# ---- mem_arbiter_flat ----
mem_arbiter_flat, where the registers sit:
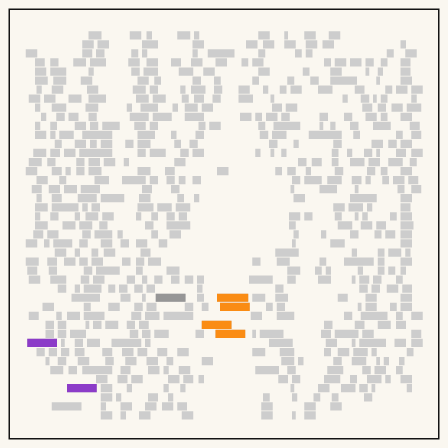

$ cat src/rtl/riscv_mem_pkg.sv
// Shared constants and types for the instruction/data memory arbiter.
// Port ids tag each entry of the response tracker so a returning word goes to the right requester.
package riscv_mem_pkg;

  localparam int WORD_BYTES = 4;

  localparam logic PORT_I = 1'b0;
  localparam logic PORT_D = 1'b1;

  typedef struct packed {
    logic       valid;
    logic       port;
    logic [1:0] offset;
  } rsp_t;

endpackage

$ cat src/rtl/mem_arbiter_if.sv
// Core-side fetch/load-store handshakes and the memory-side bus of the arbiter.
// The slave modport is the arbiter's view; master is the core plus memory environment.
interface mem_arbiter_if #(
  parameter int ADDR_WIDTH = 10
);

  logic                  i_req;
  logic [ADDR_WIDTH-1:0] i_addr;
  logic                  i_gnt;
  logic                  i_rvalid;
  logic [31:0]           i_rdata;

  logic                  d_req;
  logic [ADDR_WIDTH-1:0] d_addr;
  logic [3:0]            d_we;
  logic [31:0]           d_wdata;
  logic                  d_gnt;
  logic                  d_rvalid;
  logic [31:0]           d_rdata;
  logic                  d_err;

  logic [ADDR_WIDTH-1:0] mem_address;
  logic [3:0]            mem_write_en;
  logic [31:0]           mem_data_in;
  logic [31:0]           mem_data_out;

  modport slave (
    input  i_req, i_addr, d_req, d_addr, d_we, d_wdata, mem_data_out,
    output i_gnt, i_rvalid, i_rdata, d_gnt, d_rvalid, d_rdata, d_err,
    output mem_address, mem_write_en, mem_data_in
  );

  modport master (
    output i_req, i_addr, d_req, d_addr, d_we, d_wdata, mem_data_out,
    input  i_gnt, i_rvalid, i_rdata, d_gnt, d_rvalid, d_rdata, d_err,
    input  mem_address, mem_write_en, mem_data_in
  );

endinterface

$ cat src/rtl/lane_align.sv
// Combinational byte-lane steering: shifts store enables/data up to their lanes
// (flagging lanes pushed past the word) and right-justifies returning load data.
module lane_align
  import riscv_mem_pkg::*;
(
  input  logic [WORD_BYTES-1:0] st_we,
  input  logic [31:0]           st_wdata,
  input  logic [1:0]            st_offset,
  output logic [WORD_BYTES-1:0] mem_we,
  output logic [31:0]           mem_wdata,
  output logic                  overflow,
  input  logic [31:0]           ld_word,
  input  logic [1:0]            ld_offset,
  output logic [31:0]           ld_data
);

  logic [2*WORD_BYTES-2:0] we_wide;

  // Widen before shifting so enables that fall off the top can be detected.
  always_comb begin
    we_wide   = {{(WORD_BYTES-1){1'b0}}, st_we} << st_offset;
    mem_we    = we_wide[WORD_BYTES-1:0];
    overflow  = |we_wide[2*WORD_BYTES-2:WORD_BYTES];
    mem_wdata = st_wdata << {st_offset, 3'b000};
    ld_data   = ld_word >> {ld_offset, 3'b000};
  end

endmodule

$ cat src/rtl/mem_arbiter.sv
// Shares one synchronous-read memory between instruction fetch and load/store;
// data wins unless fetch has waited MAX_DATA_BURST consecutive data grants.
module mem_arbiter
  import riscv_mem_pkg::*;
#(
  parameter int ADDR_WIDTH     = 10,
  parameter int MAX_DATA_BURST = 2
) (
  input logic         clock,
  input logic         reset,
  mem_arbiter_if.slave bus
);

  localparam int CW = $clog2(MAX_DATA_BURST + 1);
  localparam logic [CW-1:0] BURST_MAX = CW'(MAX_DATA_BURST);

  logic [CW-1:0] burst_cnt_q, burst_cnt_d;
  rsp_t          rsp_q, rsp_d;
  logic          d_err_q, d_err_d;

  logic        i_gnt, d_gnt, is_store;
  logic [3:0]  st_we;
  logic [31:0] st_wdata, ld_data;
  logic        overflow;
  logic        unused_addr_bits;

  assign unused_addr_bits = ^bus.i_addr[1:0];

  lane_align u_lane_align (
    .st_we     (bus.d_we),
    .st_wdata  (bus.d_wdata),
    .st_offset (bus.d_addr[1:0]),
    .mem_we    (st_we),
    .mem_wdata (st_wdata),
    .overflow  (overflow),
    .ld_word   (bus.mem_data_out),
    .ld_offset (rsp_q.offset),
    .ld_data   (ld_data)
  );

  // Grants are held off entirely while reset is asserted.
  always_comb begin
    i_gnt = 1'b0;
    d_gnt = 1'b0;
    if (reset) begin
      if (bus.i_req && (!bus.d_req || burst_cnt_q == BURST_MAX)) begin
        i_gnt = 1'b1;
      end else if (bus.d_req) begin
        d_gnt = 1'b1;
      end
    end
    is_store = d_gnt && (|bus.d_we);
  end

  always_comb begin
    burst_cnt_d = burst_cnt_q;
    if (!bus.i_req || i_gnt) begin
      burst_cnt_d = '0;
    end else if (d_gnt && burst_cnt_q != BURST_MAX) begin
      burst_cnt_d = burst_cnt_q + 1'b1;
    end

    rsp_d.valid  = i_gnt || (d_gnt && !is_store);
    rsp_d.port   = d_gnt ? PORT_D : PORT_I;
    rsp_d.offset = d_gnt ? bus.d_addr[1:0] : 2'b00;

    d_err_d = is_store && overflow;
  end

  always_comb begin
    bus.i_gnt        = i_gnt;
    bus.d_gnt        = d_gnt;
    bus.mem_address  = '0;
    bus.mem_write_en = '0;
    bus.mem_data_in  = '0;
    if (i_gnt) begin
      bus.mem_address = {bus.i_addr[ADDR_WIDTH-1:2], 2'b00};
    end else if (d_gnt) begin
      bus.mem_address  = {bus.d_addr[ADDR_WIDTH-1:2], 2'b00};
      bus.mem_write_en = st_we;
      bus.mem_data_in  = st_wdata;
    end
  end

  // Memory data is steered to whichever port the tracker says issued last cycle.
  always_comb begin
    bus.i_rvalid = rsp_q.valid && (rsp_q.port == PORT_I);
    bus.d_rvalid = rsp_q.valid && (rsp_q.port == PORT_D);
    bus.i_rdata  = bus.i_rvalid ? bus.mem_data_out : 32'h0;
    bus.d_rdata  = bus.d_rvalid ? ld_data : 32'h0;
    bus.d_err    = d_err_q;
  end

  always_ff @(posedge clock or negedge reset) begin
    if (!reset) begin
      burst_cnt_q <= '0;
      rsp_q       <= '0;
      d_err_q     <= 1'b0;
    end else begin
      burst_cnt_q <= burst_cnt_d;
      rsp_q       <= rsp_d;
      d_err_q     <= d_err_d;
    end
  end

endmodule

$ cat src/flat_wrapper.sv
// flat-port wrapper written by rule: the top's interface ports become plain ports
module mem_arbiter_flat import riscv_mem_pkg::*;
#(
  parameter int ADDR_WIDTH     = 10,
  parameter int MAX_DATA_BURST = 2
)
  (clock, reset, bus_i_req, bus_i_addr, bus_d_req, bus_d_addr, bus_d_we, bus_d_wdata, bus_mem_data_out, bus_i_gnt, bus_i_rvalid, bus_i_rdata, bus_d_gnt, bus_d_rvalid, bus_d_rdata, bus_d_err, bus_mem_address, bus_mem_write_en, bus_mem_data_in);
  mem_arbiter_if #(.ADDR_WIDTH(ADDR_WIDTH)) bus_i ();
  input logic clock;
  input logic reset;
  input wire logic [$bits(bus_i.i_req)-1:0] bus_i_req;
  input wire logic [$bits(bus_i.i_addr)-1:0] bus_i_addr;
  input wire logic [$bits(bus_i.d_req)-1:0] bus_d_req;
  input wire logic [$bits(bus_i.d_addr)-1:0] bus_d_addr;
  input wire logic [$bits(bus_i.d_we)-1:0] bus_d_we;
  input wire logic [$bits(bus_i.d_wdata)-1:0] bus_d_wdata;
  input wire logic [$bits(bus_i.mem_data_out)-1:0] bus_mem_data_out;
  output wire logic [$bits(bus_i.i_gnt)-1:0] bus_i_gnt;
  output wire logic [$bits(bus_i.i_rvalid)-1:0] bus_i_rvalid;
  output wire logic [$bits(bus_i.i_rdata)-1:0] bus_i_rdata;
  output wire logic [$bits(bus_i.d_gnt)-1:0] bus_d_gnt;
  output wire logic [$bits(bus_i.d_rvalid)-1:0] bus_d_rvalid;
  output wire logic [$bits(bus_i.d_rdata)-1:0] bus_d_rdata;
  output wire logic [$bits(bus_i.d_err)-1:0] bus_d_err;
  output wire logic [$bits(bus_i.mem_address)-1:0] bus_mem_address;
  output wire logic [$bits(bus_i.mem_write_en)-1:0] bus_mem_write_en;
  output wire logic [$bits(bus_i.mem_data_in)-1:0] bus_mem_data_in;
  assign bus_i.i_req = bus_i_req;
  assign bus_i.i_addr = bus_i_addr;
  assign bus_i.d_req = bus_d_req;
  assign bus_i.d_addr = bus_d_addr;
  assign bus_i.d_we = bus_d_we;
  assign bus_i.d_wdata = bus_d_wdata;
  assign bus_i.mem_data_out = bus_mem_data_out;
  assign bus_i_gnt = bus_i.i_gnt;
  assign bus_i_rvalid = bus_i.i_rvalid;
  assign bus_i_rdata = bus_i.i_rdata;
  assign bus_d_gnt = bus_i.d_gnt;
  assign bus_d_rvalid = bus_i.d_rvalid;
  assign bus_d_rdata = bus_i.d_rdata;
  assign bus_d_err = bus_i.d_err;
  assign bus_mem_address = bus_i.mem_address;
  assign bus_mem_write_en = bus_i.mem_write_en;
  assign bus_mem_data_in = bus_i.mem_data_in;
  mem_arbiter #(.ADDR_WIDTH(ADDR_WIDTH), .MAX_DATA_BURST(MAX_DATA_BURST)) u_core (.clock(clock), .reset(reset), .bus(bus_i));
endmodule
$ cat config.mk
export PLATFORM = sky130hd
export DESIGN_NAME = mem_arbiter_flat
export DESIGN_NICKNAME = d
export VERILOG_FILES = /design/src/rtl/riscv_mem_pkg.sv /design/src/rtl/mem_arbiter_if.sv /design/src/rtl/lane_align.sv /design/src/rtl/mem_arbiter.sv /design/src/flat_wrapper.sv
export SDC_FILE = /design/constraint.sdc
export NUM_CORES = 1
export LEC_CHECK = 0
export CAP_MARGIN = 20
export CELL_PAD_IN_SITES_DETAIL_PLACEMENT = 1
export CELL_PAD_IN_SITES_GLOBAL_PLACEMENT = 2
export CORE_MARGIN = 4
export CORE_UTILIZATION = 14
export CTS_CLUSTER_SIZE = 14
export DETAILED_ROUTE_END_ITERATION = 10
export GPL_ROUTABILITY_DRIVEN = 0
export PLACE_DENSITY_LB_ADDON = 0.1
export SKIP_LAST_GASP = 1
export SYNTH_ARGS = -nofsm -noshare
export SYNTH_HDL_FRONTEND = slang
export SYNTH_SLANG_ARGS = --single-unit
$ cat constraint.sdc
create_clock -name clock -period 2.1 [get_ports clock]
set_clock_uncertainty 0.15 [all_clocks]
set_input_delay 0.42 -clock clock [delete_from_list [all_inputs] [get_ports clock]]
set_output_delay 0.42 -clock clock [all_outputs]
set_load 0.005 [all_outputs]
# ---- mux_rr_nx1 ----
--- src/rtl/mux_rr_nx1.sv ---
// rtl/mux_rr_nx1.sv - N-channel to 1 registered mux with fixed-select and round-robin arbitration
module mux_rr_nx1 #(
  parameter int N_CH = 4,
  parameter int DW   = 8,
  parameter int SELW = $clog2(N_CH)
) (
  input  logic                 clk,
  input  logic                 rst,
  input  logic [N_CH*DW-1:0]   in_data,
  input  logic [N_CH-1:0]      in_valid,
  output logic [N_CH-1:0]      in_ready,
  input  logic                 mode,
  input  logic [SELW-1:0]      sel,
  output logic [DW-1:0]        out_data,
  output logic [SELW-1:0]      out_ch,
  output logic                 out_valid,
  input  logic                 out_ready
);

  // Output register and round-robin pointer state
  logic              out_valid_q, out_valid_d;
  logic [DW-1:0]     out_data_q,  out_data_d;
  logic [SELW-1:0]   out_ch_q,    out_ch_d;
  logic [SELW-1:0]   rr_ptr_q,    rr_ptr_d;

  // Grant candidates from each mode, and the selected grant
  logic              fix_gnt_valid;
  logic [SELW-1:0]   fix_gnt_idx;
  logic              rr_gnt_valid;
  logic [SELW-1:0]   rr_gnt_idx;
  logic [SELW:0]     rr_cand;
  logic              gnt_valid;
  logic [SELW-1:0]   gnt_idx;
  logic [DW-1:0]     gnt_data;
  logic              load;

  // The output register can take a beat when it is empty or being drained this cycle
  assign load = !out_valid_q || out_ready;

  // Fixed-select grant: an out-of-range sel simply never matches a channel
  always_comb begin
    fix_gnt_valid = 1'b0;
    fix_gnt_idx   = sel;
    for (int i = 0; i < N_CH; i++) begin
      if ((sel == SELW'(i)) && in_valid[i]) begin
        fix_gnt_valid = 1'b1;
      end
    end
  end

  // Round-robin grant: walk outward from rr_ptr, first requester wins
  always_comb begin
    rr_gnt_valid = 1'b0;
    rr_gnt_idx   = '0;
    rr_cand      = '0;
    for (int k = 0; k < N_CH; k++) begin
      // rr_ptr is always < N_CH, so one subtraction folds the wrap back into range
      rr_cand = {1'b0, rr_ptr_q} + (SELW+1)'(k);
      if (rr_cand >= (SELW+1)'(N_CH)) begin
        rr_cand = rr_cand - (SELW+1)'(N_CH);
      end
      for (int i = 0; i < N_CH; i++) begin
        if (!rr_gnt_valid && in_valid[i] && (rr_cand == (SELW+1)'(i))) begin
          rr_gnt_valid = 1'b1;
          rr_gnt_idx   = SELW'(i);
        end
      end
    end
  end

  // Mode picks which grant is live; data is muxed only from the granted channel
  always_comb begin
    gnt_valid = mode ? rr_gnt_valid : fix_gnt_valid;
    gnt_idx   = mode ? rr_gnt_idx   : fix_gnt_idx;
    gnt_data  = '0;
    for (int i = 0; i < N_CH; i++) begin
      if (gnt_idx == SELW'(i)) begin
        gnt_data = in_data[i*DW +: DW];
      end
    end
  end

  // Only the granted channel sees ready, and only when the output register has space
  always_comb begin
    in_ready = '0;
    for (int i = 0; i < N_CH; i++) begin
      in_ready[i] = load && gnt_valid && (gnt_idx == SELW'(i));
    end
  end

  // Next-state: load on grant, drain to empty without one, hold under backpressure
  always_comb begin
    out_valid_d = out_valid_q;
    out_data_d  = out_data_q;
    out_ch_d    = out_ch_q;
    rr_ptr_d    = rr_ptr_q;
    if (load) begin
      out_valid_d = gnt_valid;
      if (gnt_valid) begin
        out_data_d = gnt_data;
        out_ch_d   = gnt_idx;
        // Pointer only advances on round-robin transfers; fixed-select leaves it alone
        if (mode) begin
          rr_ptr_d = (gnt_idx == SELW'(N_CH-1)) ? '0 : gnt_idx + SELW'(1);
        end
      end
    end
  end

  // State registers with asynchronous reset discarding any held beat
  always_ff @(posedge clk or posedge rst) begin
    if (rst) begin
      out_valid_q <= 1'b0;
      out_data_q  <= '0;
      out_ch_q    <= '0;
      rr_ptr_q    <= '0;
    end else begin
      out_valid_q <= out_valid_d;
      out_data_q  <= out_data_d;
      out_ch_q    <= out_ch_d;
      rr_ptr_q    <= rr_ptr_d;
    end
  end

  assign out_valid = out_valid_q;
  assign out_data  = out_data_q;
  assign out_ch    = out_ch_q;

endmodule
--- config.mk ---
export PLATFORM = sky130hd
export DESIGN_NAME = mux_rr_nx1
export DESIGN_NICKNAME = d
export VERILOG_FILES = /design/src/rtl/mux_rr_nx1.sv
export SDC_FILE = /design/constraint.sdc
export NUM_CORES = 1
export LEC_CHECK = 0
export ABC_CLOCK_PERIOD_IN_PS = 2400
export CAP_MARGIN = 20
export CORE_ASPECT_RATIO = 0.7
export CORE_MARGIN = 2
export CORE_UTILIZATION = 35
export DETAILED_ROUTE_END_ITERATION = 10
export PLACE_DENSITY = 0.85
export SETUP_SLACK_MARGIN = 0.02
export SLEW_MARGIN = 10
export SYNTH_ARGS = -nofsm -noshare
export SYNTH_HDL_FRONTEND = slang
export SYNTH_SLANG_ARGS = --single-unit
--- constraint.sdc ---
create_clock -name clk -period 2.4 [get_ports clk]
set_input_delay 0.24 -clock clk [delete_from_list [all_inputs] [get_ports clk]]
set_output_delay 0.24 -clock clk [all_outputs]
set_load 0.02 [all_outputs]
# ---- pulse_width_sweeper ----
<file path="src/rtl/pulse_width_sweeper.sv">
// Sweeps a pulse-tone pulse_width between programmable bounds, stepping on the sample strobe.
// Optional triangle looping is compiled in with `define PULSE_SWEEP_LOOP_EN.
module pulse_width_sweeper #(
  parameter int PULSEWIDTH_BITS = 12,
  parameter int RATE_BITS       = 16
) (
  input  logic                       clk,
  input  logic                       rst,
  input  logic                       sample_tick,
  input  logic                       cfg_valid,
  output logic                       cfg_ready,
  input  logic [PULSEWIDTH_BITS-1:0] cfg_min,
  input  logic [PULSEWIDTH_BITS-1:0] cfg_max,
  input  logic [PULSEWIDTH_BITS-1:0] cfg_step,
  input  logic [RATE_BITS-1:0]       cfg_rate,
  input  logic                       cfg_loop,
  input  logic                       start,
  input  logic                       stop,
  output logic [PULSEWIDTH_BITS-1:0] pulse_width,
  output logic                       busy,
  output logic                       done
);
  localparam int W = PULSEWIDTH_BITS;

  typedef enum logic [1:0] {IDLE, UP, DOWN, HOLD} state_t;

  state_t         state, state_n;
  logic [W-1:0]   pw_n, min_q, min_n, max_q, max_n, step_q, step_n;
  logic [RATE_BITS-1:0] presc, presc_n, rate_q, rate_n;
  logic           busy_n, done_n, ready_n, cfg_xfer, loop_eff;
  logic [W:0]     up_sum, dn_diff;

`ifdef PULSE_SWEEP_LOOP_EN
  logic loop_q, loop_n;
  assign loop_eff = loop_q;
`else
  logic unused_cfg_loop;
  assign unused_cfg_loop = cfg_loop;
  assign loop_eff        = 1'b0;
`endif

  // One extra bit so saturation and borrow are detected instead of wrapping.
  assign up_sum  = {1'b0, pulse_width} + {1'b0, step_q};
  assign dn_diff = {1'b0, pulse_width} - {1'b0, step_q};
  assign cfg_xfer = cfg_valid && cfg_ready;

  always_comb begin
    state_n = state;
    pw_n    = pulse_width;
    presc_n = presc;
    min_n   = min_q;
    max_n   = max_q;
    step_n  = step_q;
    rate_n  = rate_q;
    done_n  = 1'b0;
`ifdef PULSE_SWEEP_LOOP_EN
    loop_n  = loop_q;
`endif
    if (cfg_xfer) begin
      min_n  = cfg_min;
      max_n  = (cfg_min > cfg_max) ? cfg_min : cfg_max;
      step_n = (cfg_step == '0) ? {{(W-1){1'b0}}, 1'b1} : cfg_step;
      rate_n = cfg_rate;
`ifdef PULSE_SWEEP_LOOP_EN
      loop_n = cfg_loop;
`endif
    end
    if (stop) begin
      state_n = IDLE;
      presc_n = '0;
    end else if (start && (state == IDLE || state == HOLD)) begin
      // min_n already reflects a config word accepted this same cycle
      state_n = UP;
      pw_n    = min_n;
      presc_n = '0;
    end else if (sample_tick && (state == UP || state == DOWN)) begin
      if (presc == rate_q) begin
        presc_n = '0;
        if (state == UP) begin
          if (up_sum >= {1'b0, max_q}) begin
            pw_n = max_q;
            if (loop_eff) state_n = DOWN;
            else begin
              state_n = HOLD;
              done_n  = 1'b1;
            end
          end else begin
            pw_n = up_sum[W-1:0];
          end
        end else begin
          if (dn_diff[W] || dn_diff[W-1:0] <= min_q) begin
            pw_n    = min_q;
            state_n = UP;
          end else begin
            pw_n = dn_diff[W-1:0];
          end
        end
      end else begin
        presc_n = presc + 1'b1;
      end
    end
    busy_n  = (state_n == UP) || (state_n == DOWN);
    ready_n = (state_n == IDLE) || (state_n == HOLD);
  end

  always_ff @(posedge clk or posedge rst) begin
    if (rst) begin
      state       <= IDLE;
      pulse_width <= {1'b1, {(W-1){1'b0}}};
      presc       <= '0;
      min_q       <= '0;
      max_q       <= '1;
      step_q      <= {{(W-1){1'b0}}, 1'b1};
      rate_q      <= '0;
      busy        <= 1'b0;
      done        <= 1'b0;
      cfg_ready   <= 1'b1;
`ifdef PULSE_SWEEP_LOOP_EN
      loop_q      <= 1'b1;
`endif
    end else begin
      state       <= state_n;
      pulse_width <= pw_n;
      presc       <= presc_n;
      min_q       <= min_n;
      max_q       <= max_n;
      step_q      <= step_n;
      rate_q      <= rate_n;
      busy        <= busy_n;
      done        <= done_n;
      cfg_ready   <= ready_n;
`ifdef PULSE_SWEEP_LOOP_EN
      loop_q      <= loop_n;
`endif
    end
  end
endmodule

</file>
<file path="config.mk">
export PLATFORM = sky130hd
export DESIGN_NAME = pulse_width_sweeper
export DESIGN_NICKNAME = d
export VERILOG_FILES = /design/src/rtl/pulse_width_sweeper.sv
export SDC_FILE = /design/constraint.sdc
export NUM_CORES = 1
export LEC_CHECK = 0
export ABC_AREA = 1
export CELL_PAD_IN_SITES_DETAIL_PLACEMENT = 1
export CELL_PAD_IN_SITES_GLOBAL_PLACEMENT = 1
export CORE_MARGIN = 1
export CORE_UTILIZATION = 40
export DETAILED_ROUTE_END_ITERATION = 8
export PLACE_DENSITY_LB_ADDON = 0.25
export SETUP_SLACK_MARGIN = 0.5
export SYNTH_ARGS = -nofsm -noshare
export SYNTH_HDL_FRONTEND = slang
export SYNTH_SLANG_ARGS = --single-unit
</file>
<file path="constraint.sdc">
create_clock -name clk -period 4.3 [get_ports clk]
set_clock_uncertainty 0.15 [all_clocks]
set_input_delay 0.645 -clock clk [delete_from_list [all_inputs] [get_ports clk]]
set_output_delay 0.645 -clock clk [all_outputs]
set_load 0.02 [all_outputs]
</file>
# ---- mod_n_counter ----
### config.mk
export PLATFORM = sky130hd
export DESIGN_NAME = mod_n_counter
export DESIGN_NICKNAME = d
export VERILOG_FILES = /design/src/rtl/mod_n_counter.sv
export SDC_FILE = /design/constraint.sdc
export NUM_CORES = 1
export LEC_CHECK = 0
export CAP_MARGIN = 5
export CORE_AREA = 2 2 39 41
export DETAILED_ROUTE_END_ITERATION = 8
export DIE_AREA = 0 0 41 43
export SYNTH_ARGS = -nofsm -noshare
export SYNTH_HDL_FRONTEND = slang
export SYNTH_SLANG_ARGS = --single-unit
### constraint.sdc
create_clock -name clk -period 1.2 [get_ports clk]
set_input_delay 0.3 -clock clk [delete_from_list [all_inputs] [get_ports clk]]
set_output_delay 0.3 -clock clk [all_outputs]
set_load 0.005 [all_outputs]
### src/rtl/mod_n_counter.sv
// Modulo-N up counter (optional up/down via MOD_N_COUNTER_DOWN_EN) with parallel load and terminal-count flag.
// Latency: q updates one clk edge after load/en change; tc is combinational from q.
// Backpressure: none; en stalls the count and load takes priority over en.
module mod_n_counter #(
    parameter int N     = 10,
    parameter int WIDTH = 4
) (
    input  logic             clk,
    input  logic             reset,
    input  logic             en,
`ifdef MOD_N_COUNTER_DOWN_EN
    input  logic             up_dn,
`endif
    input  logic             load,
    input  logic [WIDTH-1:0] d,
    output logic [WIDTH-1:0] q,
    output logic             tc
);

    // Last legal count. N may equal 2**WIDTH, so N itself is held one bit wider.
    localparam logic [WIDTH-1:0] LAST  = WIDTH'(N - 1);
    localparam logic [WIDTH:0]   N_EXT = (WIDTH + 1)'(N);
    localparam logic [WIDTH-1:0] ONE   = WIDTH'(1);

    logic             count_up;
    logic             load_ok;
    logic [WIDTH-1:0] q_inc;
    logic [WIDTH-1:0] q_dec;

`ifdef MOD_N_COUNTER_DOWN_EN
    assign count_up = up_dn;
`else
    assign count_up = 1'b1;
`endif

    // Out-of-range load values are forced to zero so q never leaves 0..N-1.
    assign load_ok = ({1'b0, d} < N_EXT);

    // Next-count candidates; wrap is an explicit compare, never natural overflow.
    always_comb begin
        q_inc = (q == LAST) ? '0 : q + ONE;
        q_dec = (q == '0) ? LAST : q - ONE;
    end

    // Terminal count is the last value in the current direction of travel.
    assign tc = count_up ? (q == LAST) : (q == '0);

    // Count register: async clear, then load > enable > hold.
    always_ff @(posedge clk or negedge reset) begin
        if (!reset) begin
            q <= '0;
        end else if (load) begin
            q <= load_ok ? d : '0;
        end else if (en) begin
            q <= count_up ? q_inc : q_dec;
        end
    end

endmodule

# ---- multdiv_unit ----
`src/rtl/multdiv_pkg.sv`:
```
// Shared types and constants for the iterative multiply/divide unit.
// Control decode imports the funct codes so both sides agree.
package multdiv_pkg;

    localparam int MD_WIDTH = 32;
    localparam int MD_CNT_W = 6;

    localparam logic [5:0] FUNCT_MULT = 6'h18;
    localparam logic [5:0] FUNCT_DIV  = 6'h1A;

    typedef enum logic [2:0] {
        IDLE,
        MULT,
        DIV,
        FIXUP,
        DONE,
        DZ
    } state_t;

endpackage

```
`src/rtl/multdiv_unit_div_step.sv`:
```
// One restoring-division step on magnitudes: trial subtract, keep or restore.
// rem_in is the already shifted-in partial remainder (WIDTH+1 bits).
module div_step #(
    parameter int WIDTH = 32
) (
    input  logic [WIDTH:0]   rem_in,
    input  logic [WIDTH-1:0] divisor,
    output logic [WIDTH:0]   rem_out,
    output logic             qbit
);

    logic [WIDTH:0] diff;

    assign diff    = rem_in - {1'b0, divisor};
    assign qbit    = (rem_in >= {1'b0, divisor});
    assign rem_out = qbit ? diff : rem_in;

endmodule

```
`src/rtl/multdiv_unit.sv`:
```
// Iterative signed 32x32 multiply (radix-2 Booth) and restoring divide.
// Writes HI/LO on completion; flags divide-by-zero with a one-cycle pulse.
module multdiv_unit
    import multdiv_pkg::*;
#(
    parameter int WIDTH = MD_WIDTH,
    parameter int CNT_W = MD_CNT_W
) (
    input  logic             clk,
    input  logic             reset,
    input  logic             start_mult,
    input  logic             start_div,
    input  logic [WIDTH-1:0] op_a,
    input  logic [WIDTH-1:0] op_b,
    output logic             busy,
    output logic             done,
    output logic [WIDTH-1:0] hi,
    output logic [WIDTH-1:0] lo,
    output logic             divby0flag
);

    localparam logic [CNT_W-1:0] LAST = CNT_W'(WIDTH - 1);

    state_t           state;
    logic [CNT_W-1:0] cnt;
    // acc holds the Booth upper half (two guard bits) or the remainder
    logic [WIDTH+1:0] acc;
    logic [WIDTH-1:0] mq;
    logic             qm1;
    logic [WIDTH+1:0] mcand;
    logic             neg_q;
    logic             neg_r;

    logic [WIDTH+1:0] sum;
    logic [WIDTH+1:0] booth_acc;
    logic [WIDTH-1:0] booth_mq;
    logic [WIDTH:0]   ds_rem;
    logic             ds_q;
    logic [WIDTH-1:0] mag_a;
    logic [WIDTH-1:0] mag_b;
    logic             go_mult;
    logic             go_div;
    logic             go_dz;

    assign mag_a = op_a[WIDTH-1] ? -op_a : op_a;
    assign mag_b = op_b[WIDTH-1] ? -op_b : op_b;

    assign go_mult = start_mult;
    assign go_div  = start_div && !start_mult && (|op_b);
    assign go_dz   = start_div && !start_mult && !(|op_b);

    always_comb begin
        sum = acc;
        unique case ({mq[0], qm1})
            2'b01:   sum = acc + mcand;
            2'b10:   sum = acc - mcand;
            default: sum = acc;
        endcase
        booth_acc = {sum[WIDTH+1], sum[WIDTH+1:1]};
        booth_mq  = {sum[0], mq[WIDTH-1:1]};
    end

    div_step #(.WIDTH(WIDTH)) u_div_step (
        .rem_in  ({acc[WIDTH-1:0], mq[WIDTH-1]}),
        .divisor (mcand[WIDTH-1:0]),
        .rem_out (ds_rem),
        .qbit    (ds_q)
    );

    always_ff @(posedge clk or negedge reset) begin
        if (!reset) begin
            state      <= IDLE;
            busy       <= 1'b0;
            done       <= 1'b0;
            divby0flag <= 1'b0;
            hi         <= '0;
            lo         <= '0;
            cnt        <= '0;
            acc        <= '0;
            mq         <= '0;
            qm1        <= 1'b0;
            mcand      <= '0;
            neg_q      <= 1'b0;
            neg_r      <= 1'b0;
        end else begin
            done       <= 1'b0;
            divby0flag <= 1'b0;
            unique case (state)
                IDLE: begin
                    cnt <= '0;
                    unique case (1'b1)
                        go_mult: begin
                            acc   <= '0;
                            mq    <= op_b;
                            qm1   <= 1'b0;
                            mcand <= {{2{op_a[WIDTH-1]}}, op_a};
                            busy  <= 1'b1;
                            state <= MULT;
                        end
                        go_div: begin
                            acc   <= '0;
                            mq    <= mag_a;
                            mcand <= {2'b00, mag_b};
                            neg_q <= op_a[WIDTH-1] ^ op_b[WIDTH-1];
                            neg_r <= op_a[WIDTH-1];
                            busy  <= 1'b1;
                            state <= DIV;
                        end
                        go_dz: begin
                            divby0flag <= 1'b1;
                            busy       <= 1'b1;
                            state      <= DZ;
                        end
                        default: busy <= 1'b0;
                    endcase
                end
                MULT: begin
                    acc <= booth_acc;
                    mq  <= booth_mq;
                    qm1 <= mq[0];
                    cnt <= cnt + 1'b1;
                    if (cnt == LAST) begin
                        hi    <= booth_acc[WIDTH-1:0];
                        lo    <= booth_mq;
                        done  <= 1'b1;
                        state <= DONE;
                    end
                end
                DIV: begin
                    acc <= {1'b0, ds_rem};
                    mq  <= {mq[WIDTH-2:0], ds_q};
                    cnt <= cnt + 1'b1;
                    if (cnt == LAST)
                        state <= FIXUP;
                end
                FIXUP: begin
                    lo    <= neg_q ? -mq : mq;
                    hi    <= neg_r ? -acc[WIDTH-1:0] : acc[WIDTH-1:0];
                    done  <= 1'b1;
                    state <= DONE;
                end
                DONE: begin
                    busy  <= 1'b0;
                    state <= IDLE;
                end
                DZ: begin
                    busy  <= 1'b0;
                    state <= IDLE;
                end
                default: begin
                    busy  <= 1'b0;
                    state <= IDLE;
                end
            endcase
        end
    end

endmodule

```
`config.mk`:
```
export PLATFORM = sky130hd
export DESIGN_NAME = multdiv_unit
export DESIGN_NICKNAME = d
export VERILOG_FILES = /design/src/rtl/multdiv_pkg.sv /design/src/rtl/multdiv_unit_div_step.sv /design/src/rtl/multdiv_unit.sv
export SDC_FILE = /design/constraint.sdc
export NUM_CORES = 1
export LEC_CHECK = 0
export CAP_MARGIN = 5
export CORE_MARGIN = 2
export CORE_UTILIZATION = 57
export DETAILED_ROUTE_END_ITERATION = 7
export PLACE_DENSITY = 0.87
export SETUP_SLACK_MARGIN = 0.02
export SYNTH_ARGS = -nofsm -noshare
export SYNTH_HDL_FRONTEND = slang
export SYNTH_SLANG_ARGS = --single-unit
```
`constraint.sdc`:
```
create_clock -name clk -period 5.3 [get_ports clk]
set_clock_uncertainty 0.2 [all_clocks]
set_input_delay 0.795 -clock clk [delete_from_list [all_inputs] [get_ports clk]]
set_output_delay 0.795 -clock clk [all_outputs]
set_load 0.02 [all_outputs]
```
mod_n_counter, ports around the boundary:
Pins as bars across the die edge, other pins in gray.
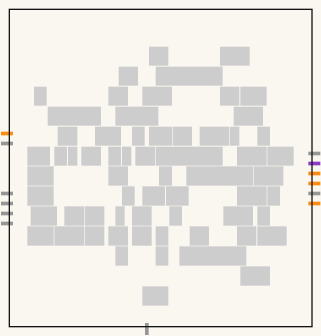
| color | port | pins | direction | edge |
|---|---|---|---|---|
| orange | q | 4 | output | 3 right, 1 left |
| purple | reset | 1 | input | right |
all pins by edge: 6 right, 6 left, 1 bottom

==> impl_metrics.tcl, mod_n_counter <==
# metrics dict for downstream scripts
set metrics [dict create \
    slew_headroom_pct 86.6 \
    post-route-cell-area_um2 603 \
    setup_viol_count_final 2 \
    log_warnings 28 \
    firstDrtPassIters 1 \
    critical-path-max-stage-delay_ps 390 \
    cpMaxStageDelayCell "sky130_fd_sc_hd__dfrtp_1" \
    finalWorstSetupSlack_ps -114 \
    post-place-ws_ps -210 \
    root_buffer "sky130_fd_sc_hd__clkbuf_4" \
    registers.top_by_ff_count "q" \
    status "finished, violations left" \
    unrepaired_setup_endpoints_after_global_routing "true" \
    largest_reg_flops 4 \
    failed_checks "setup timing" \
    post_synth_fa_ha_maj_area_fraction_pct 0 \
    critical_path.n_buffers_inverters 2 \
    final-max-slew-violation-count 0 \
]
==> mod_n_counter: layout make-up <==
cell class                 instances  area, um^2
fill                             148         781
tap                               16        20.0
sequential                         4         100
clock buffer                       3        22.5
timing repair buffer              32         284
inverter                           1        3.75
multi-input combinational         23         173
==> mod_n_counter: synthesized netlist by cell type <==
cell type	n
sky130_fd_sc_hd__nor3_1	2
sky130_fd_sc_hd__dfrtp_1	4
sky130_fd_sc_hd__and2b_1	1
sky130_fd_sc_hd__nor2_1	1
sky130_fd_sc_hd__inv_1	1
sky130_fd_sc_hd__nand4bb_1	1
sky130_fd_sc_hd__nand2_1	2
sky130_fd_sc_hd__a41o_1	1
sky130_fd_sc_hd__a21oi_1	1
sky130_fd_sc_hd__o31a_1	1
sky130_fd_sc_hd__nand3_1	3
sky130_fd_sc_hd__o21ai_0	4
sky130_fd_sc_hd__nand3b_1	1
sky130_fd_sc_hd__xnor2_1	2
sky130_fd_sc_hd__clkbuf_2	1
sky130_fd_sc_hd__and2_2	1
sky130_fd_sc_hd__o2bb2a_4	1
sky130_fd_sc_hd__xor2_1	1
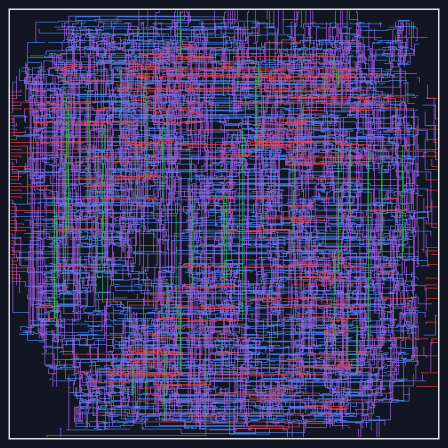
multdiv_unit: signal wires by layer
| color | layer | wire length |
|---|---|---|
| red | M3 | 6,700 um |
| green | M4 | 2,120 um |
| purple | M2 | 24.4 mm |
| blue | M1 | 23.4 mm |

==> impl_metrics.tcl, multdiv_unit <==
# metrics dict for downstream scripts
set metrics [dict create \
    status "completed" \
    area_share_of_xor_xnor_cells_in_the_synthesized_design_pct 11.1 \
    yosysChipArea_um2 16100 \
    yosys.cell_count.top_type "sky130_fd_sc_hd__nand2_1" \
    n_all_buffers 178 \
    io_pins 135 \
    post-synth-top-area-fraction_pct 27.7 \
    worst_setup_path_end_kind "flop" \
    transition_at_the_pin_with_the_smallest_max_transition_slack_ps 1280 \
    htreeDepth 4 \
    startpoint_type "flop" \
    critPathMaxFanout 8 \
    signal_buffer_area_fraction_pct 9.50 \
    share_of_the_final_layout_cell_area_in_multi_input_gates_pct 58.8 \
    synth.mux.area_fraction_pct 2.82 \
    finalWorstSetupSlack_ps 335 \
    unrepaired_setup_endpoints_after_global_routing "false" \
    worstPathArrival_ps 5140 \
    vias_per_cell 6.66 \
    critical-path-max-stage-delay_ps 500 \
    global_route.usage.met1_pct 53.0 \
    grt_pass1_wl_um 88600 \
    fin_cells 2524 \
    endpoint "acc[30]" \
    hold_path_class "in2async" \
]
## multdiv_unit: registers in the layout (all words and copies together) (netlist names)
register    flops
done            1
lo             32
cnt             6
qm1             1
neg_q           1
state           3
hi             32
divby0flag      1
neg_r           1
mq             32
mcand          33
busy            1
acc            34
## multdiv_unit: worst max-delay path, delay by kind of cell (launching register included)
| kind | cells | cell delay, ps |
|---|---|---|
| AOI/OAI and AO/OA | 3 | 660 |
| DFF | 1 | 420 |
| adders and majority gates | 1 | 410 |
| and+or+nand+nor | 10 | 3050 |
| xor gates and xnor gates | 1 | 130 |
## multdiv_unit: repair_timing
item	in CTS	in global routing
resized	0	4
setup endpoints to repair	0	11
setup buffers	0	0
## multdiv_unit: cells by family after synthesis
family                     Yosys count
adders and majority gates           74
muxes                               45
DFF                                178
buffers and inverters              218
xor gates and xnor gates           203
and+or+nand+nor                    677
AOI/OAI and AO/OA                  694
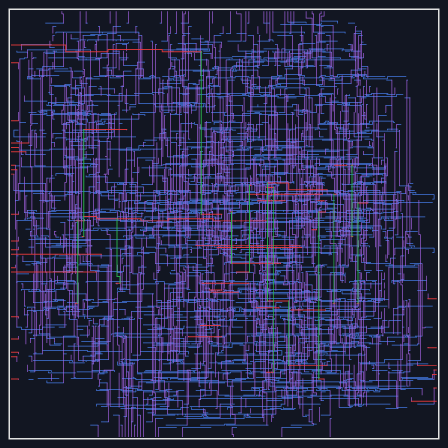
pulse_width_sweeper: signal wires by layer
| color | layer | wire length |
|---|---|---|
| purple | M2 | 10,700 um |
| red | M3 | 480 um |
| blue | M1 | 8,690 um |
| green | M4 | 419 um |

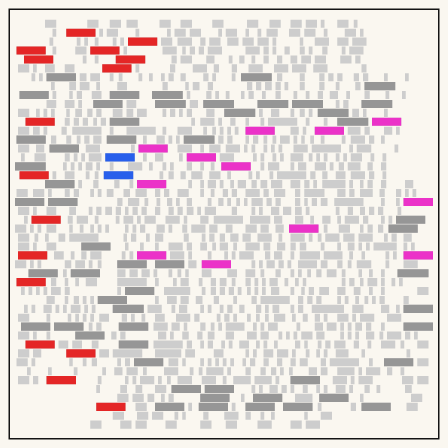
pulse_width_sweeper: where the registers sit
| color | netlist name | flops |
|---|---|---|
| red | rate_q | 16 |
| magenta | min_q | 12 |
| blue | state | 2 |

==> impl_metrics.tcl, pulse_width_sweeper <==
# metrics dict for downstream scripts
set metrics [dict create \
    slew_headroom_pct 28.4 \
    ys_top_cells_by_count "sky130_fd_sc_hd__nand2_1 (232), sky130_fd_sc_hd__inv_1 (149), sky130_fd_sc_hd__nand3_1 (76), sky130_fd_sc_hd__dfrtp_1 (70), sky130_fd_sc_hd__ha_1 (62)" \
    met3WireLength_um 479 \
    place.port_buffers 72 \
    syn_area_um2 6630 \
    transition_at_the_pin_with_the_smallest_max_transition_slack_ps 1070 \
    drtIter0Drc 314 \
    vias_per_cell 5.12 \
    finalWorstSetupSlack_ps 480 \
    sh_seq_area_pct 25.9 \
    coreArea_um2 16000 \
    synthesis.instances 921 \
    routabilityCongestion 0.854 \
    startpoint_type "flop" \
    ys.flops 85 \
    synthesis.area_per_instance_um2 7.19 \
    status "completed" \
    dieHeight_um 131 \
    setup_viol_count_final 0 \
    post-synth-top-area-fraction_pct 26.4 \
    floorplan.initialDensity_pct 41.4 \
]
-- pulse_width_sweeper: sequential cells by signal, indices dropped and copies added, names as in the netlist --
name         count
busy             1
cfg_ready        1
done             1
max_q           12
min_q           12
presc           16
pulse_width     12
rate_q          16
state            2
step_q          12
-- pulse_width_sweeper: worst max-delay path by stage --
stage / startpoint / endpoint / cells after the start / slack (ps)
6_report: step_q[0] / pulse_width[4] / 25 / 480
5_1_grt: step_q[0] / pulse_width[6] / 25 / 280
4_1_cts: step_q[0] / pulse_width[3] / 25 / 520
3_5_place_dp: pulse_width[0] / pulse_width[6] / 21 / 170
3_3_place_gp: pulse_width[0] / pulse_width[8] / 21 / 290
2_1_floorplan: step_q[0] / pulse_width[8] / 25 / 940
-- pulse_width_sweeper: per-stage QoR --
| step | hold WS [ps] | std cells |
|---|---|---|
| after floorplan | 319 | 921 |
| after global placement | 330 | 1187 |
| after detailed placement | 339 | 1187 |
| after CTS | 349 | 1219 |
| after global routing | 366 | 1230 |
| final | 345 | 1230 |
-- pulse_width_sweeper: tightest hold or removal path: cells and delay by family (launching register included) --
kind | cells | cell delay, ps
AND/OR/NAND/NOR | 2 | 110
flip-flops | 1 | 390
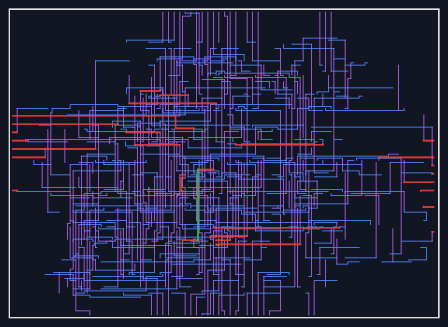
mux_rr_nx1: signal wires by layer
| color | layer | wire length |
|---|---|---|
| purple | M2 | 1,930 um |
| green | M4 | 11.6 um |
| red | M3 | 192 um |
| blue | M1 | 1,650 um |

==> impl_metrics.tcl, mux_rr_nx1 <==
# metrics dict for downstream scripts
set metrics [dict create \
    worstReg2RegEnd "out_data[5]" \
    n_clock_buffer 4 \
    status "completed" \
    postSynthNetCount 159 \
    slew_headroom_pct 64.5 \
    vias_per_cell 5.19 \
    post-cts-setup-buffers 0 \
    met1_length_um 1650 \
    lay_top_cells "sky130_fd_sc_hd__clkdlybuf4s50_1 (47), sky130_fd_sc_hd__buf_4 (23), sky130_fd_sc_hd__nand2_1 (13), sky130_fd_sc_hd__nor2_1 (13), sky130_fd_sc_hd__dfrtp_1 (13)" \
    flop-count 13 \
    reg2reg_setup_slack_ps 90 \
    hpwl_um 2910 \
    totalNegativeSetupSlack_ps 0 \
    final-comb-area_um2 742 \
    synthesis.instances 113 \
    drtIter0Drc 54 \
    floorplan.initialDensity_pct 37.5 \
    drv.max_cap_violation_count 0 \
    cp_data_required_time_ps 2530 \
    yosysSeqAreaShare_pct 30.3 \
    timing.hold.ws_ps 334 \
    cpMaxStageDelayCell "sky130_fd_sc_hd__clkdlybuf4s50_1" \
]
mux_rr_nx1: synth_stat cells, drive strengths merged:
cell,instances,area share (%)
a211o,1,0.82
a21o,2,1.5
a21oi,3,1.7
a221oi,7,5.7
a22o,1,0.93
a22oi,1,1.2
a32o,1,0.93
and2b,1,0.82
and3,2,1.4
and3b,1,0.82
buf,2,1.7
clkbuf,3,2.1
clkinv,1,0.35
dfrtp,13,30
dlymetal6s2s,1,1.2
ha,4,4.7
inv,6,2.1
mux2,11,14
mux2i,2,1.9
nand2,14,5.1
nand4b,1,0.82
nor2,13,4.5
nor2b,5,2.9
nor4,1,0.58
o2111ai,1,0.82
o21a,1,0.70
o21ai,1,0.47
o22ai,1,0.58
o311ai,2,2.3
o31ai,7,4.9
or2b,3,2.1
mux_rr_nx1: stage by stage:
stage	utilization, %	cell area [um^2]
after global placement	62.3	1780
after CTS	65.5	1870
after detailed placement	62.3	1780
after floorplan	-	1070
final	66.4	1900
after global routing	66.4	1900
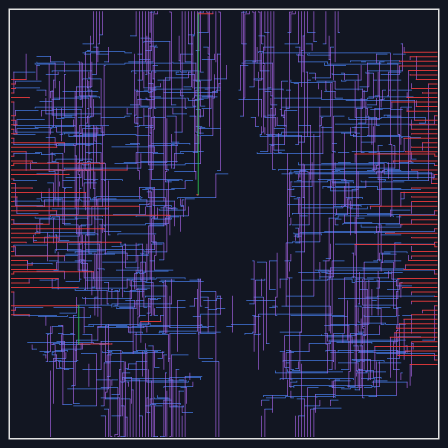
mem_arbiter_flat: signal wires by layer
| color | layer | wire length |
|---|---|---|
| purple | M2 | 6,320 um |
| blue | M1 | 5,000 um |
| green | M4 | 66.0 um |
| red | M3 | 1,100 um |

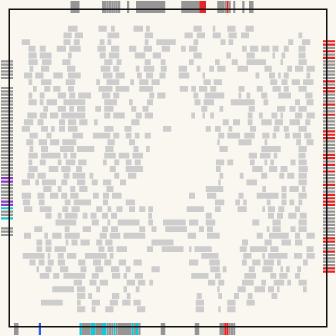
mem_arbiter_flat: ports around the boundary
Pins as bars across the die edge, other pins in gray.
| color | port | pins | direction | edge |
|---|---|---|---|---|
| blue | reset | 1 | input | bottom |
| red | bus_d_rdata | 32 | output | 26 right, 4 top, 2 bottom |
| purple | bus_d_we | 4 | input | left |
| cyan | bus_d_addr | 10 | input | 8 bottom, 2 left |
all pins by edge: 70 right, 49 left, 47 top, 41 bottom

## Picture notes: 'where the registers sit' of mem_arbiter_flat
| color | netlist name | flops |
|---|---|---|
| purple | u_core.burst_cnt_q | 2 |
| orange | u_core.rsp_q | 4 |
not colored: 1

==> impl_metrics.tcl, mem_arbiter_flat <==
# metrics dict for downstream scripts
set metrics [dict create \
    status "finished, violations left" \
    failed_checks "setup timing" \
    finalCritPeriodShare_pct 109 \
    route.met2.wl_um 6320 \
    startpoint_type "input port" \
    fillers 1658 \
    max_clock_freq_ghz 0.437 \
    global_route_usage_over_all_layers_pct 13.2 \
    first_global_vias 3288 \
    drc 0 \
    finalWorstSetupSlack_ps -190 \
    final-comb-area_um2 2030 \
    grt_remaining_overflow 0 \
    setup_viol_count_final 73 \
]
## mem_arbiter_flat: per-stage QoR
stage	TNS (ps)	utilization, %	hold WS (ps)
floorplan	0	-	-25.6
global placement	-38270	33.3	429
detailed placement	-39190	33.3	438
CTS	-11380	35.6	141
global route	-14330	38.7	166
finish	-8340	38.7	141
## mem_arbiter_flat: sequential cells by signal (all words and copies together) (netlist names)
name,count
u_core.burst_cnt_q,2
u_core.bus.d_err,1
u_core.rsp_q,4
## mem_arbiter_flat: cell families after synthesis
group,after synthesis,share of synthesized area [%]
AND/OR/NAND/NOR,122,38.1
AND-OR/OR-AND,64,25.8
multiplexers,34,16.7
buffers and inverters,30,10.1
flip-flops,7,8.59
adder cells (fa/ha/maj),1,0.614
other,1,0.184
## mem_arbiter_flat: area by class of cell
| class | count | area share [%] |
|---|---|---|
| timing repair buffer | 323 | 53.6 |
| tap | 180 | 4.13 |
| timing repair inverter | 1 | 0.115 |
| clock buffer | 4 | 1.44 |
| multi-input combinational | 223 | 37.2 |
| sequential | 7 | 3.23 |
| inverter | 3 | 0.298 |

==> screenshots <==
Gate-type map.
shot_01.png
The bar under the picture is 50 um long.
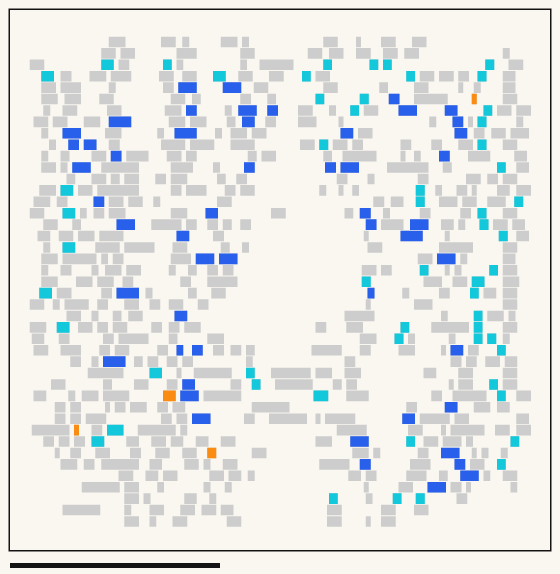
shot_02.png
The bar under the picture is 50 um long.
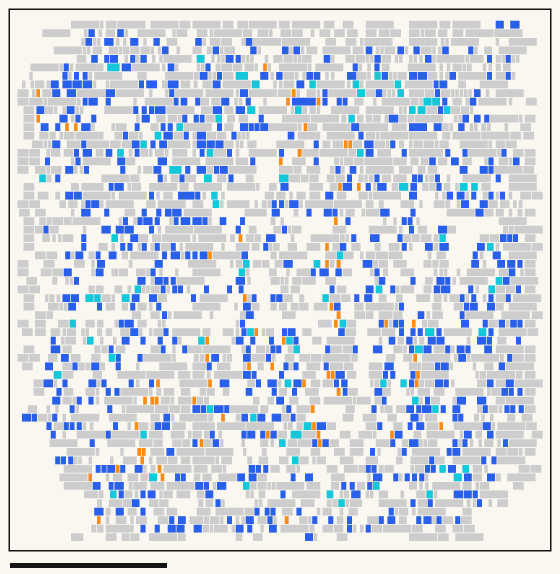
shot_03.png
The bar under the picture is 50 um long.
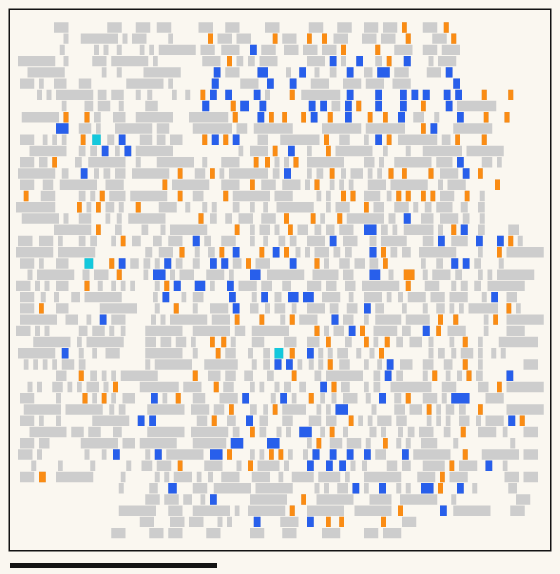
shot_04.png
The bar under the picture is 10 um long.
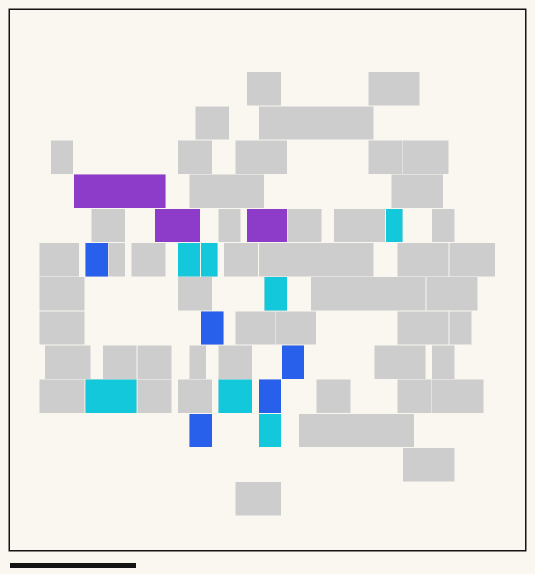
shot_05.png
The bar under the picture is 20 um long.
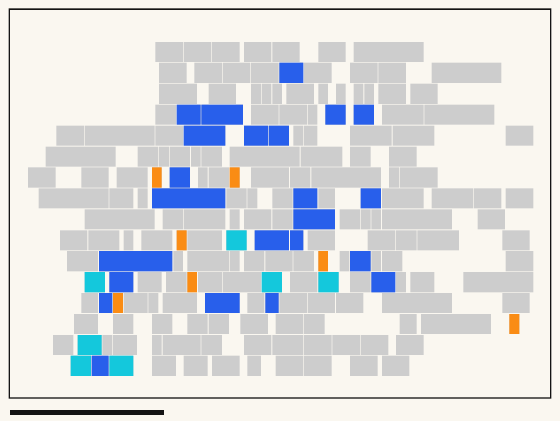
The one with the largest die is shot_02.png.
The one with the smallest die is shot_04.png.
pulse_width_sweeper -> shot_03.png
multdiv_unit -> shot_02.png
mem_arbiter_flat -> shot_01.png
mod_n_counter -> shot_04.png
mux_rr_nx1 -> shot_05.png


# ---- spi_rx_sipo ----
`src/rtl/spi_rx_sipo.sv`:
```
// SPI receive SIPO: assembles LARGO-bit words from MISO on the ena strobe
// and hands them out through a single-entry valid/ready output register.
// Ports: clk, rst (async, active low), start/stop (frame pulses),
//   ena/DatIn (bit strobe, serial data), ready (consumer accept),
//   ovr_clr (clear flags), DatOut/valid (word out), busy (in SHIFT),
//   ovr (sticky overrun), err (sticky truncated frame).
// Option: define SPI_RX_LSB_FIRST_EN for LSB-first bit order.

module spi_rx_sipo #(
  parameter int LARGO = 8
) (
  input  logic             clk,
  input  logic             rst,
  input  logic             start,
  input  logic             stop,
  input  logic             ena,
  input  logic             DatIn,
  input  logic             ready,
  input  logic             ovr_clr,
  output logic [LARGO-1:0] DatOut,
  output logic             valid,
  output logic             busy,
  output logic             ovr,
  output logic             err
);

  localparam int CW = $clog2(LARGO);

  typedef enum logic {
    IDLE,
    SHIFT
  } state_t;

  state_t           state;
  state_t           state_nxt;
  logic [CW-1:0]    cnt;
  logic [CW-1:0]    cnt_nxt;
  logic [LARGO-2:0] sreg;
  logic [LARGO-2:0] sreg_nxt;
  logic [LARGO-2:0] shifted;
  logic [LARGO-1:0] word;
  logic             last;
  logic             done;
  logic             trunc;
  logic             drop;

  // word is the full value if this sample completes it; the shifted
  // register is the same concatenation minus the oldest slot.
`ifdef SPI_RX_LSB_FIRST_EN
  assign word    = {DatIn, sreg};
  assign shifted = word[LARGO-1:1];
`else
  assign word    = {sreg, DatIn};
  assign shifted = word[LARGO-2:0];
`endif

  assign last = (cnt == CW'(LARGO - 1));
  assign busy = (state == SHIFT);
  assign drop = done & valid & ~ready;

  always_ff @(posedge clk or negedge rst) begin
    if (!rst) begin
      state <= IDLE;
      cnt   <= '0;
      sreg  <= '0;
    end else begin
      state <= state_nxt;
      cnt   <= cnt_nxt;
      sreg  <= sreg_nxt;
    end
  end

  // start beats stop beats ena; a stop still lets a completing bit land.
  always_comb begin
    state_nxt = state;
    cnt_nxt   = cnt;
    sreg_nxt  = sreg;
    done      = 1'b0;
    trunc     = 1'b0;
    unique case (state)
      IDLE: begin
        if (start) begin
          state_nxt = SHIFT;
          cnt_nxt   = '0;
        end
      end
      SHIFT: begin
        if (start) begin
          cnt_nxt = '0;
          trunc   = (cnt != '0);
        end else if (stop) begin
          state_nxt = IDLE;
          cnt_nxt   = '0;
          if (ena && last) begin
            done = 1'b1;
          end else begin
            trunc = (cnt != '0);
          end
        end else if (ena) begin
          if (last) begin
            done    = 1'b1;
            cnt_nxt = '0;
          end else begin
            sreg_nxt = shifted;
            cnt_nxt  = cnt + CW'(1);
          end
        end
      end
    endcase
  end

  // A completing word may replace one being consumed on the same edge.
  always_ff @(posedge clk or negedge rst) begin
    if (!rst) begin
      DatOut <= '0;
      valid  <= 1'b0;
    end else if (done) begin
      if (!valid || ready) begin
        DatOut <= word;
        valid  <= 1'b1;
      end
    end else if (valid && ready) begin
      valid <= 1'b0;
    end
  end

  always_ff @(posedge clk or negedge rst) begin
    if (!rst) begin
      ovr <= 1'b0;
      err <= 1'b0;
    end else begin
      ovr <= drop | (ovr & ~ovr_clr);
      err <= trunc | (err & ~ovr_clr);
    end
  end

endmodule

```
`config.mk`:
```
export PLATFORM = sky130hd
export DESIGN_NAME = spi_rx_sipo
export DESIGN_NICKNAME = d
export VERILOG_FILES = /design/src/rtl/spi_rx_sipo.sv
export SDC_FILE = /design/constraint.sdc
export NUM_CORES = 1
export LEC_CHECK = 0
export ABC_AREA = 1
export CORE_AREA = 2 2 49 51
export CTS_CLUSTER_DIAMETER = 120
export DETAILED_ROUTE_END_ITERATION = 16
export DIE_AREA = 0 0 51 53
export PLACE_DENSITY = 0.82
export SLEW_MARGIN = 20
export SYNTH_ARGS = -nofsm -noshare
export SYNTH_HDL_FRONTEND = slang
export SYNTH_SLANG_ARGS = --single-unit
```
`constraint.sdc`:
```
create_clock -name clk -period 1.7 [get_ports clk]
set_clock_uncertainty 0.1 [all_clocks]
set_input_delay 0.34 -clock clk [delete_from_list [all_inputs] [get_ports clk]]
set_output_delay 0.34 -clock clk [all_outputs]
set_load 0.02 [all_outputs]
```
# ---- id_operand_unit ----
--- src/rtl/id_operand_unit.sv ---
// Decode-stage operand unit: register file, prioritised forwarding, pending-write scoreboard, signed comparator.
// Optional write trace enabled by defining ID_TRACE_EN.
module id_operand_unit #(
  parameter int unsigned XLEN         = 32,
  parameter int unsigned NREG         = 32,
  parameter int unsigned NRD          = 2,
  parameter int unsigned NFWD         = 3,
  parameter int unsigned MAX_INFLIGHT = 3
) (
  input  logic                          clk,
  input  logic                          reset,
  input  logic [NRD*$clog2(NREG)-1:0]   rd_addr,
  input  logic [NRD-1:0]                rd_used,
  output logic [NRD*XLEN-1:0]           rd_data,
  input  logic                          issue_valid,
  input  logic [$clog2(NREG)-1:0]       issue_dst,
  input  logic                          wb_we,
  input  logic [$clog2(NREG)-1:0]       wb_addr,
  input  logic [XLEN-1:0]               wb_data,
  input  logic [31:0]                   wb_pc,
  input  logic [NFWD-1:0]               fwd_valid,
  input  logic [NFWD*$clog2(NREG)-1:0]  fwd_addr,
  input  logic [NFWD*XLEN-1:0]          fwd_data,
  output logic                          stall,
  output logic                          cmp_eq,
  output logic                          cmp_gt,
  output logic                          cmp_lt,
  output logic                          sb_error
);

  localparam int unsigned AW = $clog2(NREG);
  localparam int unsigned CW = $clog2(MAX_INFLIGHT + 1);

  logic [XLEN-1:0] regs [NREG];
  logic [CW-1:0]   pend [NREG];
  logic [AW-1:0]   port_addr [NRD];
  logic [XLEN-1:0] port_data [NRD];
  logic [NRD-1:0]  port_hit;
  logic [NREG-1:0] inc_hit;
  logic [NREG-1:0] dec_hit;
  logic            inc;
  logic            dec;
  logic [XLEN-1:0] op0;
  logic [XLEN-1:0] op1;

  // Operand resolution (youngest forward wins, then writeback bypass, then array) and RAW stall.
  always_comb begin
    rd_data  = '0;
    stall    = 1'b0;
    port_hit = '0;
    for (int i = 0; i < int'(NRD); i++) begin
      port_addr[i] = rd_addr[i*AW +: AW];
      port_data[i] = regs[port_addr[i]];
      if (wb_we && wb_addr == port_addr[i]) begin
        port_data[i] = wb_data;
        port_hit[i]  = 1'b1;
      end
      for (int j = int'(NFWD) - 1; j >= 0; j--) begin
        if (fwd_valid[j] && fwd_addr[j*AW +: AW] == port_addr[i]) begin
          port_data[i] = fwd_data[j*XLEN +: XLEN];
          port_hit[i]  = 1'b1;
        end
      end
      if (port_addr[i] == '0) begin
        port_data[i] = '0;
      end
      rd_data[i*XLEN +: XLEN] = port_data[i];
      if (rd_used[i] && port_addr[i] != '0) begin
        if (int'(pend[port_addr[i]]) >= 2 ||
            (int'(pend[port_addr[i]]) == 1 && !port_hit[i])) begin
          stall = 1'b1;
        end
      end
    end
  end

  assign op0    = rd_data[0 +: XLEN];
  assign op1    = rd_data[XLEN +: XLEN];
  assign cmp_eq = (op0 == op1);
  assign cmp_lt = ($signed(op0) < $signed(op1));
  assign cmp_gt = !cmp_eq && !cmp_lt;

  assign inc = issue_valid && !stall && issue_dst != '0;
  assign dec = wb_we && wb_addr != '0;

  always_comb begin
    inc_hit = '0;
    dec_hit = '0;
    for (int r = 0; r < int'(NREG); r++) begin
      inc_hit[r] = inc && issue_dst == AW'(r);
      dec_hit[r] = dec && wb_addr == AW'(r);
    end
  end

  // Register array and saturating pending-writer counters; a matched inc/dec pair cancels.
  always_ff @(posedge clk or posedge reset) begin
    if (reset) begin
      for (int r = 0; r < int'(NREG); r++) begin
        regs[r] <= '0;
        pend[r] <= '0;
      end
      sb_error <= 1'b0;
    end else begin
      if (dec) begin
        regs[wb_addr] <= wb_data;
      end
      for (int r = 0; r < int'(NREG); r++) begin
        if (inc_hit[r] && !dec_hit[r]) begin
          if (pend[r] == CW'(MAX_INFLIGHT)) sb_error <= 1'b1;
          else                              pend[r]  <= pend[r] + CW'(1);
        end else if (dec_hit[r] && !inc_hit[r]) begin
          if (pend[r] == '0) sb_error <= 1'b1;
          else               pend[r]  <= pend[r] - CW'(1);
        end
      end
    end
  end

`ifdef ID_TRACE_EN
  always_ff @(posedge clk) begin
    if (!reset && dec) begin
      $display("@%h: $%d <= %h", wb_pc, wb_addr, wb_data);
    end
  end
`else
  logic trace_unused;
  assign trace_unused = ^wb_pc;
`endif

endmodule

--- config.mk ---
export PLATFORM = sky130hd
export DESIGN_NAME = id_operand_unit
export DESIGN_NICKNAME = d
export VERILOG_FILES = /design/src/rtl/id_operand_unit.sv
export SDC_FILE = /design/constraint.sdc
export NUM_CORES = 2
export LEC_CHECK = 0
export CAP_MARGIN = 10
export CORE_ASPECT_RATIO = 1.1
export CORE_UTILIZATION = 50
export CTS_CLUSTER_DIAMETER = 30
export CTS_CLUSTER_SIZE = 24
export DETAILED_ROUTE_END_ITERATION = 10
export PLACE_DENSITY = 0.68
export SLEW_MARGIN = 20
export SYNTH_ARGS = -nofsm -noshare
export SYNTH_HDL_FRONTEND = slang
export SYNTH_SLANG_ARGS = --single-unit
--- constraint.sdc ---
create_clock -name clk -period 41.2 [get_ports clk]
set_input_delay 6.18 -clock clk [delete_from_list [all_inputs] [get_ports clk]]
set_output_delay 6.18 -clock clk [all_outputs]
set_load 0.01 [all_outputs]
# ---- hv_power_sequencer ----
`src/rtl/hv_seq_pkg.sv`:
```
`default_nettype none
// ============================================================================
// Module      : hv_seq_pkg
// Description : Shared types and helpers for the HV tube-supply sequencer.
//               State encoding, stage indices and enable-vector helpers.
// Revision    : 1.0 - initial release
// ============================================================================
package hv_seq_pkg;

    // Values are visible on o_state, so they are pinned explicitly.
    typedef enum logic [3:0] {
        ST_OFF         = 4'd0,
        ST_UP_WAIT_ACK = 4'd1,
        ST_UP_DWELL    = 4'd2,
        ST_SB_READY    = 4'd3,
        ST_HV_READY    = 4'd4,
        ST_DOWN_STEP   = 4'd5,
        ST_FAULT       = 4'd6
    } seq_state_t;

    localparam logic [2:0] STG_FAN   = 3'd0;
    localparam logic [2:0] STG_CA    = 3'd1;
    localparam logic [2:0] STG_G1    = 3'd2;
    localparam logic [2:0] STG_AN    = 3'd3;
    localparam logic [2:0] STG_G2    = 3'd4;
    localparam logic [2:0] STG_DRAMP = 3'd5;

    localparam logic [2:0] FAULT_INTERLOCK = 3'd7;

    // Index of the lowest set bit (0 when the vector is empty).
    function automatic logic [2:0] lowest_set(input logic [5:0] v);
        logic [2:0] idx;
        idx = 3'd0;
        for (int i = 5; i >= 0; i--) begin
            if (v[i]) idx = 3'(i);
        end
        return idx;
    endfunction

    // Index of the highest set bit (0 when the vector is empty).
    function automatic logic [2:0] highest_set(input logic [5:0] v);
        logic [2:0] idx;
        idx = 3'd0;
        for (int i = 0; i < 6; i++) begin
            if (v[i]) idx = 3'(i);
        end
        return idx;
    endfunction

    // Enable vector with its highest set bit removed.
    function automatic logic [5:0] clear_highest(input logic [5:0] v);
        logic [5:0] r;
        r = v;
        if (|v) r[highest_set(v)] = 1'b0;
        return r;
    endfunction

endpackage
`default_nettype wire

```
`src/rtl/hv_power_sequencer_seq_timer.sv`:
```
`default_nettype none
// ============================================================================
// Module      : seq_timer
// Description : Loadable down-counter. Loading value N makes o_done rise N
//               clocks later; the count holds at zero instead of wrapping.
// Ports       : clk, reset (async, active-high), i_load, i_load_val, o_done
// Revision    : 1.0 - initial release
// ============================================================================
module seq_timer #(
    parameter int WIDTH = 16
) (
    input  logic             clk,
    input  logic             reset,
    input  logic             i_load,
    input  logic [WIDTH-1:0] i_load_val,
    output logic             o_done
);

    logic [WIDTH-1:0] r_count;

    always_ff @(posedge clk or posedge reset) begin
        if (reset) begin
            r_count <= '0;
        end else if (i_load) begin
            r_count <= i_load_val;
        end else if (r_count != '0) begin
            r_count <= r_count - 1'b1;
        end
    end

    assign o_done = (r_count == '0);

endmodule
`default_nettype wire

```
`src/rtl/hv_power_sequencer.sv`:
```
`default_nettype none
// ============================================================================
// Module      : hv_power_sequencer
// Description : Power-up / power-down sequencer for the tube supplies
//               FAN -> CATHODE -> G1 -> ANODE -> G2 -> DRIVE AMP, with ACT
//               acknowledge supervision, interlock shutdown and fault latch.
// Ports       : clk, reset (async, active-high)
//               i_sb_on_req / i_sb_off_req / i_hv_on_req / i_hv_off_req
//               i_interlock_ok, i_fault_clear, i_act[5:0]
//               o_enable[5:0], o_sb_ready, o_hv_ready, o_seq_fault,
//               o_fault_stage[2:0], o_state[3:0]
// Revision    : 1.0 - initial release
// ============================================================================
module hv_power_sequencer
    import hv_seq_pkg::*;
#(
    parameter int ACK_TIMEOUT   = 2000,
    parameter int STEP_DELAY    = 500,
    parameter int CA_HEAT_DELAY = 60000
) (
    input  logic       clk,
    input  logic       reset,
    input  logic       i_sb_on_req,
    input  logic       i_sb_off_req,
    input  logic       i_hv_on_req,
    input  logic       i_hv_off_req,
    input  logic       i_interlock_ok,
    input  logic       i_fault_clear,
    input  logic [5:0] i_act,
    output logic [5:0] o_enable,
    output logic       o_sb_ready,
    output logic       o_hv_ready,
    output logic       o_seq_fault,
    output logic [2:0] o_fault_stage,
    output logic [3:0] o_state
);

    localparam int C_MAX_AS    = (ACK_TIMEOUT > STEP_DELAY) ? ACK_TIMEOUT : STEP_DELAY;
    localparam int C_MAX_DELAY = (C_MAX_AS > CA_HEAT_DELAY) ? C_MAX_AS : CA_HEAT_DELAY;
    localparam int C_CNT_W     = $clog2(C_MAX_DELAY + 1);

    // The timer raises done N clocks after loading N, so load (delay - 1)
    // to get the transition exactly 'delay' edges after entry.
    localparam logic [C_CNT_W-1:0] C_ACK_LOAD  = C_CNT_W'(ACK_TIMEOUT - 1);
    localparam logic [C_CNT_W-1:0] C_STEP_LOAD = C_CNT_W'(STEP_DELAY - 1);
    localparam logic [C_CNT_W-1:0] C_HEAT_LOAD = C_CNT_W'(CA_HEAT_DELAY - 1);

    seq_state_t   r_state,   w_state;
    logic [5:0]   r_enable,  w_enable;
    logic [2:0]   r_stage,   w_stage;
    logic         r_floor_hi, w_floor_hi;   // 1: stop at G1 (SB_READY), 0: stop at OFF
    logic         r_sb_ready, w_sb_ready;
    logic         r_hv_ready, w_hv_ready;
    logic         r_seq_fault, w_seq_fault;
    logic [2:0]   r_fault_stage, w_fault_stage;

    logic               w_load;
    logic [C_CNT_W-1:0] w_load_val;
    logic               w_timer_done;

    logic [5:0] w_act_lost;
    logic       w_hv_ramp;
    logic [2:0] w_next_stage;
    logic       w_below_floor;

    seq_timer #(
        .WIDTH (C_CNT_W)
    ) u_timer (
        .clk        (clk),
        .reset      (reset),
        .i_load     (w_load),
        .i_load_val (w_load_val),
        .o_done     (w_timer_done)
    );

    assign w_act_lost   = r_enable & ~i_act;
    assign w_hv_ramp    = ((r_state == ST_UP_WAIT_ACK) || (r_state == ST_UP_DWELL)) &&
                          (r_stage >= STG_G1);
    assign w_next_stage = r_stage + 3'd1;

    always_comb begin
        w_state       = r_state;
        w_enable      = r_enable;
        w_stage       = r_stage;
        w_floor_hi    = r_floor_hi;
        w_seq_fault   = r_seq_fault;
        w_fault_stage = r_fault_stage;
        w_load        = 1'b0;
        w_load_val    = C_STEP_LOAD;
        w_below_floor = 1'b0;

        if ((r_state != ST_OFF) && (r_state != ST_FAULT) && !i_interlock_ok) begin
            w_state       = ST_FAULT;
            w_enable      = '0;
            w_seq_fault   = 1'b1;
            w_fault_stage = FAULT_INTERLOCK;
        end else begin
            case (r_state)
                ST_OFF: begin
                    if (i_sb_on_req && i_interlock_ok) begin
                        w_state    = ST_UP_WAIT_ACK;
                        w_stage    = STG_FAN;
                        w_enable   = 6'b000001;
                        w_load     = 1'b1;
                        w_load_val = C_ACK_LOAD;
                    end
                end

                ST_UP_WAIT_ACK: begin
                    if (!i_act[r_stage] && w_timer_done) begin
                        w_state       = ST_FAULT;
                        w_enable      = '0;
                        w_seq_fault   = 1'b1;
                        w_fault_stage = r_stage;
                    end else if (i_sb_off_req) begin
                        w_state    = ST_DOWN_STEP;
                        w_floor_hi = 1'b0;
                        w_enable   = clear_highest(r_enable);
                        w_load     = 1'b1;
                    end else if (i_hv_off_req && w_hv_ramp) begin
                        w_state    = ST_DOWN_STEP;
                        w_floor_hi = 1'b1;
                        w_enable   = clear_highest(r_enable);
                        w_load     = 1'b1;
                    end else if (i_act[r_stage]) begin
                        w_state    = ST_UP_DWELL;
                        w_load     = 1'b1;
                        w_load_val = (r_stage == STG_CA) ? C_HEAT_LOAD : C_STEP_LOAD;
                    end
                end

                ST_UP_DWELL: begin
                    if (|w_act_lost) begin
                        w_state       = ST_FAULT;
                        w_enable      = '0;
                        w_seq_fault   = 1'b1;
                        w_fault_stage = lowest_set(w_act_lost);
                    end else if (i_sb_off_req) begin
                        w_state    = ST_DOWN_STEP;
                        w_floor_hi = 1'b0;
                        w_enable   = clear_highest(r_enable);
                        w_load     = 1'b1;
                    end else if (i_hv_off_req && w_hv_ramp) begin
                        w_state    = ST_DOWN_STEP;
                        w_floor_hi = 1'b1;
                        w_enable   = clear_highest(r_enable);
                        w_load     = 1'b1;
                    end else if (w_timer_done) begin
                        if (r_stage == STG_CA) begin
                            w_state = ST_SB_READY;
                        end else if (r_stage == STG_DRAMP) begin
                            w_state = ST_HV_READY;
                        end else begin
                            w_state    = ST_UP_WAIT_ACK;
                            w_stage    = w_next_stage;
                            w_enable   = r_enable | (6'b000001 << w_next_stage);
                            w_load     = 1'b1;
                            w_load_val = C_ACK_LOAD;
                        end
                    end
                end

                ST_SB_READY: begin
                    if (|w_act_lost) begin
                        w_state       = ST_FAULT;
                        w_enable      = '0;
                        w_seq_fault   = 1'b1;
                        w_fault_stage = lowest_set(w_act_lost);
                    end else if (i_sb_off_req) begin
                        w_state    = ST_DOWN_STEP;
                        w_floor_hi = 1'b0;
                        w_enable   = clear_highest(r_enable);
                        w_load     = 1'b1;
                    end else if (i_hv_on_req) begin
                        w_state    = ST_UP_WAIT_ACK;
                        w_stage    = STG_G1;
                        w_enable   = r_enable | 6'b000100;
                        w_load     = 1'b1;
                        w_load_val = C_ACK_LOAD;
                    end
                end

                ST_HV_READY: begin
                    if (|w_act_lost) begin
                        w_state       = ST_FAULT;
                        w_enable      = '0;
                        w_seq_fault   = 1'b1;
                        w_fault_stage = lowest_set(w_act_lost);
                    end else if (i_sb_off_req) begin
                        w_state    = ST_DOWN_STEP;
                        w_floor_hi = 1'b0;
                        w_enable   = clear_highest(r_enable);
                        w_load     = 1'b1;
                    end else if (i_hv_off_req) begin
                        w_state    = ST_DOWN_STEP;
                        w_floor_hi = 1'b1;
                        w_enable   = clear_highest(r_enable);
                        w_load     = 1'b1;
                    end
                end

                ST_DOWN_STEP: begin
                    // A standby-off during an HV-only ramp-down deepens the target.
                    if (i_sb_off_req) w_floor_hi = 1'b0;
                    w_below_floor = !(|r_enable) ||
                                    (w_floor_hi && (highest_set(r_enable) < STG_G1));
                    if (w_below_floor) begin
                        if (w_floor_hi) begin
                            w_state = ST_SB_READY;
                        end else begin
                            w_state = ST_OFF;
                            w_stage = STG_FAN;
                        end
                    end else if (w_timer_done) begin
                        w_enable = clear_highest(r_enable);
                        w_load   = 1'b1;
                    end
                end

                ST_FAULT: begin
                    w_enable = '0;
                    if (i_fault_clear && i_interlock_ok) begin
                        w_state       = ST_OFF;
                        w_stage       = STG_FAN;
                        w_seq_fault   = 1'b0;
                        w_fault_stage = 3'd0;
                    end
                end

                default: begin
                    w_state  = ST_FAULT;
                    w_enable = '0;
                end
            endcase
        end

        w_sb_ready = (w_state == ST_SB_READY) || (w_state == ST_HV_READY);
        w_hv_ready = (w_state == ST_HV_READY);
    end

    always_ff @(posedge clk or posedge reset) begin
        if (reset) begin
            r_state       <= ST_OFF;
            r_enable      <= '0;
            r_stage       <= STG_FAN;
            r_floor_hi    <= 1'b0;
            r_sb_ready    <= 1'b0;
            r_hv_ready    <= 1'b0;
            r_seq_fault   <= 1'b0;
            r_fault_stage <= 3'd0;
        end else begin
            r_state       <= w_state;
            r_enable      <= w_enable;
            r_stage       <= w_stage;
            r_floor_hi    <= w_floor_hi;
            r_sb_ready    <= w_sb_ready;
            r_hv_ready    <= w_hv_ready;
            r_seq_fault   <= w_seq_fault;
            r_fault_stage <= w_fault_stage;
        end
    end

    assign o_enable      = r_enable;
    assign o_sb_ready    = r_sb_ready;
    assign o_hv_ready    = r_hv_ready;
    assign o_seq_fault   = r_seq_fault;
    assign o_fault_stage = r_fault_stage;
    assign o_state       = r_state;

endmodule
`default_nettype wire

```
`config.mk`:
```
export PLATFORM = sky130hd
export DESIGN_NAME = hv_power_sequencer
export DESIGN_NICKNAME = d
export VERILOG_FILES = /design/src/rtl/hv_seq_pkg.sv /design/src/rtl/hv_power_sequencer_seq_timer.sv /design/src/rtl/hv_power_sequencer.sv
export SDC_FILE = /design/constraint.sdc
export NUM_CORES = 1
export LEC_CHECK = 0
export ABC_AREA = 1
export CORE_MARGIN = 4
export CORE_UTILIZATION = 50
export DETAILED_ROUTE_END_ITERATION = 8
export GPL_TIMING_DRIVEN = 0
export PLACE_DENSITY = 0.74
export SYNTH_ARGS = -nofsm -noshare
export SYNTH_HDL_FRONTEND = slang
export SYNTH_SLANG_ARGS = --single-unit
```
`constraint.sdc`:
```
create_clock -name clk -period 2 [get_ports clk]
set_clock_uncertainty 0.2 [all_clocks]
set_input_delay 0.4 -clock clk [delete_from_list [all_inputs] [get_ports clk]]
set_output_delay 0.4 -clock clk [all_outputs]
set_load 0.03 [all_outputs]
```
# ---- gpio_dflt_ctrl ----
===== src/rtl/gpio_dflt_ctrl_pkg.sv =====
// Shared constants for the GPIO input-conditioning controller.
package gpio_dflt_ctrl_pkg;

  localparam int unsigned CNTW = 8;
  localparam logic [CNTW-1:0] DFLT_BYPASS = CNTW'(0);

endpackage


===== src/rtl/gpio_dflt_ch.sv =====
// One GPIO input channel: 2-FF synchroniser, debounce filter, filtered output and edge pulses.
module gpio_dflt_ch
  import gpio_dflt_ctrl_pkg::*;
(
  input  logic            clk,
  input  logic            rst_n,
  input  logic            pin,
  input  logic            smp_tick,
  input  logic [CNTW-1:0] dflt_st,
  output logic            gpio_in,
  output logic            rise_pls,
  output logic            fall_pls
);

  logic            sync_meta;
  logic            sync;
  logic [CNTW-1:0] dcnt;
  logic [CNTW-1:0] dcnt_nxt;
  logic            gpio_nxt;

  // Filter decision; the counter compare is widened so dcnt+1 never wraps.
  always_comb begin
    gpio_nxt = gpio_in;
    dcnt_nxt = dcnt;
    if (dflt_st == DFLT_BYPASS) begin
      gpio_nxt = sync;
      dcnt_nxt = '0;
    end else if (smp_tick) begin
      if (sync == gpio_in) begin
        dcnt_nxt = '0;
      end else if ((CNTW+1)'(dcnt) + (CNTW+1)'(1) >= (CNTW+1)'(dflt_st)) begin
        gpio_nxt = sync;
        dcnt_nxt = '0;
      end else begin
        dcnt_nxt = dcnt + CNTW'(1);
      end
    end
  end

  // Edge pulses are formed from the next value so they align with the first cycle gpio_in changes.
  always_ff @(posedge clk) begin
    if (!rst_n) begin
      sync_meta <= 1'b0;
      sync      <= 1'b0;
      dcnt      <= '0;
      gpio_in   <= 1'b0;
      rise_pls  <= 1'b0;
      fall_pls  <= 1'b0;
    end else begin
      sync_meta <= pin;
      sync      <= sync_meta;
      dcnt      <= dcnt_nxt;
      gpio_in   <= gpio_nxt;
      rise_pls  <= gpio_nxt & ~gpio_in;
      fall_pls  <= ~gpio_nxt & gpio_in;
    end
  end

endmodule


===== src/rtl/gpio_dflt_ctrl.sv =====
// GPIO input conditioning: shared sampling prescaler plus INNUM debounce channels.
module gpio_dflt_ctrl
  import gpio_dflt_ctrl_pkg::*;
#(
  parameter int unsigned INNUM = 16
) (
  input  logic             clk,
  input  logic             rst_n,
  input  logic [INNUM-1:0] pin_in,
  input  logic [CNTW-1:0]  refclk_st,
  input  logic [CNTW-1:0]  dflt_st,
  output logic [INNUM-1:0] gpio_in,
  output logic [INNUM-1:0] rise_pls,
  output logic [INNUM-1:0] fall_pls,
  output logic             smp_tick
);

  logic [CNTW-1:0] pcnt;

  // >= rather than == so a lowered setting mid-count fires on the next clk.
  always_ff @(posedge clk) begin
    if (!rst_n) begin
      pcnt     <= '0;
      smp_tick <= 1'b0;
    end else if (pcnt >= refclk_st) begin
      pcnt     <= '0;
      smp_tick <= 1'b1;
    end else begin
      pcnt     <= pcnt + CNTW'(1);
      smp_tick <= 1'b0;
    end
  end

  for (genvar i = 0; i < int'(INNUM); i++) begin : g_ch
    gpio_dflt_ch u_ch (
      .clk      (clk),
      .rst_n    (rst_n),
      .pin      (pin_in[i]),
      .smp_tick (smp_tick),
      .dflt_st  (dflt_st),
      .gpio_in  (gpio_in[i]),
      .rise_pls (rise_pls[i]),
      .fall_pls (fall_pls[i])
    );
  end

endmodule


===== config.mk =====
export PLATFORM = sky130hd
export DESIGN_NAME = gpio_dflt_ctrl
export DESIGN_NICKNAME = d
export VERILOG_FILES = /design/src/rtl/gpio_dflt_ctrl_pkg.sv /design/src/rtl/gpio_dflt_ch.sv /design/src/rtl/gpio_dflt_ctrl.sv
export SDC_FILE = /design/constraint.sdc
export NUM_CORES = 1
export LEC_CHECK = 0
export CAP_MARGIN = 10
export CORE_ASPECT_RATIO = 0.7
export CORE_MARGIN = 1
export CORE_UTILIZATION = 35
export CTS_CLUSTER_DIAMETER = 50
export CTS_CLUSTER_SIZE = 8
export DETAILED_ROUTE_END_ITERATION = 8
export GPL_ROUTABILITY_DRIVEN = 0
export HOLD_SLACK_MARGIN = 0.03
export PLACE_DENSITY = 0.55
export SYNTH_ARGS = -nofsm -noshare
export SYNTH_HDL_FRONTEND = slang
export SYNTH_SLANG_ARGS = --single-unit

===== constraint.sdc =====
create_clock -name clk -period 2.9 [get_ports clk]
set_clock_uncertainty 0.15 [all_clocks]
set_input_delay 0.29 -clock clk [delete_from_list [all_inputs] [get_ports clk]]
set_output_delay 0.29 -clock clk [all_outputs]
set_load 0.02 [all_outputs]

hv_power_sequencer, signal wires by layer:
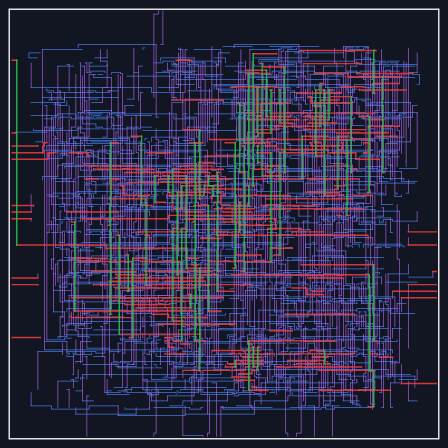
| color | layer | wire length |
|---|---|---|
| green | M4 | 871 um |
| purple | M2 | 6,330 um |
| blue | M1 | 5,050 um |
| red | M3 | 1,610 um |

==> impl_metrics.tcl, hv_power_sequencer <==
# metrics dict for downstream scripts
set metrics [dict create \
    setup_viol_count_final 35 \
    status "finished, violations left" \
    lay_top_cells "sky130_fd_sc_hd__nand2_1 (118), sky130_fd_sc_hd__buf_4 (75), sky130_fd_sc_hd__inv_1 (64)" \
    critical_path.top_delay_family "simple AND/OR/NAND/NOR gates" \
    cts_repair_resize_count 148 \
    clk_share_pct 1.84 \
    syn2layout_area_growth_pct 58.2 \
    finalCritPeriodShare_pct 122 \
    global_route.usage.met1_pct 42.8 \
    post_dp_cell_area_um2 3640 \
    failed_checks "setup timing" \
    worstPathArrival_ps 2460 \
    hold_path_class "in2reg" \
    antennaDiodeCount 0 \
    power.share.sequential_pct 24.3 \
    fp-row-count 28 \
    p_clk_uw 572 \
    finalWorstSetupSlack_ps -447 \
    global_route_usage_over_all_layers_pct 33.0 \
    cts_tree "yes" \
    vias_per_cell 6.05 \
    drc 0 \
    drive_above_1_share_pct 41.7 \
    n_all_buffers 126 \
    worst_skew_pair.late_latency_ps 300 \
    design_power_total_uw 4640 \
    regArea_um2 915 \
    top_layer_used "met4" \
    timing.final.hold_violations 0 \
    netlist_logic_family_top "simple AND/OR/NAND/NOR gates" \
]
-- hv_power_sequencer: worst paths after layout --
| kind | endpoint | slack, ps | cells after the start |
|---|---|---|---|
| worst min-delay path | r_floor_hi | 270 | 2 |
| worst min register to register | o_seq_fault | 300 | 2 |
| min in group asynchronous | o_seq_fault | 360 | 2 |
| worst max-delay path | u_timer.r_count[14] | -450 | 12 |
| worst max register to register | u_timer.r_count[14] | -450 | 12 |
| max in group asynchronous | o_state[3] | 650 | 3 |
-- hv_power_sequencer: state kept, by name, summed over array words and instances, names as in the netlist --
name / flops
o_hv_ready: 1
o_fault_stage: 3
r_floor_hi: 1
u_timer.r_count: 16
o_state: 4
o_sb_ready: 1
o_enable: 6
o_seq_fault: 1
r_stage: 3
-- hv_power_sequencer: through the flow --
| step | worst slack (ps) | hold WS [ps] | setup TNS, ps | std cells |
|---|---|---|---|---|
| after detailed placement | -657 | 275 | -19680 | 625 |
| after global routing | -509 | 281 | -12660 | 722 |
| after floorplan | 0.196 | 286 | 0 | 521 |
| after CTS | -126 | 267 | -2610 | 710 |
| final | -447 | 275 | -11030 | 722 |
| after global placement | -679 | 263 | -28670 | 624 |
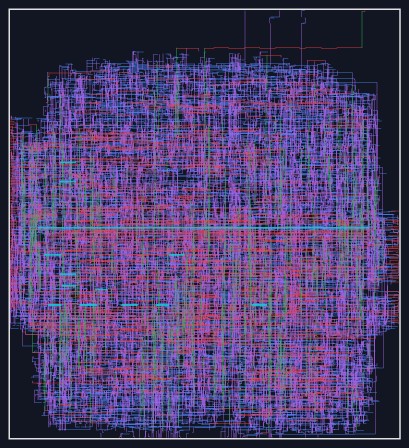
id_operand_unit: signal wires by layer
| color | layer | wire length |
|---|---|---|
| green | M4 | 13,200 um |
| cyan | M5 | 434 um |
| red | M3 | 31.2 mm |
| purple | M2 | 101 mm |
| blue | M1 | 84.0 mm |

==> impl_metrics.tcl, id_operand_unit <==
# metrics dict for downstream scripts
set metrics [dict create \
    p_clk_uw 1940 \
    cts_tree "yes" \
    cpMaxStageDelayCell "sky130_fd_sc_hd__o21ai_1" \
    unrepaired_setup_endpoints_after_global_routing "false" \
    log_warnings 96 \
    met3WireLength_um 31200 \
    transition_at_the_pin_with_the_smallest_max_transition_slack_ps 1290 \
    crit_path_cell_trace "buf_8 -> buf_12 -> buf_12 -> buf_4 -> mux4_2 -> mux2i_1 -> a21oi_1 -> nor3_1 -> nor3_1 -> a211oi_1 -> o22ai_1 -> ha_1 -> nand4_1 -> o21ai_1 -> a21oi_1 -> or2_2 -> o21ai_0 -> clkdlybuf4s50_1" \
    clock-skew-final_ps 11.4 \
    drc 0 \
    cts.sinks 1089 \
    worstSetupPathType "in2out" \
    power.share.sequential_pct 34.3 \
    finalWorstSetupSlack_ps 20290 \
    comb_power_share_pct 19.7 \
    yosysSeqAreaShare_pct 42.5 \
    area_fraction_in_and_or_nand_and_nor_cells_pct 9.26 \
    finalCritPeriodShare_pct 50.8 \
    status "completed" \
    area_leaders "sky130_fd_sc_hd__dfrtp_1 (43%), sky130_fd_sc_hd__mux4_2 (21%), sky130_fd_sc_hd__mux2_2 (13%), sky130_fd_sc_hd__nand2_1 (5.4%), sky130_fd_sc_hd__mux2i_1 (2.0%)" \
    drive_above_1_share_pct 36.7 \
    htreeDepth 4 \
    period_minus_slack_ps 20910 \
]
==> id_operand_unit: flip-flops by register name, indices dropped and copies added, names as in the netlist <==
| name | cells |
|---|---|
| pend | 64 |
| regs | 1024 |
| sb_error | 1 |
==> id_operand_unit: worst max path at each step <==
stage	cells after the start	slack, ps	end	from
after floorplan	1	4360	pend[0]	reset
after global routing	18	20020	cmp_lt	rd_addr[0]
after global placement	18	20710	cmp_lt	rd_addr[0]
after CTS	18	20750	cmp_lt	rd_addr[0]
after detailed placement	18	20780	cmp_lt	rd_addr[0]
final	18	20290	cmp_lt	rd_addr[0]
==> id_operand_unit: metrics by stage <==
step | power, uW | instance area (um^2) | hold WS (ps)
after floorplan | 2000 | 64100 | 441
after global placement | 2230 | 67700 | 376
after detailed placement | 2270 | 67700 | 383
after CTS | 4210 | 75900 | 394
after global routing | 4370 | 75900 | 408
final | 4220 | 75900 | 388
==> id_operand_unit: area by class of cell <==
type | instances | area [um^2]
diodes | 4 | 10.0
clock buffers | 287 | 6290
clock inverters | 150 | 1960
fillers | 9795 | 51100
inverters | 50 | 195
multi-input cells | 3486 | 34700
flip-flops and latches | 1089 | 27300
well taps | 1668 | 2090
repair buffers | 373 | 3460
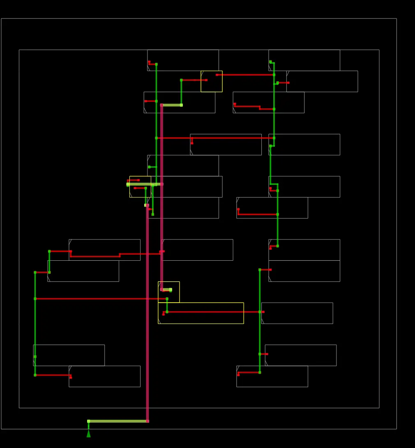
spi_rx_sipo: clock wiring as the flow saved it
total number of sequential cells: 22
number of clock sinks seen by CTS: 22
total of clock buffers placed in the layout: 3

==> impl_metrics.tcl, spi_rx_sipo <==
# metrics dict for downstream scripts
set metrics [dict create \
    inverters_excl_clock 18 \
    grt_remaining_overflow 0 \
    clock_pin_slew_reported_for_the_worst_setup_and_hold_paths_after_clock_tree_synthesis_ps 120 \
    ir_worst_vdd_mv 0.618 \
    timing.hold.ws_ps 251 \
    yosysChipArea_um2 1050 \
    start_point_of_the_critical_path "cnt[0]" \
    avgRoutedWirePerCell_um 12.1 \
    signal_buffer_area_fraction_pct 16.1 \
    drive_above_1_share_pct 17.9 \
    clockBufferDepth 2 \
    dieHeight_um 53 \
    top_cell_category "flip-flops and latches" \
    syn_area_um2 1050 \
    max_clock_freq_ghz 0.615 \
    final_core_util_pct 63.5 \
    status "completed" \
    die-width_um 51 \
    edf_count 0 \
]
-- spi_rx_sipo: metrics by stage --
step	cell area (um^2)	setup slack [ps]	TNS (ps)	power, uW
final	1370	74.4	0	1180
after floorplan	1050	209	0	708
after global placement	1300	103	0	767
after global routing	1370	-11.4	-17.4	1240
after detailed placement	1300	52.7	0	779
after CTS	1340	37.0	0	1170
-- spi_rx_sipo: per-layer routing --
metal	track usage, %	vias to the layer above
li1	-	426
met1	17.7	393
met2	31.0	25
met3	2.54	5
met4	12.2	0
met5	0	-
-- spi_rx_sipo: worst max-delay path: stages, from the launching register on --
cell                      delay [ps]
sky130_fd_sc_hd__dfrtp_1         410
sky130_fd_sc_hd__ha_1            200
sky130_fd_sc_hd__ha_1            230
sky130_fd_sc_hd__nand2_1         120
sky130_fd_sc_hd__nor2_4          140
sky130_fd_sc_hd__buf_4           180
sky130_fd_sc_hd__nand4_1         100
sky130_fd_sc_hd__nand2_1          90
-- spi_rx_sipo: flip-flops by register name (all words and copies together) (netlist names) --
name and cells:
DatOut 8, sreg 7, cnt 3, busy 1, err 1, ovr 1
valid 1
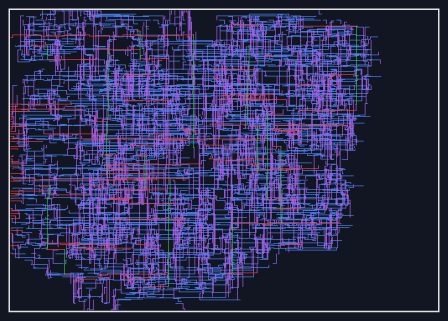
gpio_dflt_ctrl: signal wires by layer
| color | layer | wire length |
|---|---|---|
| green | M4 | 507 um |
| blue | M1 | 19,500 um |
| purple | M2 | 15,100 um |
| red | M3 | 1,810 um |

==> impl_metrics.tcl, gpio_dflt_ctrl <==
# metrics dict for downstream scripts
set metrics [dict create \
    log_warnings 27 \
    p_leak_uw 0.00750 \
    power.share.sequential_pct 40.7 \
    detail-route-antenna-nets 0 \
    worstSetupPathType "reg2reg" \
    top_area_cell "sky130_fd_sc_hd__dfxtp_1" \
    post-route-cell-area_um2 17300 \
    postSynthNetCount 1723 \
    worst_setup_path_end_kind "flop" \
    finalWorstSetupSlack_ps 5.62 \
    post_dp_cell_area_um2 15300 \
    synth.mux.area_fraction_pct 0.528 \
    reg2reg_setup_slack_ps 6 \
    antennaDiodeCount 0 \
    yosys.cell_count.top_type "sky130_fd_sc_hd__dfxtp_1" \
    synthesis.instances 1536 \
    netlist_logic_family_top "simple AND/OR/NAND/NOR gates" \
    hpwl_um 25400 \
    area_share_of_xor_xnor_cells_in_the_synthesized_design_pct 6.40 \
    status "completed" \
    vias_per_cell 5.15 \
]
-- gpio_dflt_ctrl: what timing repair did --
action                                  4_1_cts  5_1_grt
hold endpoints to repair                      1        0
cloned                                        0        3
hold buffers                                  1        0
buffers inserted                              0       20
pin swaps                                     5       63
endpoints found under the setup margin       40      145
resized                                      23      163
-- gpio_dflt_ctrl: final cells by class --
| type | count | area [um^2] | area share (%) |
|---|---|---|---|
| multi-input combinational | 1183 | 8790 | 50.9 |
| inverter | 31 | 116 | 0.673 |
| clock buffer | 46 | 988 | 5.72 |
| timing repair buffer | 253 | 2270 | 13.2 |
| sequential | 217 | 4410 | 25.5 |
| tap | 488 | 611 | 3.53 |
| clock inverter | 6 | 97.6 | 0.565 |
-- gpio_dflt_ctrl: power groups by stage --
stage,clock network (uW),registers (uW),logic [uW]
after floorplan,0,3080,210
after global placement,0,3090,399
after detailed placement,0,3090,408
after CTS,4070,3030,411
after global routing,4230,3020,471
final,3980,3020,429
-- gpio_dflt_ctrl: per-layer routing --
layer,GRT usage (%),wire [um],vias to the layer above
li1,-,-,5815
met1,27.3,19500,5364
met2,26.5,15100,225
met3,3.43,1810,41
met4,3.98,506,0
met5,0,0,-

==> screenshots <==
Where the registers sit.
panel A
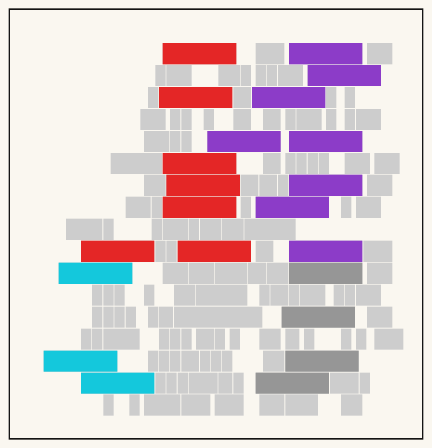
panel B
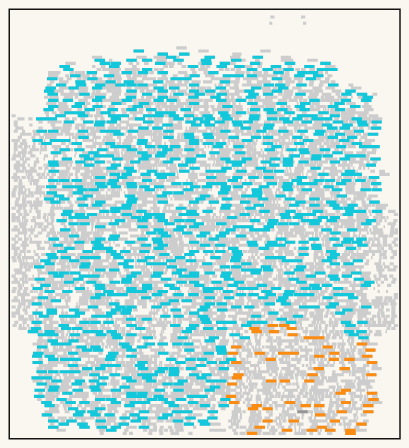
panel C
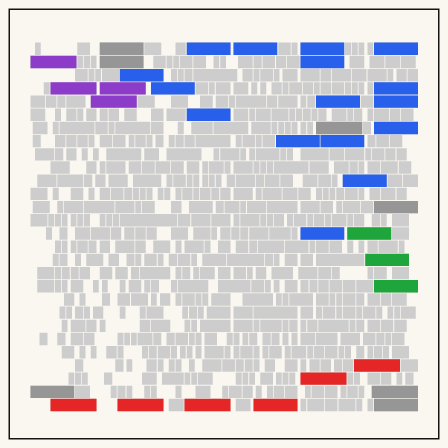
panel D
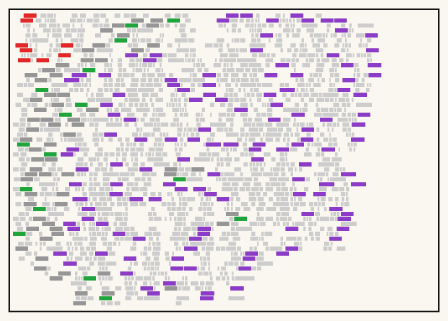
- panel A = spi_rx_sipo
- panel B = id_operand_unit
- panel C = hv_power_sequencer
- panel D = gpio_dflt_ctrl

Key to panel C:
| color | netlist name | flops |
|---|---|---|
| purple | o_state | 4 |
| blue | u_timer.r_count | 16 |
| green | o_fault_stage | 3 |
| red | o_enable | 6 |
not colored: 7


# ---- fetch_stage_flat ----
fetch_stage_flat, ports around the boundary:
Pins as bars across the die edge, other pins in gray.
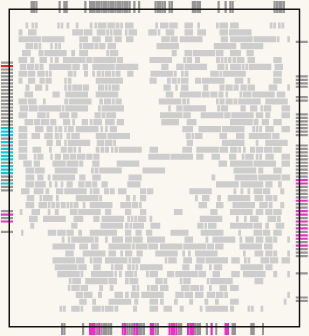

## src/rtl/fetch_stage_pkg.sv

```systemverilog
// Shared fetch-stage constants and FSM encoding.
// Imported by the interface, the hold buffer and the fetch_stage top.
package fetch_stage_pkg;

  localparam int               DEF_ADDR_W   = 12;
  localparam logic [11:0]      DEF_RESET_PC = 12'd0;

  typedef enum logic [1:0] {
    BOOT = 2'd0,
    RUN  = 2'd1,
    HOLD = 2'd2
  } state_t;

endpackage

```

## src/rtl/fetch_stage_if.sv

```systemverilog
// Fetch-stage bus: execute redirect, decode stall, imem address/data and decode-side outputs.
// master = fetch_stage, slave = surrounding pipeline and imem.
interface fetch_stage_if #(
  parameter int ADDR_W = fetch_stage_pkg::DEF_ADDR_W
);

  logic              stall;
  logic              redirect;
  logic [ADDR_W-1:0] redirect_target;
  logic [ADDR_W-1:0] imem_addr;
  logic [31:0]       imem_q;
  logic [31:0]       instr;
  logic              instr_valid;
  logic [31:0]       instr_pc;
  logic [31:0]       instr_pc_plus1;
  logic [31:0]       fetch_count;

  modport master (
    input  stall, redirect, redirect_target, imem_q,
    output imem_addr, instr, instr_valid, instr_pc, instr_pc_plus1, fetch_count
  );

  modport slave (
    output stall, redirect, redirect_target, imem_q,
    input  imem_addr, instr, instr_valid, instr_pc, instr_pc_plus1, fetch_count
  );

endinterface

```

## src/rtl/fetch_stage_instr_hold_buf.sv

```systemverilog
// One-entry hold register for the word presented to decode, plus the instr output mux.
// Loads imem_q when decode stalls, so the word survives imem moving on to the next address.
module instr_hold_buf (
  input  logic        clock,
  input  logic        reset,
  input  logic        load,
  input  logic        clear,
  input  logic        sel_hold,
  input  logic        sel_mem,
  input  logic [31:0] imem_q,
  output logic [31:0] instr
);

  logic [31:0] hold_buf;

  always_ff @(posedge clock or negedge reset) begin
    if (!reset) begin
      hold_buf <= '0;
    end else if (clear) begin
      hold_buf <= '0;
    end else if (load) begin
      hold_buf <= imem_q;
    end
  end

  assign instr = sel_hold ? hold_buf : (sel_mem ? imem_q : 32'd0);

endmodule

```

## src/rtl/fetch_stage.sv

```systemverilog
// Fetch front end: PC, imem address, decode handoff; one word per cycle, 1-cycle imem latency.
// Stall freezes PCs and parks the presented word; redirect beats stall and costs no fetch bubble.
module fetch_stage
  import fetch_stage_pkg::*;
#(
  parameter int                ADDR_W   = DEF_ADDR_W,
  parameter logic [ADDR_W-1:0] RESET_PC = ADDR_W'(DEF_RESET_PC)
) (
  input  logic          clock,
  input  logic          reset,
  fetch_stage_if.master bus
);

  localparam logic [ADDR_W-1:0] PC_ONE = ADDR_W'(1);

  state_t            state, state_nxt;
  logic [ADDR_W-1:0] pc_f, pc_f_nxt;
  logic [ADDR_W-1:0] pc_d, pc_d_nxt;
  logic [ADDR_W-1:0] pc_d_inc;
  logic [31:0]       fetch_count;
  logic              hold_load;
  logic              count_en;

  // Redirect is the only combinational path into imem_addr; stall only acts through pc_f.
  assign bus.imem_addr = bus.redirect ? bus.redirect_target : pc_f;

  always_comb begin
    state_nxt = state;
    pc_f_nxt  = pc_f;
    pc_d_nxt  = pc_d;
    hold_load = 1'b0;
    if (bus.redirect) begin
      state_nxt = RUN;
      pc_d_nxt  = bus.redirect_target;
      pc_f_nxt  = bus.redirect_target + PC_ONE;
    end else begin
      case (state)
        BOOT: begin
          state_nxt = RUN;
          pc_d_nxt  = pc_f;
          pc_f_nxt  = pc_f + PC_ONE;
        end
        RUN: begin
          if (bus.stall) begin
            state_nxt = HOLD;
            hold_load = 1'b1;
          end else begin
            pc_d_nxt = pc_f;
            pc_f_nxt = pc_f + PC_ONE;
          end
        end
        HOLD: begin
          if (!bus.stall) begin
            state_nxt = RUN;
            pc_d_nxt  = pc_f;
            pc_f_nxt  = pc_f + PC_ONE;
          end
        end
        default: state_nxt = BOOT;
      endcase
    end
  end

  always_ff @(posedge clock or negedge reset) begin
    if (!reset) begin
      state <= BOOT;
      pc_f  <= RESET_PC;
      pc_d  <= '0;
    end else begin
      state <= state_nxt;
      pc_f  <= pc_f_nxt;
      pc_d  <= pc_d_nxt;
    end
  end

  assign count_en = bus.instr_valid & ~bus.stall & ~bus.redirect;

  always_ff @(posedge clock or negedge reset) begin
    if (!reset) begin
      fetch_count <= '0;
    end else if (count_en) begin
      fetch_count <= fetch_count + 32'd1;
    end
  end

  instr_hold_buf u_hold (
    .clock    (clock),
    .reset    (reset),
    .load     (hold_load),
    .clear    (bus.redirect),
    .sel_hold (state == HOLD),
    .sel_mem  (state == RUN),
    .imem_q   (bus.imem_q),
    .instr    (bus.instr)
  );

  assign pc_d_inc           = pc_d + PC_ONE;
  assign bus.instr_valid    = (state != BOOT);
  assign bus.instr_pc       = 32'(pc_d);
  assign bus.instr_pc_plus1 = 32'(pc_d_inc);
  assign bus.fetch_count    = fetch_count;

endmodule

```

## src/flat_wrapper.sv

```systemverilog
// flat-port wrapper written by rule: the top's interface ports become plain ports
module fetch_stage_flat import fetch_stage_pkg::*;
#(
  parameter int                ADDR_W   = DEF_ADDR_W,
  parameter logic [ADDR_W-1:0] RESET_PC = ADDR_W'(DEF_RESET_PC)
)
  (clock, reset, bus_stall, bus_redirect, bus_redirect_target, bus_imem_q, bus_imem_addr, bus_instr, bus_instr_valid, bus_instr_pc, bus_instr_pc_plus1, bus_fetch_count);
  fetch_stage_if #(.ADDR_W(ADDR_W)) bus_i ();
  input  logic clock;
  input  logic reset;
  input wire logic [$bits(bus_i.stall)-1:0] bus_stall;
  input wire logic [$bits(bus_i.redirect)-1:0] bus_redirect;
  input wire logic [$bits(bus_i.redirect_target)-1:0] bus_redirect_target;
  input wire logic [$bits(bus_i.imem_q)-1:0] bus_imem_q;
  output wire logic [$bits(bus_i.imem_addr)-1:0] bus_imem_addr;
  output wire logic [$bits(bus_i.instr)-1:0] bus_instr;
  output wire logic [$bits(bus_i.instr_valid)-1:0] bus_instr_valid;
  output wire logic [$bits(bus_i.instr_pc)-1:0] bus_instr_pc;
  output wire logic [$bits(bus_i.instr_pc_plus1)-1:0] bus_instr_pc_plus1;
  output wire logic [$bits(bus_i.fetch_count)-1:0] bus_fetch_count;
  assign bus_i.stall = bus_stall;
  assign bus_i.redirect = bus_redirect;
  assign bus_i.redirect_target = bus_redirect_target;
  assign bus_i.imem_q = bus_imem_q;
  assign bus_imem_addr = bus_i.imem_addr;
  assign bus_instr = bus_i.instr;
  assign bus_instr_valid = bus_i.instr_valid;
  assign bus_instr_pc = bus_i.instr_pc;
  assign bus_instr_pc_plus1 = bus_i.instr_pc_plus1;
  assign bus_fetch_count = bus_i.fetch_count;
  fetch_stage #(.ADDR_W(ADDR_W), .RESET_PC(RESET_PC)) u_core (.clock(clock), .reset(reset), .bus(bus_i));
endmodule
```

## config.mk

```make
export PLATFORM = sky130hd
export DESIGN_NAME = fetch_stage_flat
export DESIGN_NICKNAME = d
export VERILOG_FILES = /design/src/rtl/fetch_stage_pkg.sv /design/src/rtl/fetch_stage_if.sv /design/src/rtl/fetch_stage_instr_hold_buf.sv /design/src/rtl/fetch_stage.sv /design/src/flat_wrapper.sv
export SDC_FILE = /design/constraint.sdc
export NUM_CORES = 1
export LEC_CHECK = 0
export CORE_ASPECT_RATIO = 1.1
export CORE_MARGIN = 3
export CORE_UTILIZATION = 40
export CTS_CLUSTER_SIZE = 20
export DETAILED_ROUTE_END_ITERATION = 16
export PLACE_DENSITY = 0.72
export SYNTH_ARGS = -nofsm -noshare
export SYNTH_HDL_FRONTEND = slang
export SYNTH_HIERARCHICAL = 1
export SYNTH_SLANG_ARGS = --single-unit
```

## constraint.sdc

```tcl
create_clock -name clock -period 2.15 [get_ports clock]
set_input_delay 0.3225 -clock clock [delete_from_list [all_inputs] [get_ports clock]]
set_output_delay 0.3225 -clock clock [all_outputs]
set_load 0.02 [all_outputs]
```

# ---- pc_sequencer ----
## src/rtl/pc_sequencer.sv

```systemverilog
// Program-counter unit: next-PC selection from a 3-bit mode code plus a circular
// return-address stack for call/return.
module pc_sequencer #(
  parameter int unsigned     PC_W      = 64,
  parameter int unsigned     OFF_W     = 26,
  parameter int unsigned     STEP      = 4,
  parameter int unsigned     SHIFT     = 2,
  parameter int unsigned     DEPTH     = 4,
  parameter logic [PC_W-1:0] RESET_VEC = '0
) (
  input  logic             Clock,
  input  logic             Reset,
  input  logic             Stall,
  input  logic [2:0]       Mode,
  input  logic             Zero,
  input  logic [OFF_W-1:0] Offset,
  input  logic [PC_W-1:0]  RegTarget,
  output logic [PC_W-1:0]  PC,
  output logic [PC_W-1:0]  PCPlus,
  output logic             Taken,
  output logic             RasEmpty,
  output logic             RasFull,
  output logic             RasOvf,
  output logic             RasUnf
);

  localparam int unsigned PtrW = $clog2(DEPTH);
  localparam int unsigned CntW = PtrW + 1;

  typedef enum logic [2:0] {
    ModeSeq  = 3'd0,
    ModeCbz  = 3'd1,
    ModeCbnz = 3'd2,
    ModeB    = 3'd3,
    ModeBl   = 3'd4,
    ModeBr   = 3'd5,
    ModeRet  = 3'd6,
    ModeRsvd = 3'd7
  } mode_e;

  mode_e           mode;
  logic [PC_W-1:0] pc_q, pc_d;
  logic            taken_q, taken_d;
  logic [CntW-1:0] count_q, count_d;
  logic [PtrW-1:0] top_q, top_d;
  logic            ovf_q, ovf_d;
  logic            unf_q, unf_d;
  logic            push;
  logic [PC_W-1:0] ras_q [DEPTH];

  logic [PC_W-1:0] off_ext;
  logic [PC_W-1:0] bt;
  logic [PC_W-1:0] pc_plus;
  logic [PtrW-1:0] top_m1;
  logic            ras_empty;
  logic            ras_full;

  assign mode      = mode_e'(Mode);
  assign off_ext   = {{(PC_W-OFF_W){Offset[OFF_W-1]}}, Offset};
  assign bt        = pc_q + (off_ext << SHIFT);
  assign pc_plus   = pc_q + PC_W'(STEP);
  // top_q names the next free slot; the newest entry sits just below it.
  assign top_m1    = top_q - PtrW'(1);
  assign ras_empty = (count_q == '0);
  assign ras_full  = (count_q == CntW'(DEPTH));

  always_comb begin
    pc_d    = pc_q;
    taken_d = 1'b0;
    count_d = count_q;
    top_d   = top_q;
    ovf_d   = ovf_q;
    unf_d   = unf_q;
    push    = 1'b0;
    if (!Stall) begin
      pc_d = pc_plus;
      case (mode)
        ModeCbz: begin
          if (Zero) begin
            pc_d    = bt;
            taken_d = 1'b1;
          end
        end
        ModeCbnz: begin
          if (!Zero) begin
            pc_d    = bt;
            taken_d = 1'b1;
          end
        end
        ModeB: begin
          pc_d    = bt;
          taken_d = 1'b1;
        end
        ModeBl: begin
          pc_d    = bt;
          taken_d = 1'b1;
          push    = 1'b1;
          top_d   = top_q + PtrW'(1);
          // When full the write lands on the oldest slot, so count saturates.
          if (ras_full) ovf_d = 1'b1;
          else          count_d = count_q + CntW'(1);
        end
        ModeBr: begin
          pc_d    = RegTarget;
          taken_d = 1'b1;
        end
        ModeRet: begin
          if (!ras_empty) begin
            pc_d    = ras_q[top_m1];
            taken_d = 1'b1;
            top_d   = top_m1;
            count_d = count_q - CntW'(1);
          end else begin
            unf_d = 1'b1;
          end
        end
        default: ;
      endcase
    end
  end

  always_ff @(posedge Clock) begin
    if (Reset) begin
      pc_q    <= RESET_VEC;
      taken_q <= 1'b0;
      count_q <= '0;
      top_q   <= '0;
      ovf_q   <= 1'b0;
      unf_q   <= 1'b0;
    end else begin
      pc_q    <= pc_d;
      taken_q <= taken_d;
      count_q <= count_d;
      top_q   <= top_d;
      ovf_q   <= ovf_d;
      unf_q   <= unf_d;
    end
  end

  always_ff @(posedge Clock) begin
    if (!Reset && push) ras_q[top_q] <= pc_plus;
  end

  assign PC       = pc_q;
  assign PCPlus   = pc_plus;
  assign Taken    = taken_q;
  assign RasEmpty = ras_empty;
  assign RasFull  = ras_full;
  assign RasOvf   = ovf_q;
  assign RasUnf   = unf_q;

endmodule

```

## config.mk

```make
export PLATFORM = sky130hd
export DESIGN_NAME = pc_sequencer
export DESIGN_NICKNAME = d
export VERILOG_FILES = /design/src/rtl/pc_sequencer.sv
export SDC_FILE = /design/constraint.sdc
export NUM_CORES = 1
export LEC_CHECK = 0
export CORE_MARGIN = 3
export CORE_UTILIZATION = 45
export DETAILED_ROUTE_END_ITERATION = 8
export PLACE_DENSITY = 0.68
export SYNTH_ARGS = -nofsm -noshare
export SYNTH_HDL_FRONTEND = slang
export SYNTH_SLANG_ARGS = --single-unit
```

## constraint.sdc

```tcl
create_clock -name Clock -period 5.3 [get_ports Clock]
set_input_delay 1.06 -clock Clock [delete_from_list [all_inputs] [get_ports Clock]]
set_output_delay 1.06 -clock Clock [all_outputs]
set_load 0.01 [all_outputs]
```

# ---- rv_fifo_buffer ----
File: src/rtl/rv_fifo_buffer.sv
// rv_fifo_buffer: registered ready/valid FIFO that decouples generator and checker, exposing occupancy
module rv_fifo_buffer #(
    parameter int DATA_WIDTH = 8,
    parameter int DEPTH      = 4
) (
    input  logic                       clock_port,
    input  logic                       reset_port,
    input  logic [DATA_WIDTH-1:0]      input_port_data,
    input  logic                       input_port_valid,
    output logic                       input_port_ready,
    output logic [DATA_WIDTH-1:0]      output_port_data,
    output logic                       output_port_valid,
    input  logic                       output_port_ready,
    output logic [$clog2(DEPTH):0]     level
);
    localparam int AW = $clog2(DEPTH);
    localparam logic [AW:0] FULL = (AW+1)'(DEPTH);
    logic [DATA_WIDTH-1:0] storage [DEPTH];
    logic [AW-1:0] wr_ptr, rd_ptr;
    logic zero_out;
    logic push, pop;
    // handshakes and status derive only from registered state and reset
    always_comb begin
        input_port_ready  = (level != FULL) && !reset_port;
        output_port_valid = level != '0;
        push              = input_port_valid && input_port_ready;
        pop               = output_port_valid && output_port_ready && !reset_port;
        output_port_data  = zero_out ? '0 : storage[rd_ptr];
    end
    // pointers and occupancy; output reads as zero after reset until the first write
    always_ff @(posedge clock_port) begin
        if (reset_port) begin
            wr_ptr   <= '0;
            rd_ptr   <= '0;
            level    <= '0;
            zero_out <= 1'b1;
        end else begin
            if (push) begin
                wr_ptr   <= wr_ptr + 1'b1;
                zero_out <= 1'b0;
            end
            if (pop) rd_ptr <= rd_ptr + 1'b1;
            level <= level + {{AW{1'b0}}, push} - {{AW{1'b0}}, pop};
        end
    end
    // payload storage is never cleared
    always_ff @(posedge clock_port) begin
        if (push) storage[wr_ptr] <= input_port_data;
    end
endmodule
File: config.mk
export PLATFORM = sky130hd
export DESIGN_NAME = rv_fifo_buffer
export DESIGN_NICKNAME = d
export VERILOG_FILES = /design/src/rtl/rv_fifo_buffer.sv
export SDC_FILE = /design/constraint.sdc
export NUM_CORES = 1
export LEC_CHECK = 0
export CAP_MARGIN = 25
export CORE_AREA = 2 2 48 83
export DETAILED_ROUTE_END_ITERATION = 8
export DIE_AREA = 0 0 50 85
export PLACE_DENSITY = 0.76
export SYNTH_ARGS = -nofsm -noshare
export SYNTH_HDL_FRONTEND = slang
export SYNTH_SLANG_ARGS = --single-unit
File: constraint.sdc
create_clock -name clock_port -period 2.8 [get_ports clock_port]
set_input_delay 0.84 -clock clock_port [delete_from_list [all_inputs] [get_ports clock_port]]
set_output_delay 0.84 -clock clock_port [all_outputs]
set_load 0.01 [all_outputs]

==> layout pictures side by side <==
Signal wires by layer.
image #1
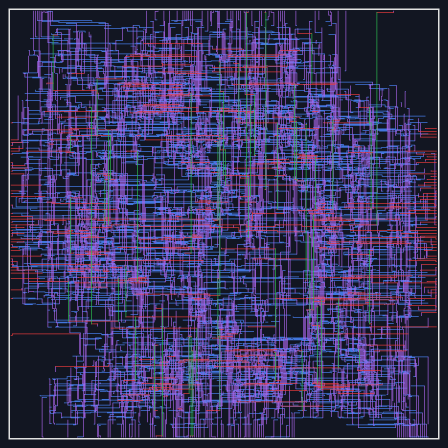
image #2
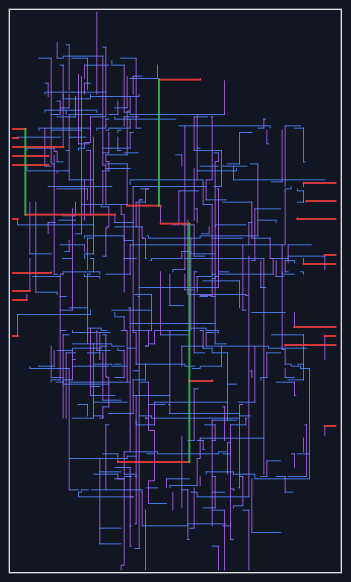
image #3
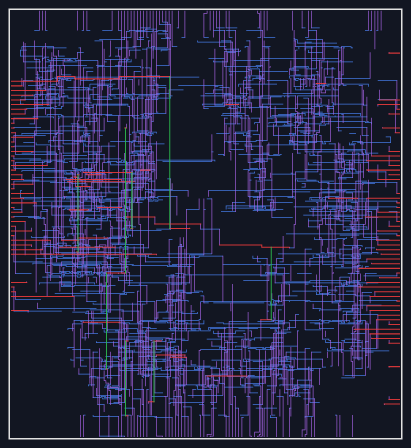
image #3: fetch_stage_flat
image #2: rv_fifo_buffer
image #1: pc_sequencer

rv_fifo_buffer, gate-type map:
The bar under the picture is 20 um long.
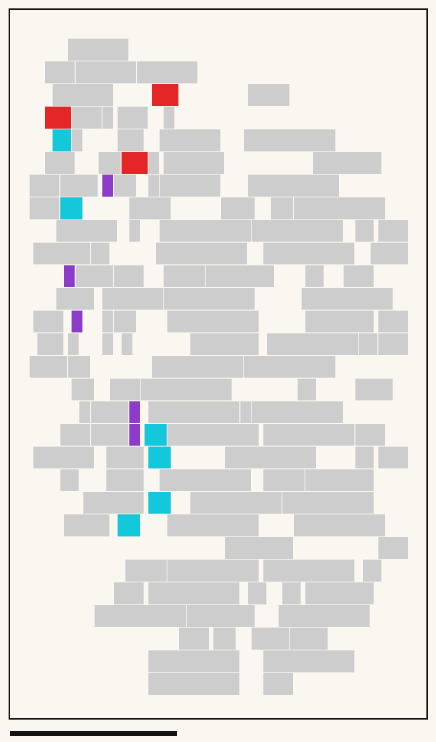
| color | family | cells | most used |
|---|---|---|---|
| red | xor and xnor cells | 3 | xor2_1 |
| cyan | and/or cells | 6 | and2_2 |
| purple | inv cells | 5 | inv_1 |

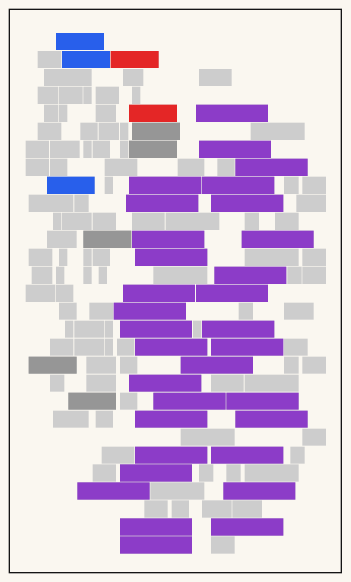
rv_fifo_buffer: where the registers sit
| color | netlist name | flops |
|---|---|---|
| purple | storage | 32 |
| blue | level | 3 |
| red | rd_ptr | 2 |
not colored: 5

==> impl_metrics.tcl, rv_fifo_buffer <==
# metrics dict for downstream scripts
set metrics [dict create \
    power.switching_uw 433 \
    post-cts-setup-buffers 0 \
    n_clock_buffer 7 \
    r2r.worst_path.cells 11 \
    share_of_the_final_layout_cell_area_in_multi_input_gates_pct 24.6 \
    netlist_logic_family_top "multiplexers" \
    coreArea_um2 3590 \
    synthesis.area_per_instance_um2 17.1 \
    global_route.usage.met1_pct 14.2 \
    status "completed" \
    worstSetupPathType "reg2out" \
    largest_net_degree_at_the_start_of_global_routing 12 \
    top_cell_category "flip-flops and latches" \
    grt_pass1_wl_um 4200 \
    layout_top_cell "sky130_fd_sc_hd__edfxtp_1" \
    ys_top_cells_by_count "sky130_fd_sc_hd__edfxtp_1 (32), sky130_fd_sc_hd__dfxtp_1 (10), sky130_fd_sc_hd__nor2_1 (10), sky130_fd_sc_hd__nor2b_1 (9), sky130_fd_sc_hd__mux4_2 (8)" \
    critical_path.top_delay_family "buffers and inverters" \
    power.share.clock_pct 21.3 \
    power.share.sequential_pct 49.0 \
]
-- rv_fifo_buffer: state kept, by name, summed over array words and instances, names as in the netlist, named ones only --
signal and cells:
zero_out 1, storage 32, wr_ptr 2, rd_ptr 2
level 3
-- rv_fifo_buffer: through the flow --
| step | cell area (um^2) | power [uW] | setup TNS (ps) |
|---|---|---|---|
| after detailed placement | 2040 | 1300 | -391 |
| final | 2150 | 1650 | 0 |
| after CTS | 2120 | 1660 | 0 |
| after global placement | 2040 | 1290 | -282 |
| after floorplan | 1730 | 1110 | 0 |
| after global routing | 2150 | 1740 | 0 |
-- rv_fifo_buffer: path summary, 6_finish.rpt --
check / endpoint / from / slack, ps
setup reg to reg: level[2] / level[1] / 580
setup / recovery: output_port_data[7] / flop / 90
hold reg to reg: wr_ptr[0] / wr_ptr[0] / 530
hold / removal: wr_ptr[0] / wr_ptr[0] / 530
-- rv_fifo_buffer: layer usage --
layer / up-vias / wire length, um
li1: 438 / -
met1: 453 / 998
met2: 25 / 1400
met3: 7 / 114
met4: 0 / 68
met5: - / 0
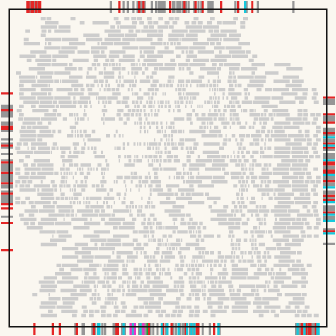
pc_sequencer: ports around the boundary
Pins as bars across the die edge, other pins in gray.
| color | port | pins | direction | edge |
|---|---|---|---|---|
| green | RasUnf | 1 | output | bottom |
| cyan | Offset | 26 | input | 16 bottom, 9 right, 1 top |
| magenta | Mode | 3 | input | bottom |
| red | PCPlus | 64 | output | 19 bottom, 17 top, 15 right, 13 left |
all pins by edge: 78 bottom, 55 top, 55 right, 42 left

==> impl_metrics.tcl, pc_sequencer <==
# metrics dict for downstream scripts
set metrics [dict create \
    ys.flops 328 \
    post-cts-setup-buffers 0 \
    die-width_um 205 \
    place.port_buffers 229 \
    largest_reg_flops 256 \
    synthesis.area_per_instance_um2 11.9 \
    ys_top_cells_by_count "sky130_fd_sc_hd__edfxtp_1 (256), sky130_fd_sc_hd__a21oi_1 (93), sky130_fd_sc_hd__nand2_1 (92), sky130_fd_sc_hd__xnor2_1 (81), sky130_fd_sc_hd__nor2_1 (76)" \
    yosys_most_used_dff "sky130_fd_sc_hd__edfxtp_1" \
    status "completed" \
    totalNegativeSetupSlack_ps 0 \
    worst_skew_pair.late_latency_ps 550 \
    avgRoutedWirePerCell_um 24.4 \
    worstPathArrival_ps 4100 \
    yosys_cells 1501 \
    postSynthNetCount 1666 \
    root_buffer "sky130_fd_sc_hd__clkbuf_16" \
    path_common_cell "sky130_fd_sc_hd__buf_4" \
    antenna_found_initial 2 \
    yosysChipArea_um2 17900 \
    lay_top_cells "sky130_fd_sc_hd__edfxtp_1 (256), sky130_fd_sc_hd__clkdlybuf4s50_1 (227), sky130_fd_sc_hd__a21oi_1 (93)" \
    post_synth_fa_ha_maj_area_fraction_pct 4.83 \
    power.switching_uw 1870 \
    area_leaders "sky130_fd_sc_hd__edfxtp_1 (43%), sky130_fd_sc_hd__dfxtp_1 (8.0%), sky130_fd_sc_hd__mux4_2 (8.0%), sky130_fd_sc_hd__ha_1 (4.6%), sky130_fd_sc_hd__xnor2_1 (4.0%)" \
    power.combinational.total_uw 1320 \
    log_warnings 29 \
    timing.final.hold_violations 0 \
    p_clk_uw 2460 \
    hold_path_class "reg2reg" \
    max_clock_freq_ghz 0.194 \
    synth.mux.area_fraction_pct 8.34 \
]
-- pc_sequencer: cell type report --
| type | count | area (um^2) | share of cell area [%] |
|---|---|---|---|
| Clock buffer | 47 | 983 | 4.45 |
| Sequential cell | 328 | 9140 | 41.3 |
| Clock inverter | 18 | 164 | 0.741 |
| Multi-Input combinational cell | 1044 | 8370 | 37.9 |
| Tap cell | 518 | 648 | 2.93 |
| Timing Repair Buffer | 278 | 2660 | 12.0 |
| Antenna cell | 2 | 5.00 | 0.0226 |
| Inverter | 38 | 143 | 0.645 |
-- pc_sequencer: worst paths after layout --
| kind | startpoint | to | slack, ps | cells past startpoint |
|---|---|---|---|---|
| worst max-delay path | PC[9] | PCPlus[45] | 140 | 12 |
| worst min-delay path | RasOvf | RasOvf | 500 | 2 |
| worst max register to register | PC[2] | PC[56] | 1470 | 14 |
| worst min register to register | RasOvf | RasOvf | 500 | 2 |
-- pc_sequencer: through the flow --
stage	cells	utilization [%]	hold WS [ps]
floorplan	1501	-	489
CTS	2266	56.5	507
detailed placement	2201	53.5	500
global placement	2201	53.5	490
finish	2273	56.7	502
global route	2273	56.7	525
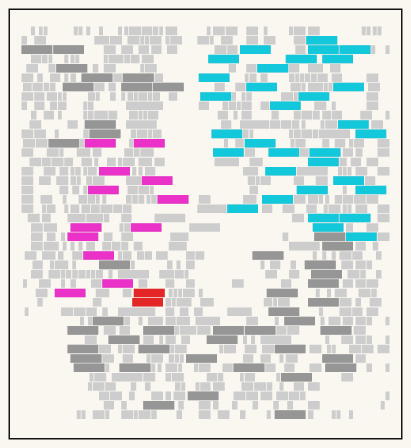
fetch_stage_flat: where the registers sit
| color | netlist name | flops |
|---|---|---|
| cyan | u_core/bus.fetch_count | 32 |
| red | u_core/state | 2 |
| magenta | u_core/pc_f | 12 |
not colored: 44

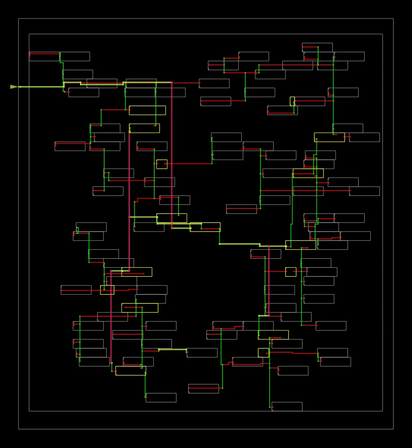
fetch_stage_flat: clock wiring as the flow saved it
total of clock buffers placed in the layout: 10
number of clock sinks seen by CTS: 90
insertion delay of the later-clocked pin in the worst-skew pair: 340 ps
Clock Skews: 7.23 ps
clk pwr: 1730 uW

Notes on 'ports around the boundary' of fetch_stage_flat above:
| color | port | pins | direction | edge |
|---|---|---|---|---|
| cyan | bus_redirect_target | 12 | input | left |
| red | reset | 1 | input | left |
| magenta | bus_imem_q | 32 | input | 20 bottom, 10 right, 2 left |
all pins by edge: 50 right, 49 bottom, 47 top, 43 left

==> impl_metrics.tcl, fetch_stage_flat <==
# metrics dict for downstream scripts
set metrics [dict create \
    status "completed" \
    cpMaxStageDelayCell "sky130_fd_sc_hd__clkdlybuf4s50_1" \
    yosys.area_share.aoi_pct 8.93 \
    post-place-ws_ps -43.2 \
    final_nets 743 \
    post_dp_cell_area_um2 6810 \
    drive_above_1_share_pct 18.5 \
    ir_worst_vdd_mv 0.715 \
    ys_top_cells_by_count "sky130_fd_sc_hd__dfrtp_1 (90), sky130_fd_sc_hd__nor2_1 (72), sky130_fd_sc_hd__buf_4 (42), sky130_fd_sc_hd__nand2_1 (42), sky130_fd_sc_hd__mux2i_1 (38)" \
    area_share_of_xor_xnor_cells_in_the_synthesized_design_pct 8.42 \
    largest_net_degree_at_the_start_of_global_routing 48 \
    totalNegativeSetupSlack_ps 0 \
    reg2reg_from "u_core/state[1]" \
    hold_path_class "reg2reg" \
    signal_buffer_area_fraction_pct 24.5 \
    async_set_reset_flop_share_out_of_synthesis_pct 100 \
]
fetch_stage_flat: registers in the layout, indices dropped and copies added, names as in the netlist:
signal and count:
u_core/bus.fetch_count 32, u_core/state 2, u_core/pc_f 12, u_core/u_hold/hold_buf 32, u_core/pc_d 12
fetch_stage_flat: metal layers:
metal | GRT usage, % | vias up | part of all wire, %
met5 | 0 | - | 0
met4 | 7.57 | 0 | 1.6
met3 | 3.45 | 18 | 5.8
met2 | 31.2 | 151 | 50
met1 | 23.5 | 2007 | 42
li1 | - | 2002 | -
fetch_stage_flat: how the worst min path moves through the flow:
| stage | from | to | slack (ps) | cells past startpoint |
|---|---|---|---|---|
| after floorplan | reset | u_core/bus.fetch_count[0] | 30 | 0 |
| after global placement | reset | u_core/pc_d[7] | 360 | 1 |
| after detailed placement | reset | u_core/pc_d[11] | 370 | 1 |
| after CTS | u_core/bus.fetch_count[31] | u_core/bus.fetch_count[31] | 470 | 1 |
| after global routing | u_core/bus.fetch_count[31] | u_core/bus.fetch_count[31] | 480 | 1 |
| final | u_core/bus.fetch_count[31] | u_core/bus.fetch_count[31] | 470 | 1 |


==> layout pictures side by side <==
Clock wiring as the flow saved it.
Plate I
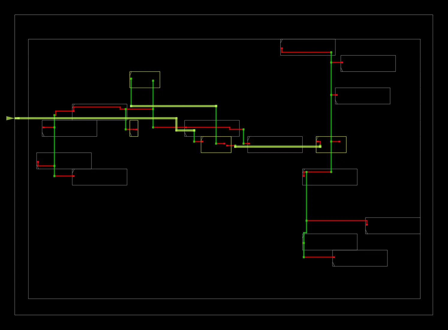
Plate II
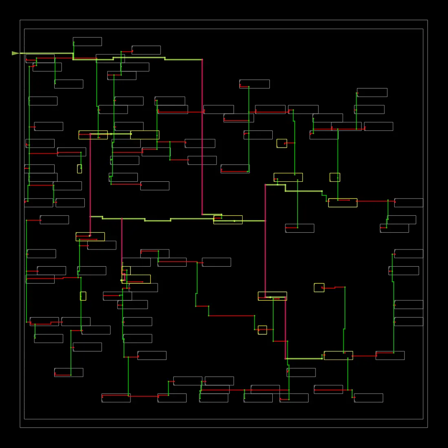
Plate III
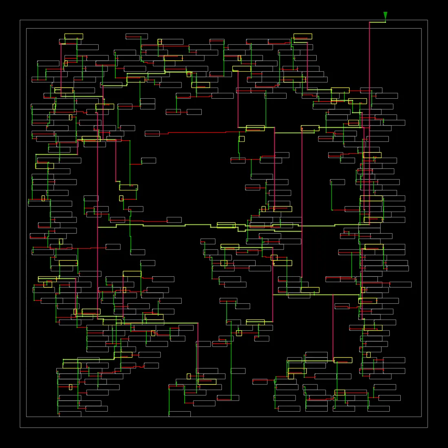
Plate IV
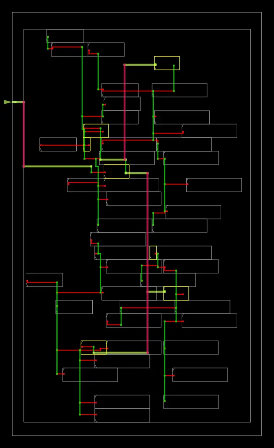
Plate V
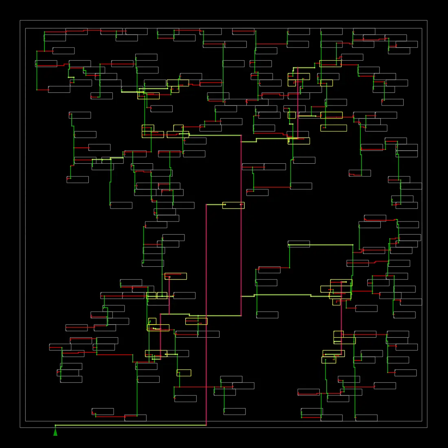
Plate VI
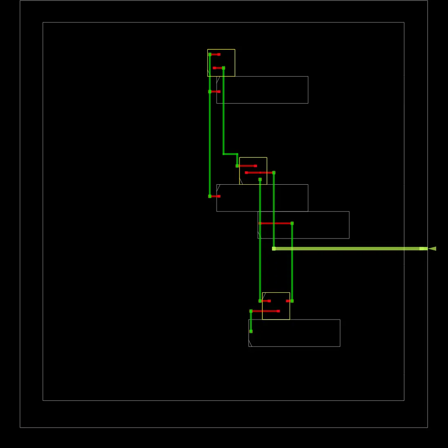
Of these, most clock buffers: Plate III
Of these, fewest sequential cells: Plate VI
- Plate V = multdiv_unit
- Plate III = pc_sequencer
- Plate II = pulse_width_sweeper
- Plate I = mux_rr_nx1
- Plate IV = rv_fifo_buffer
- Plate VI = mod_n_counter


==> layout pictures side by side <==
Where the registers sit.
picture 1
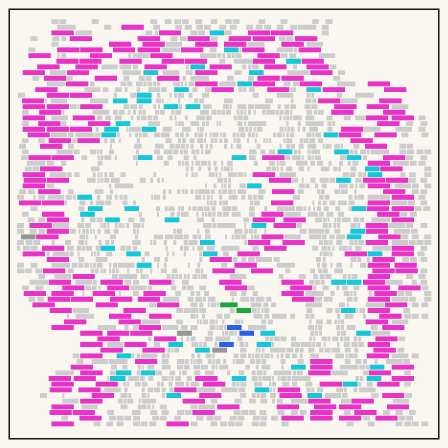
picture 2
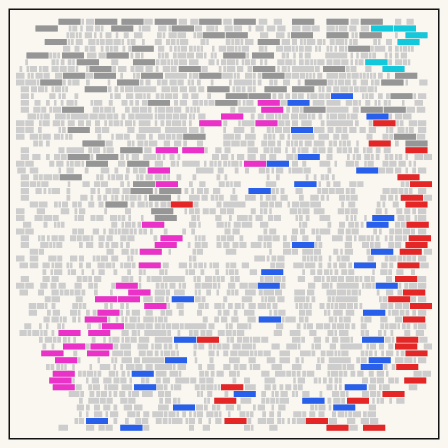
picture 3
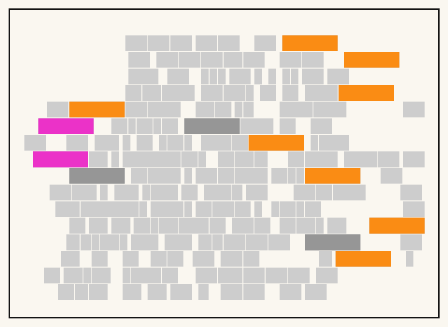
picture 1 -> pc_sequencer
picture 3 -> mux_rr_nx1
picture 2 -> multdiv_unit
Of these, most sequential cells: picture 1
Of these, fewest sequential cells: picture 3

Key to picture 2:
| color | netlist name | flops |
|---|---|---|
| magenta | mcand | 33 |
| red | hi | 32 |
| cyan | cnt | 6 |
| blue | acc | 34 |

No activity file was given, so power comes from the tool's default toggle rates.
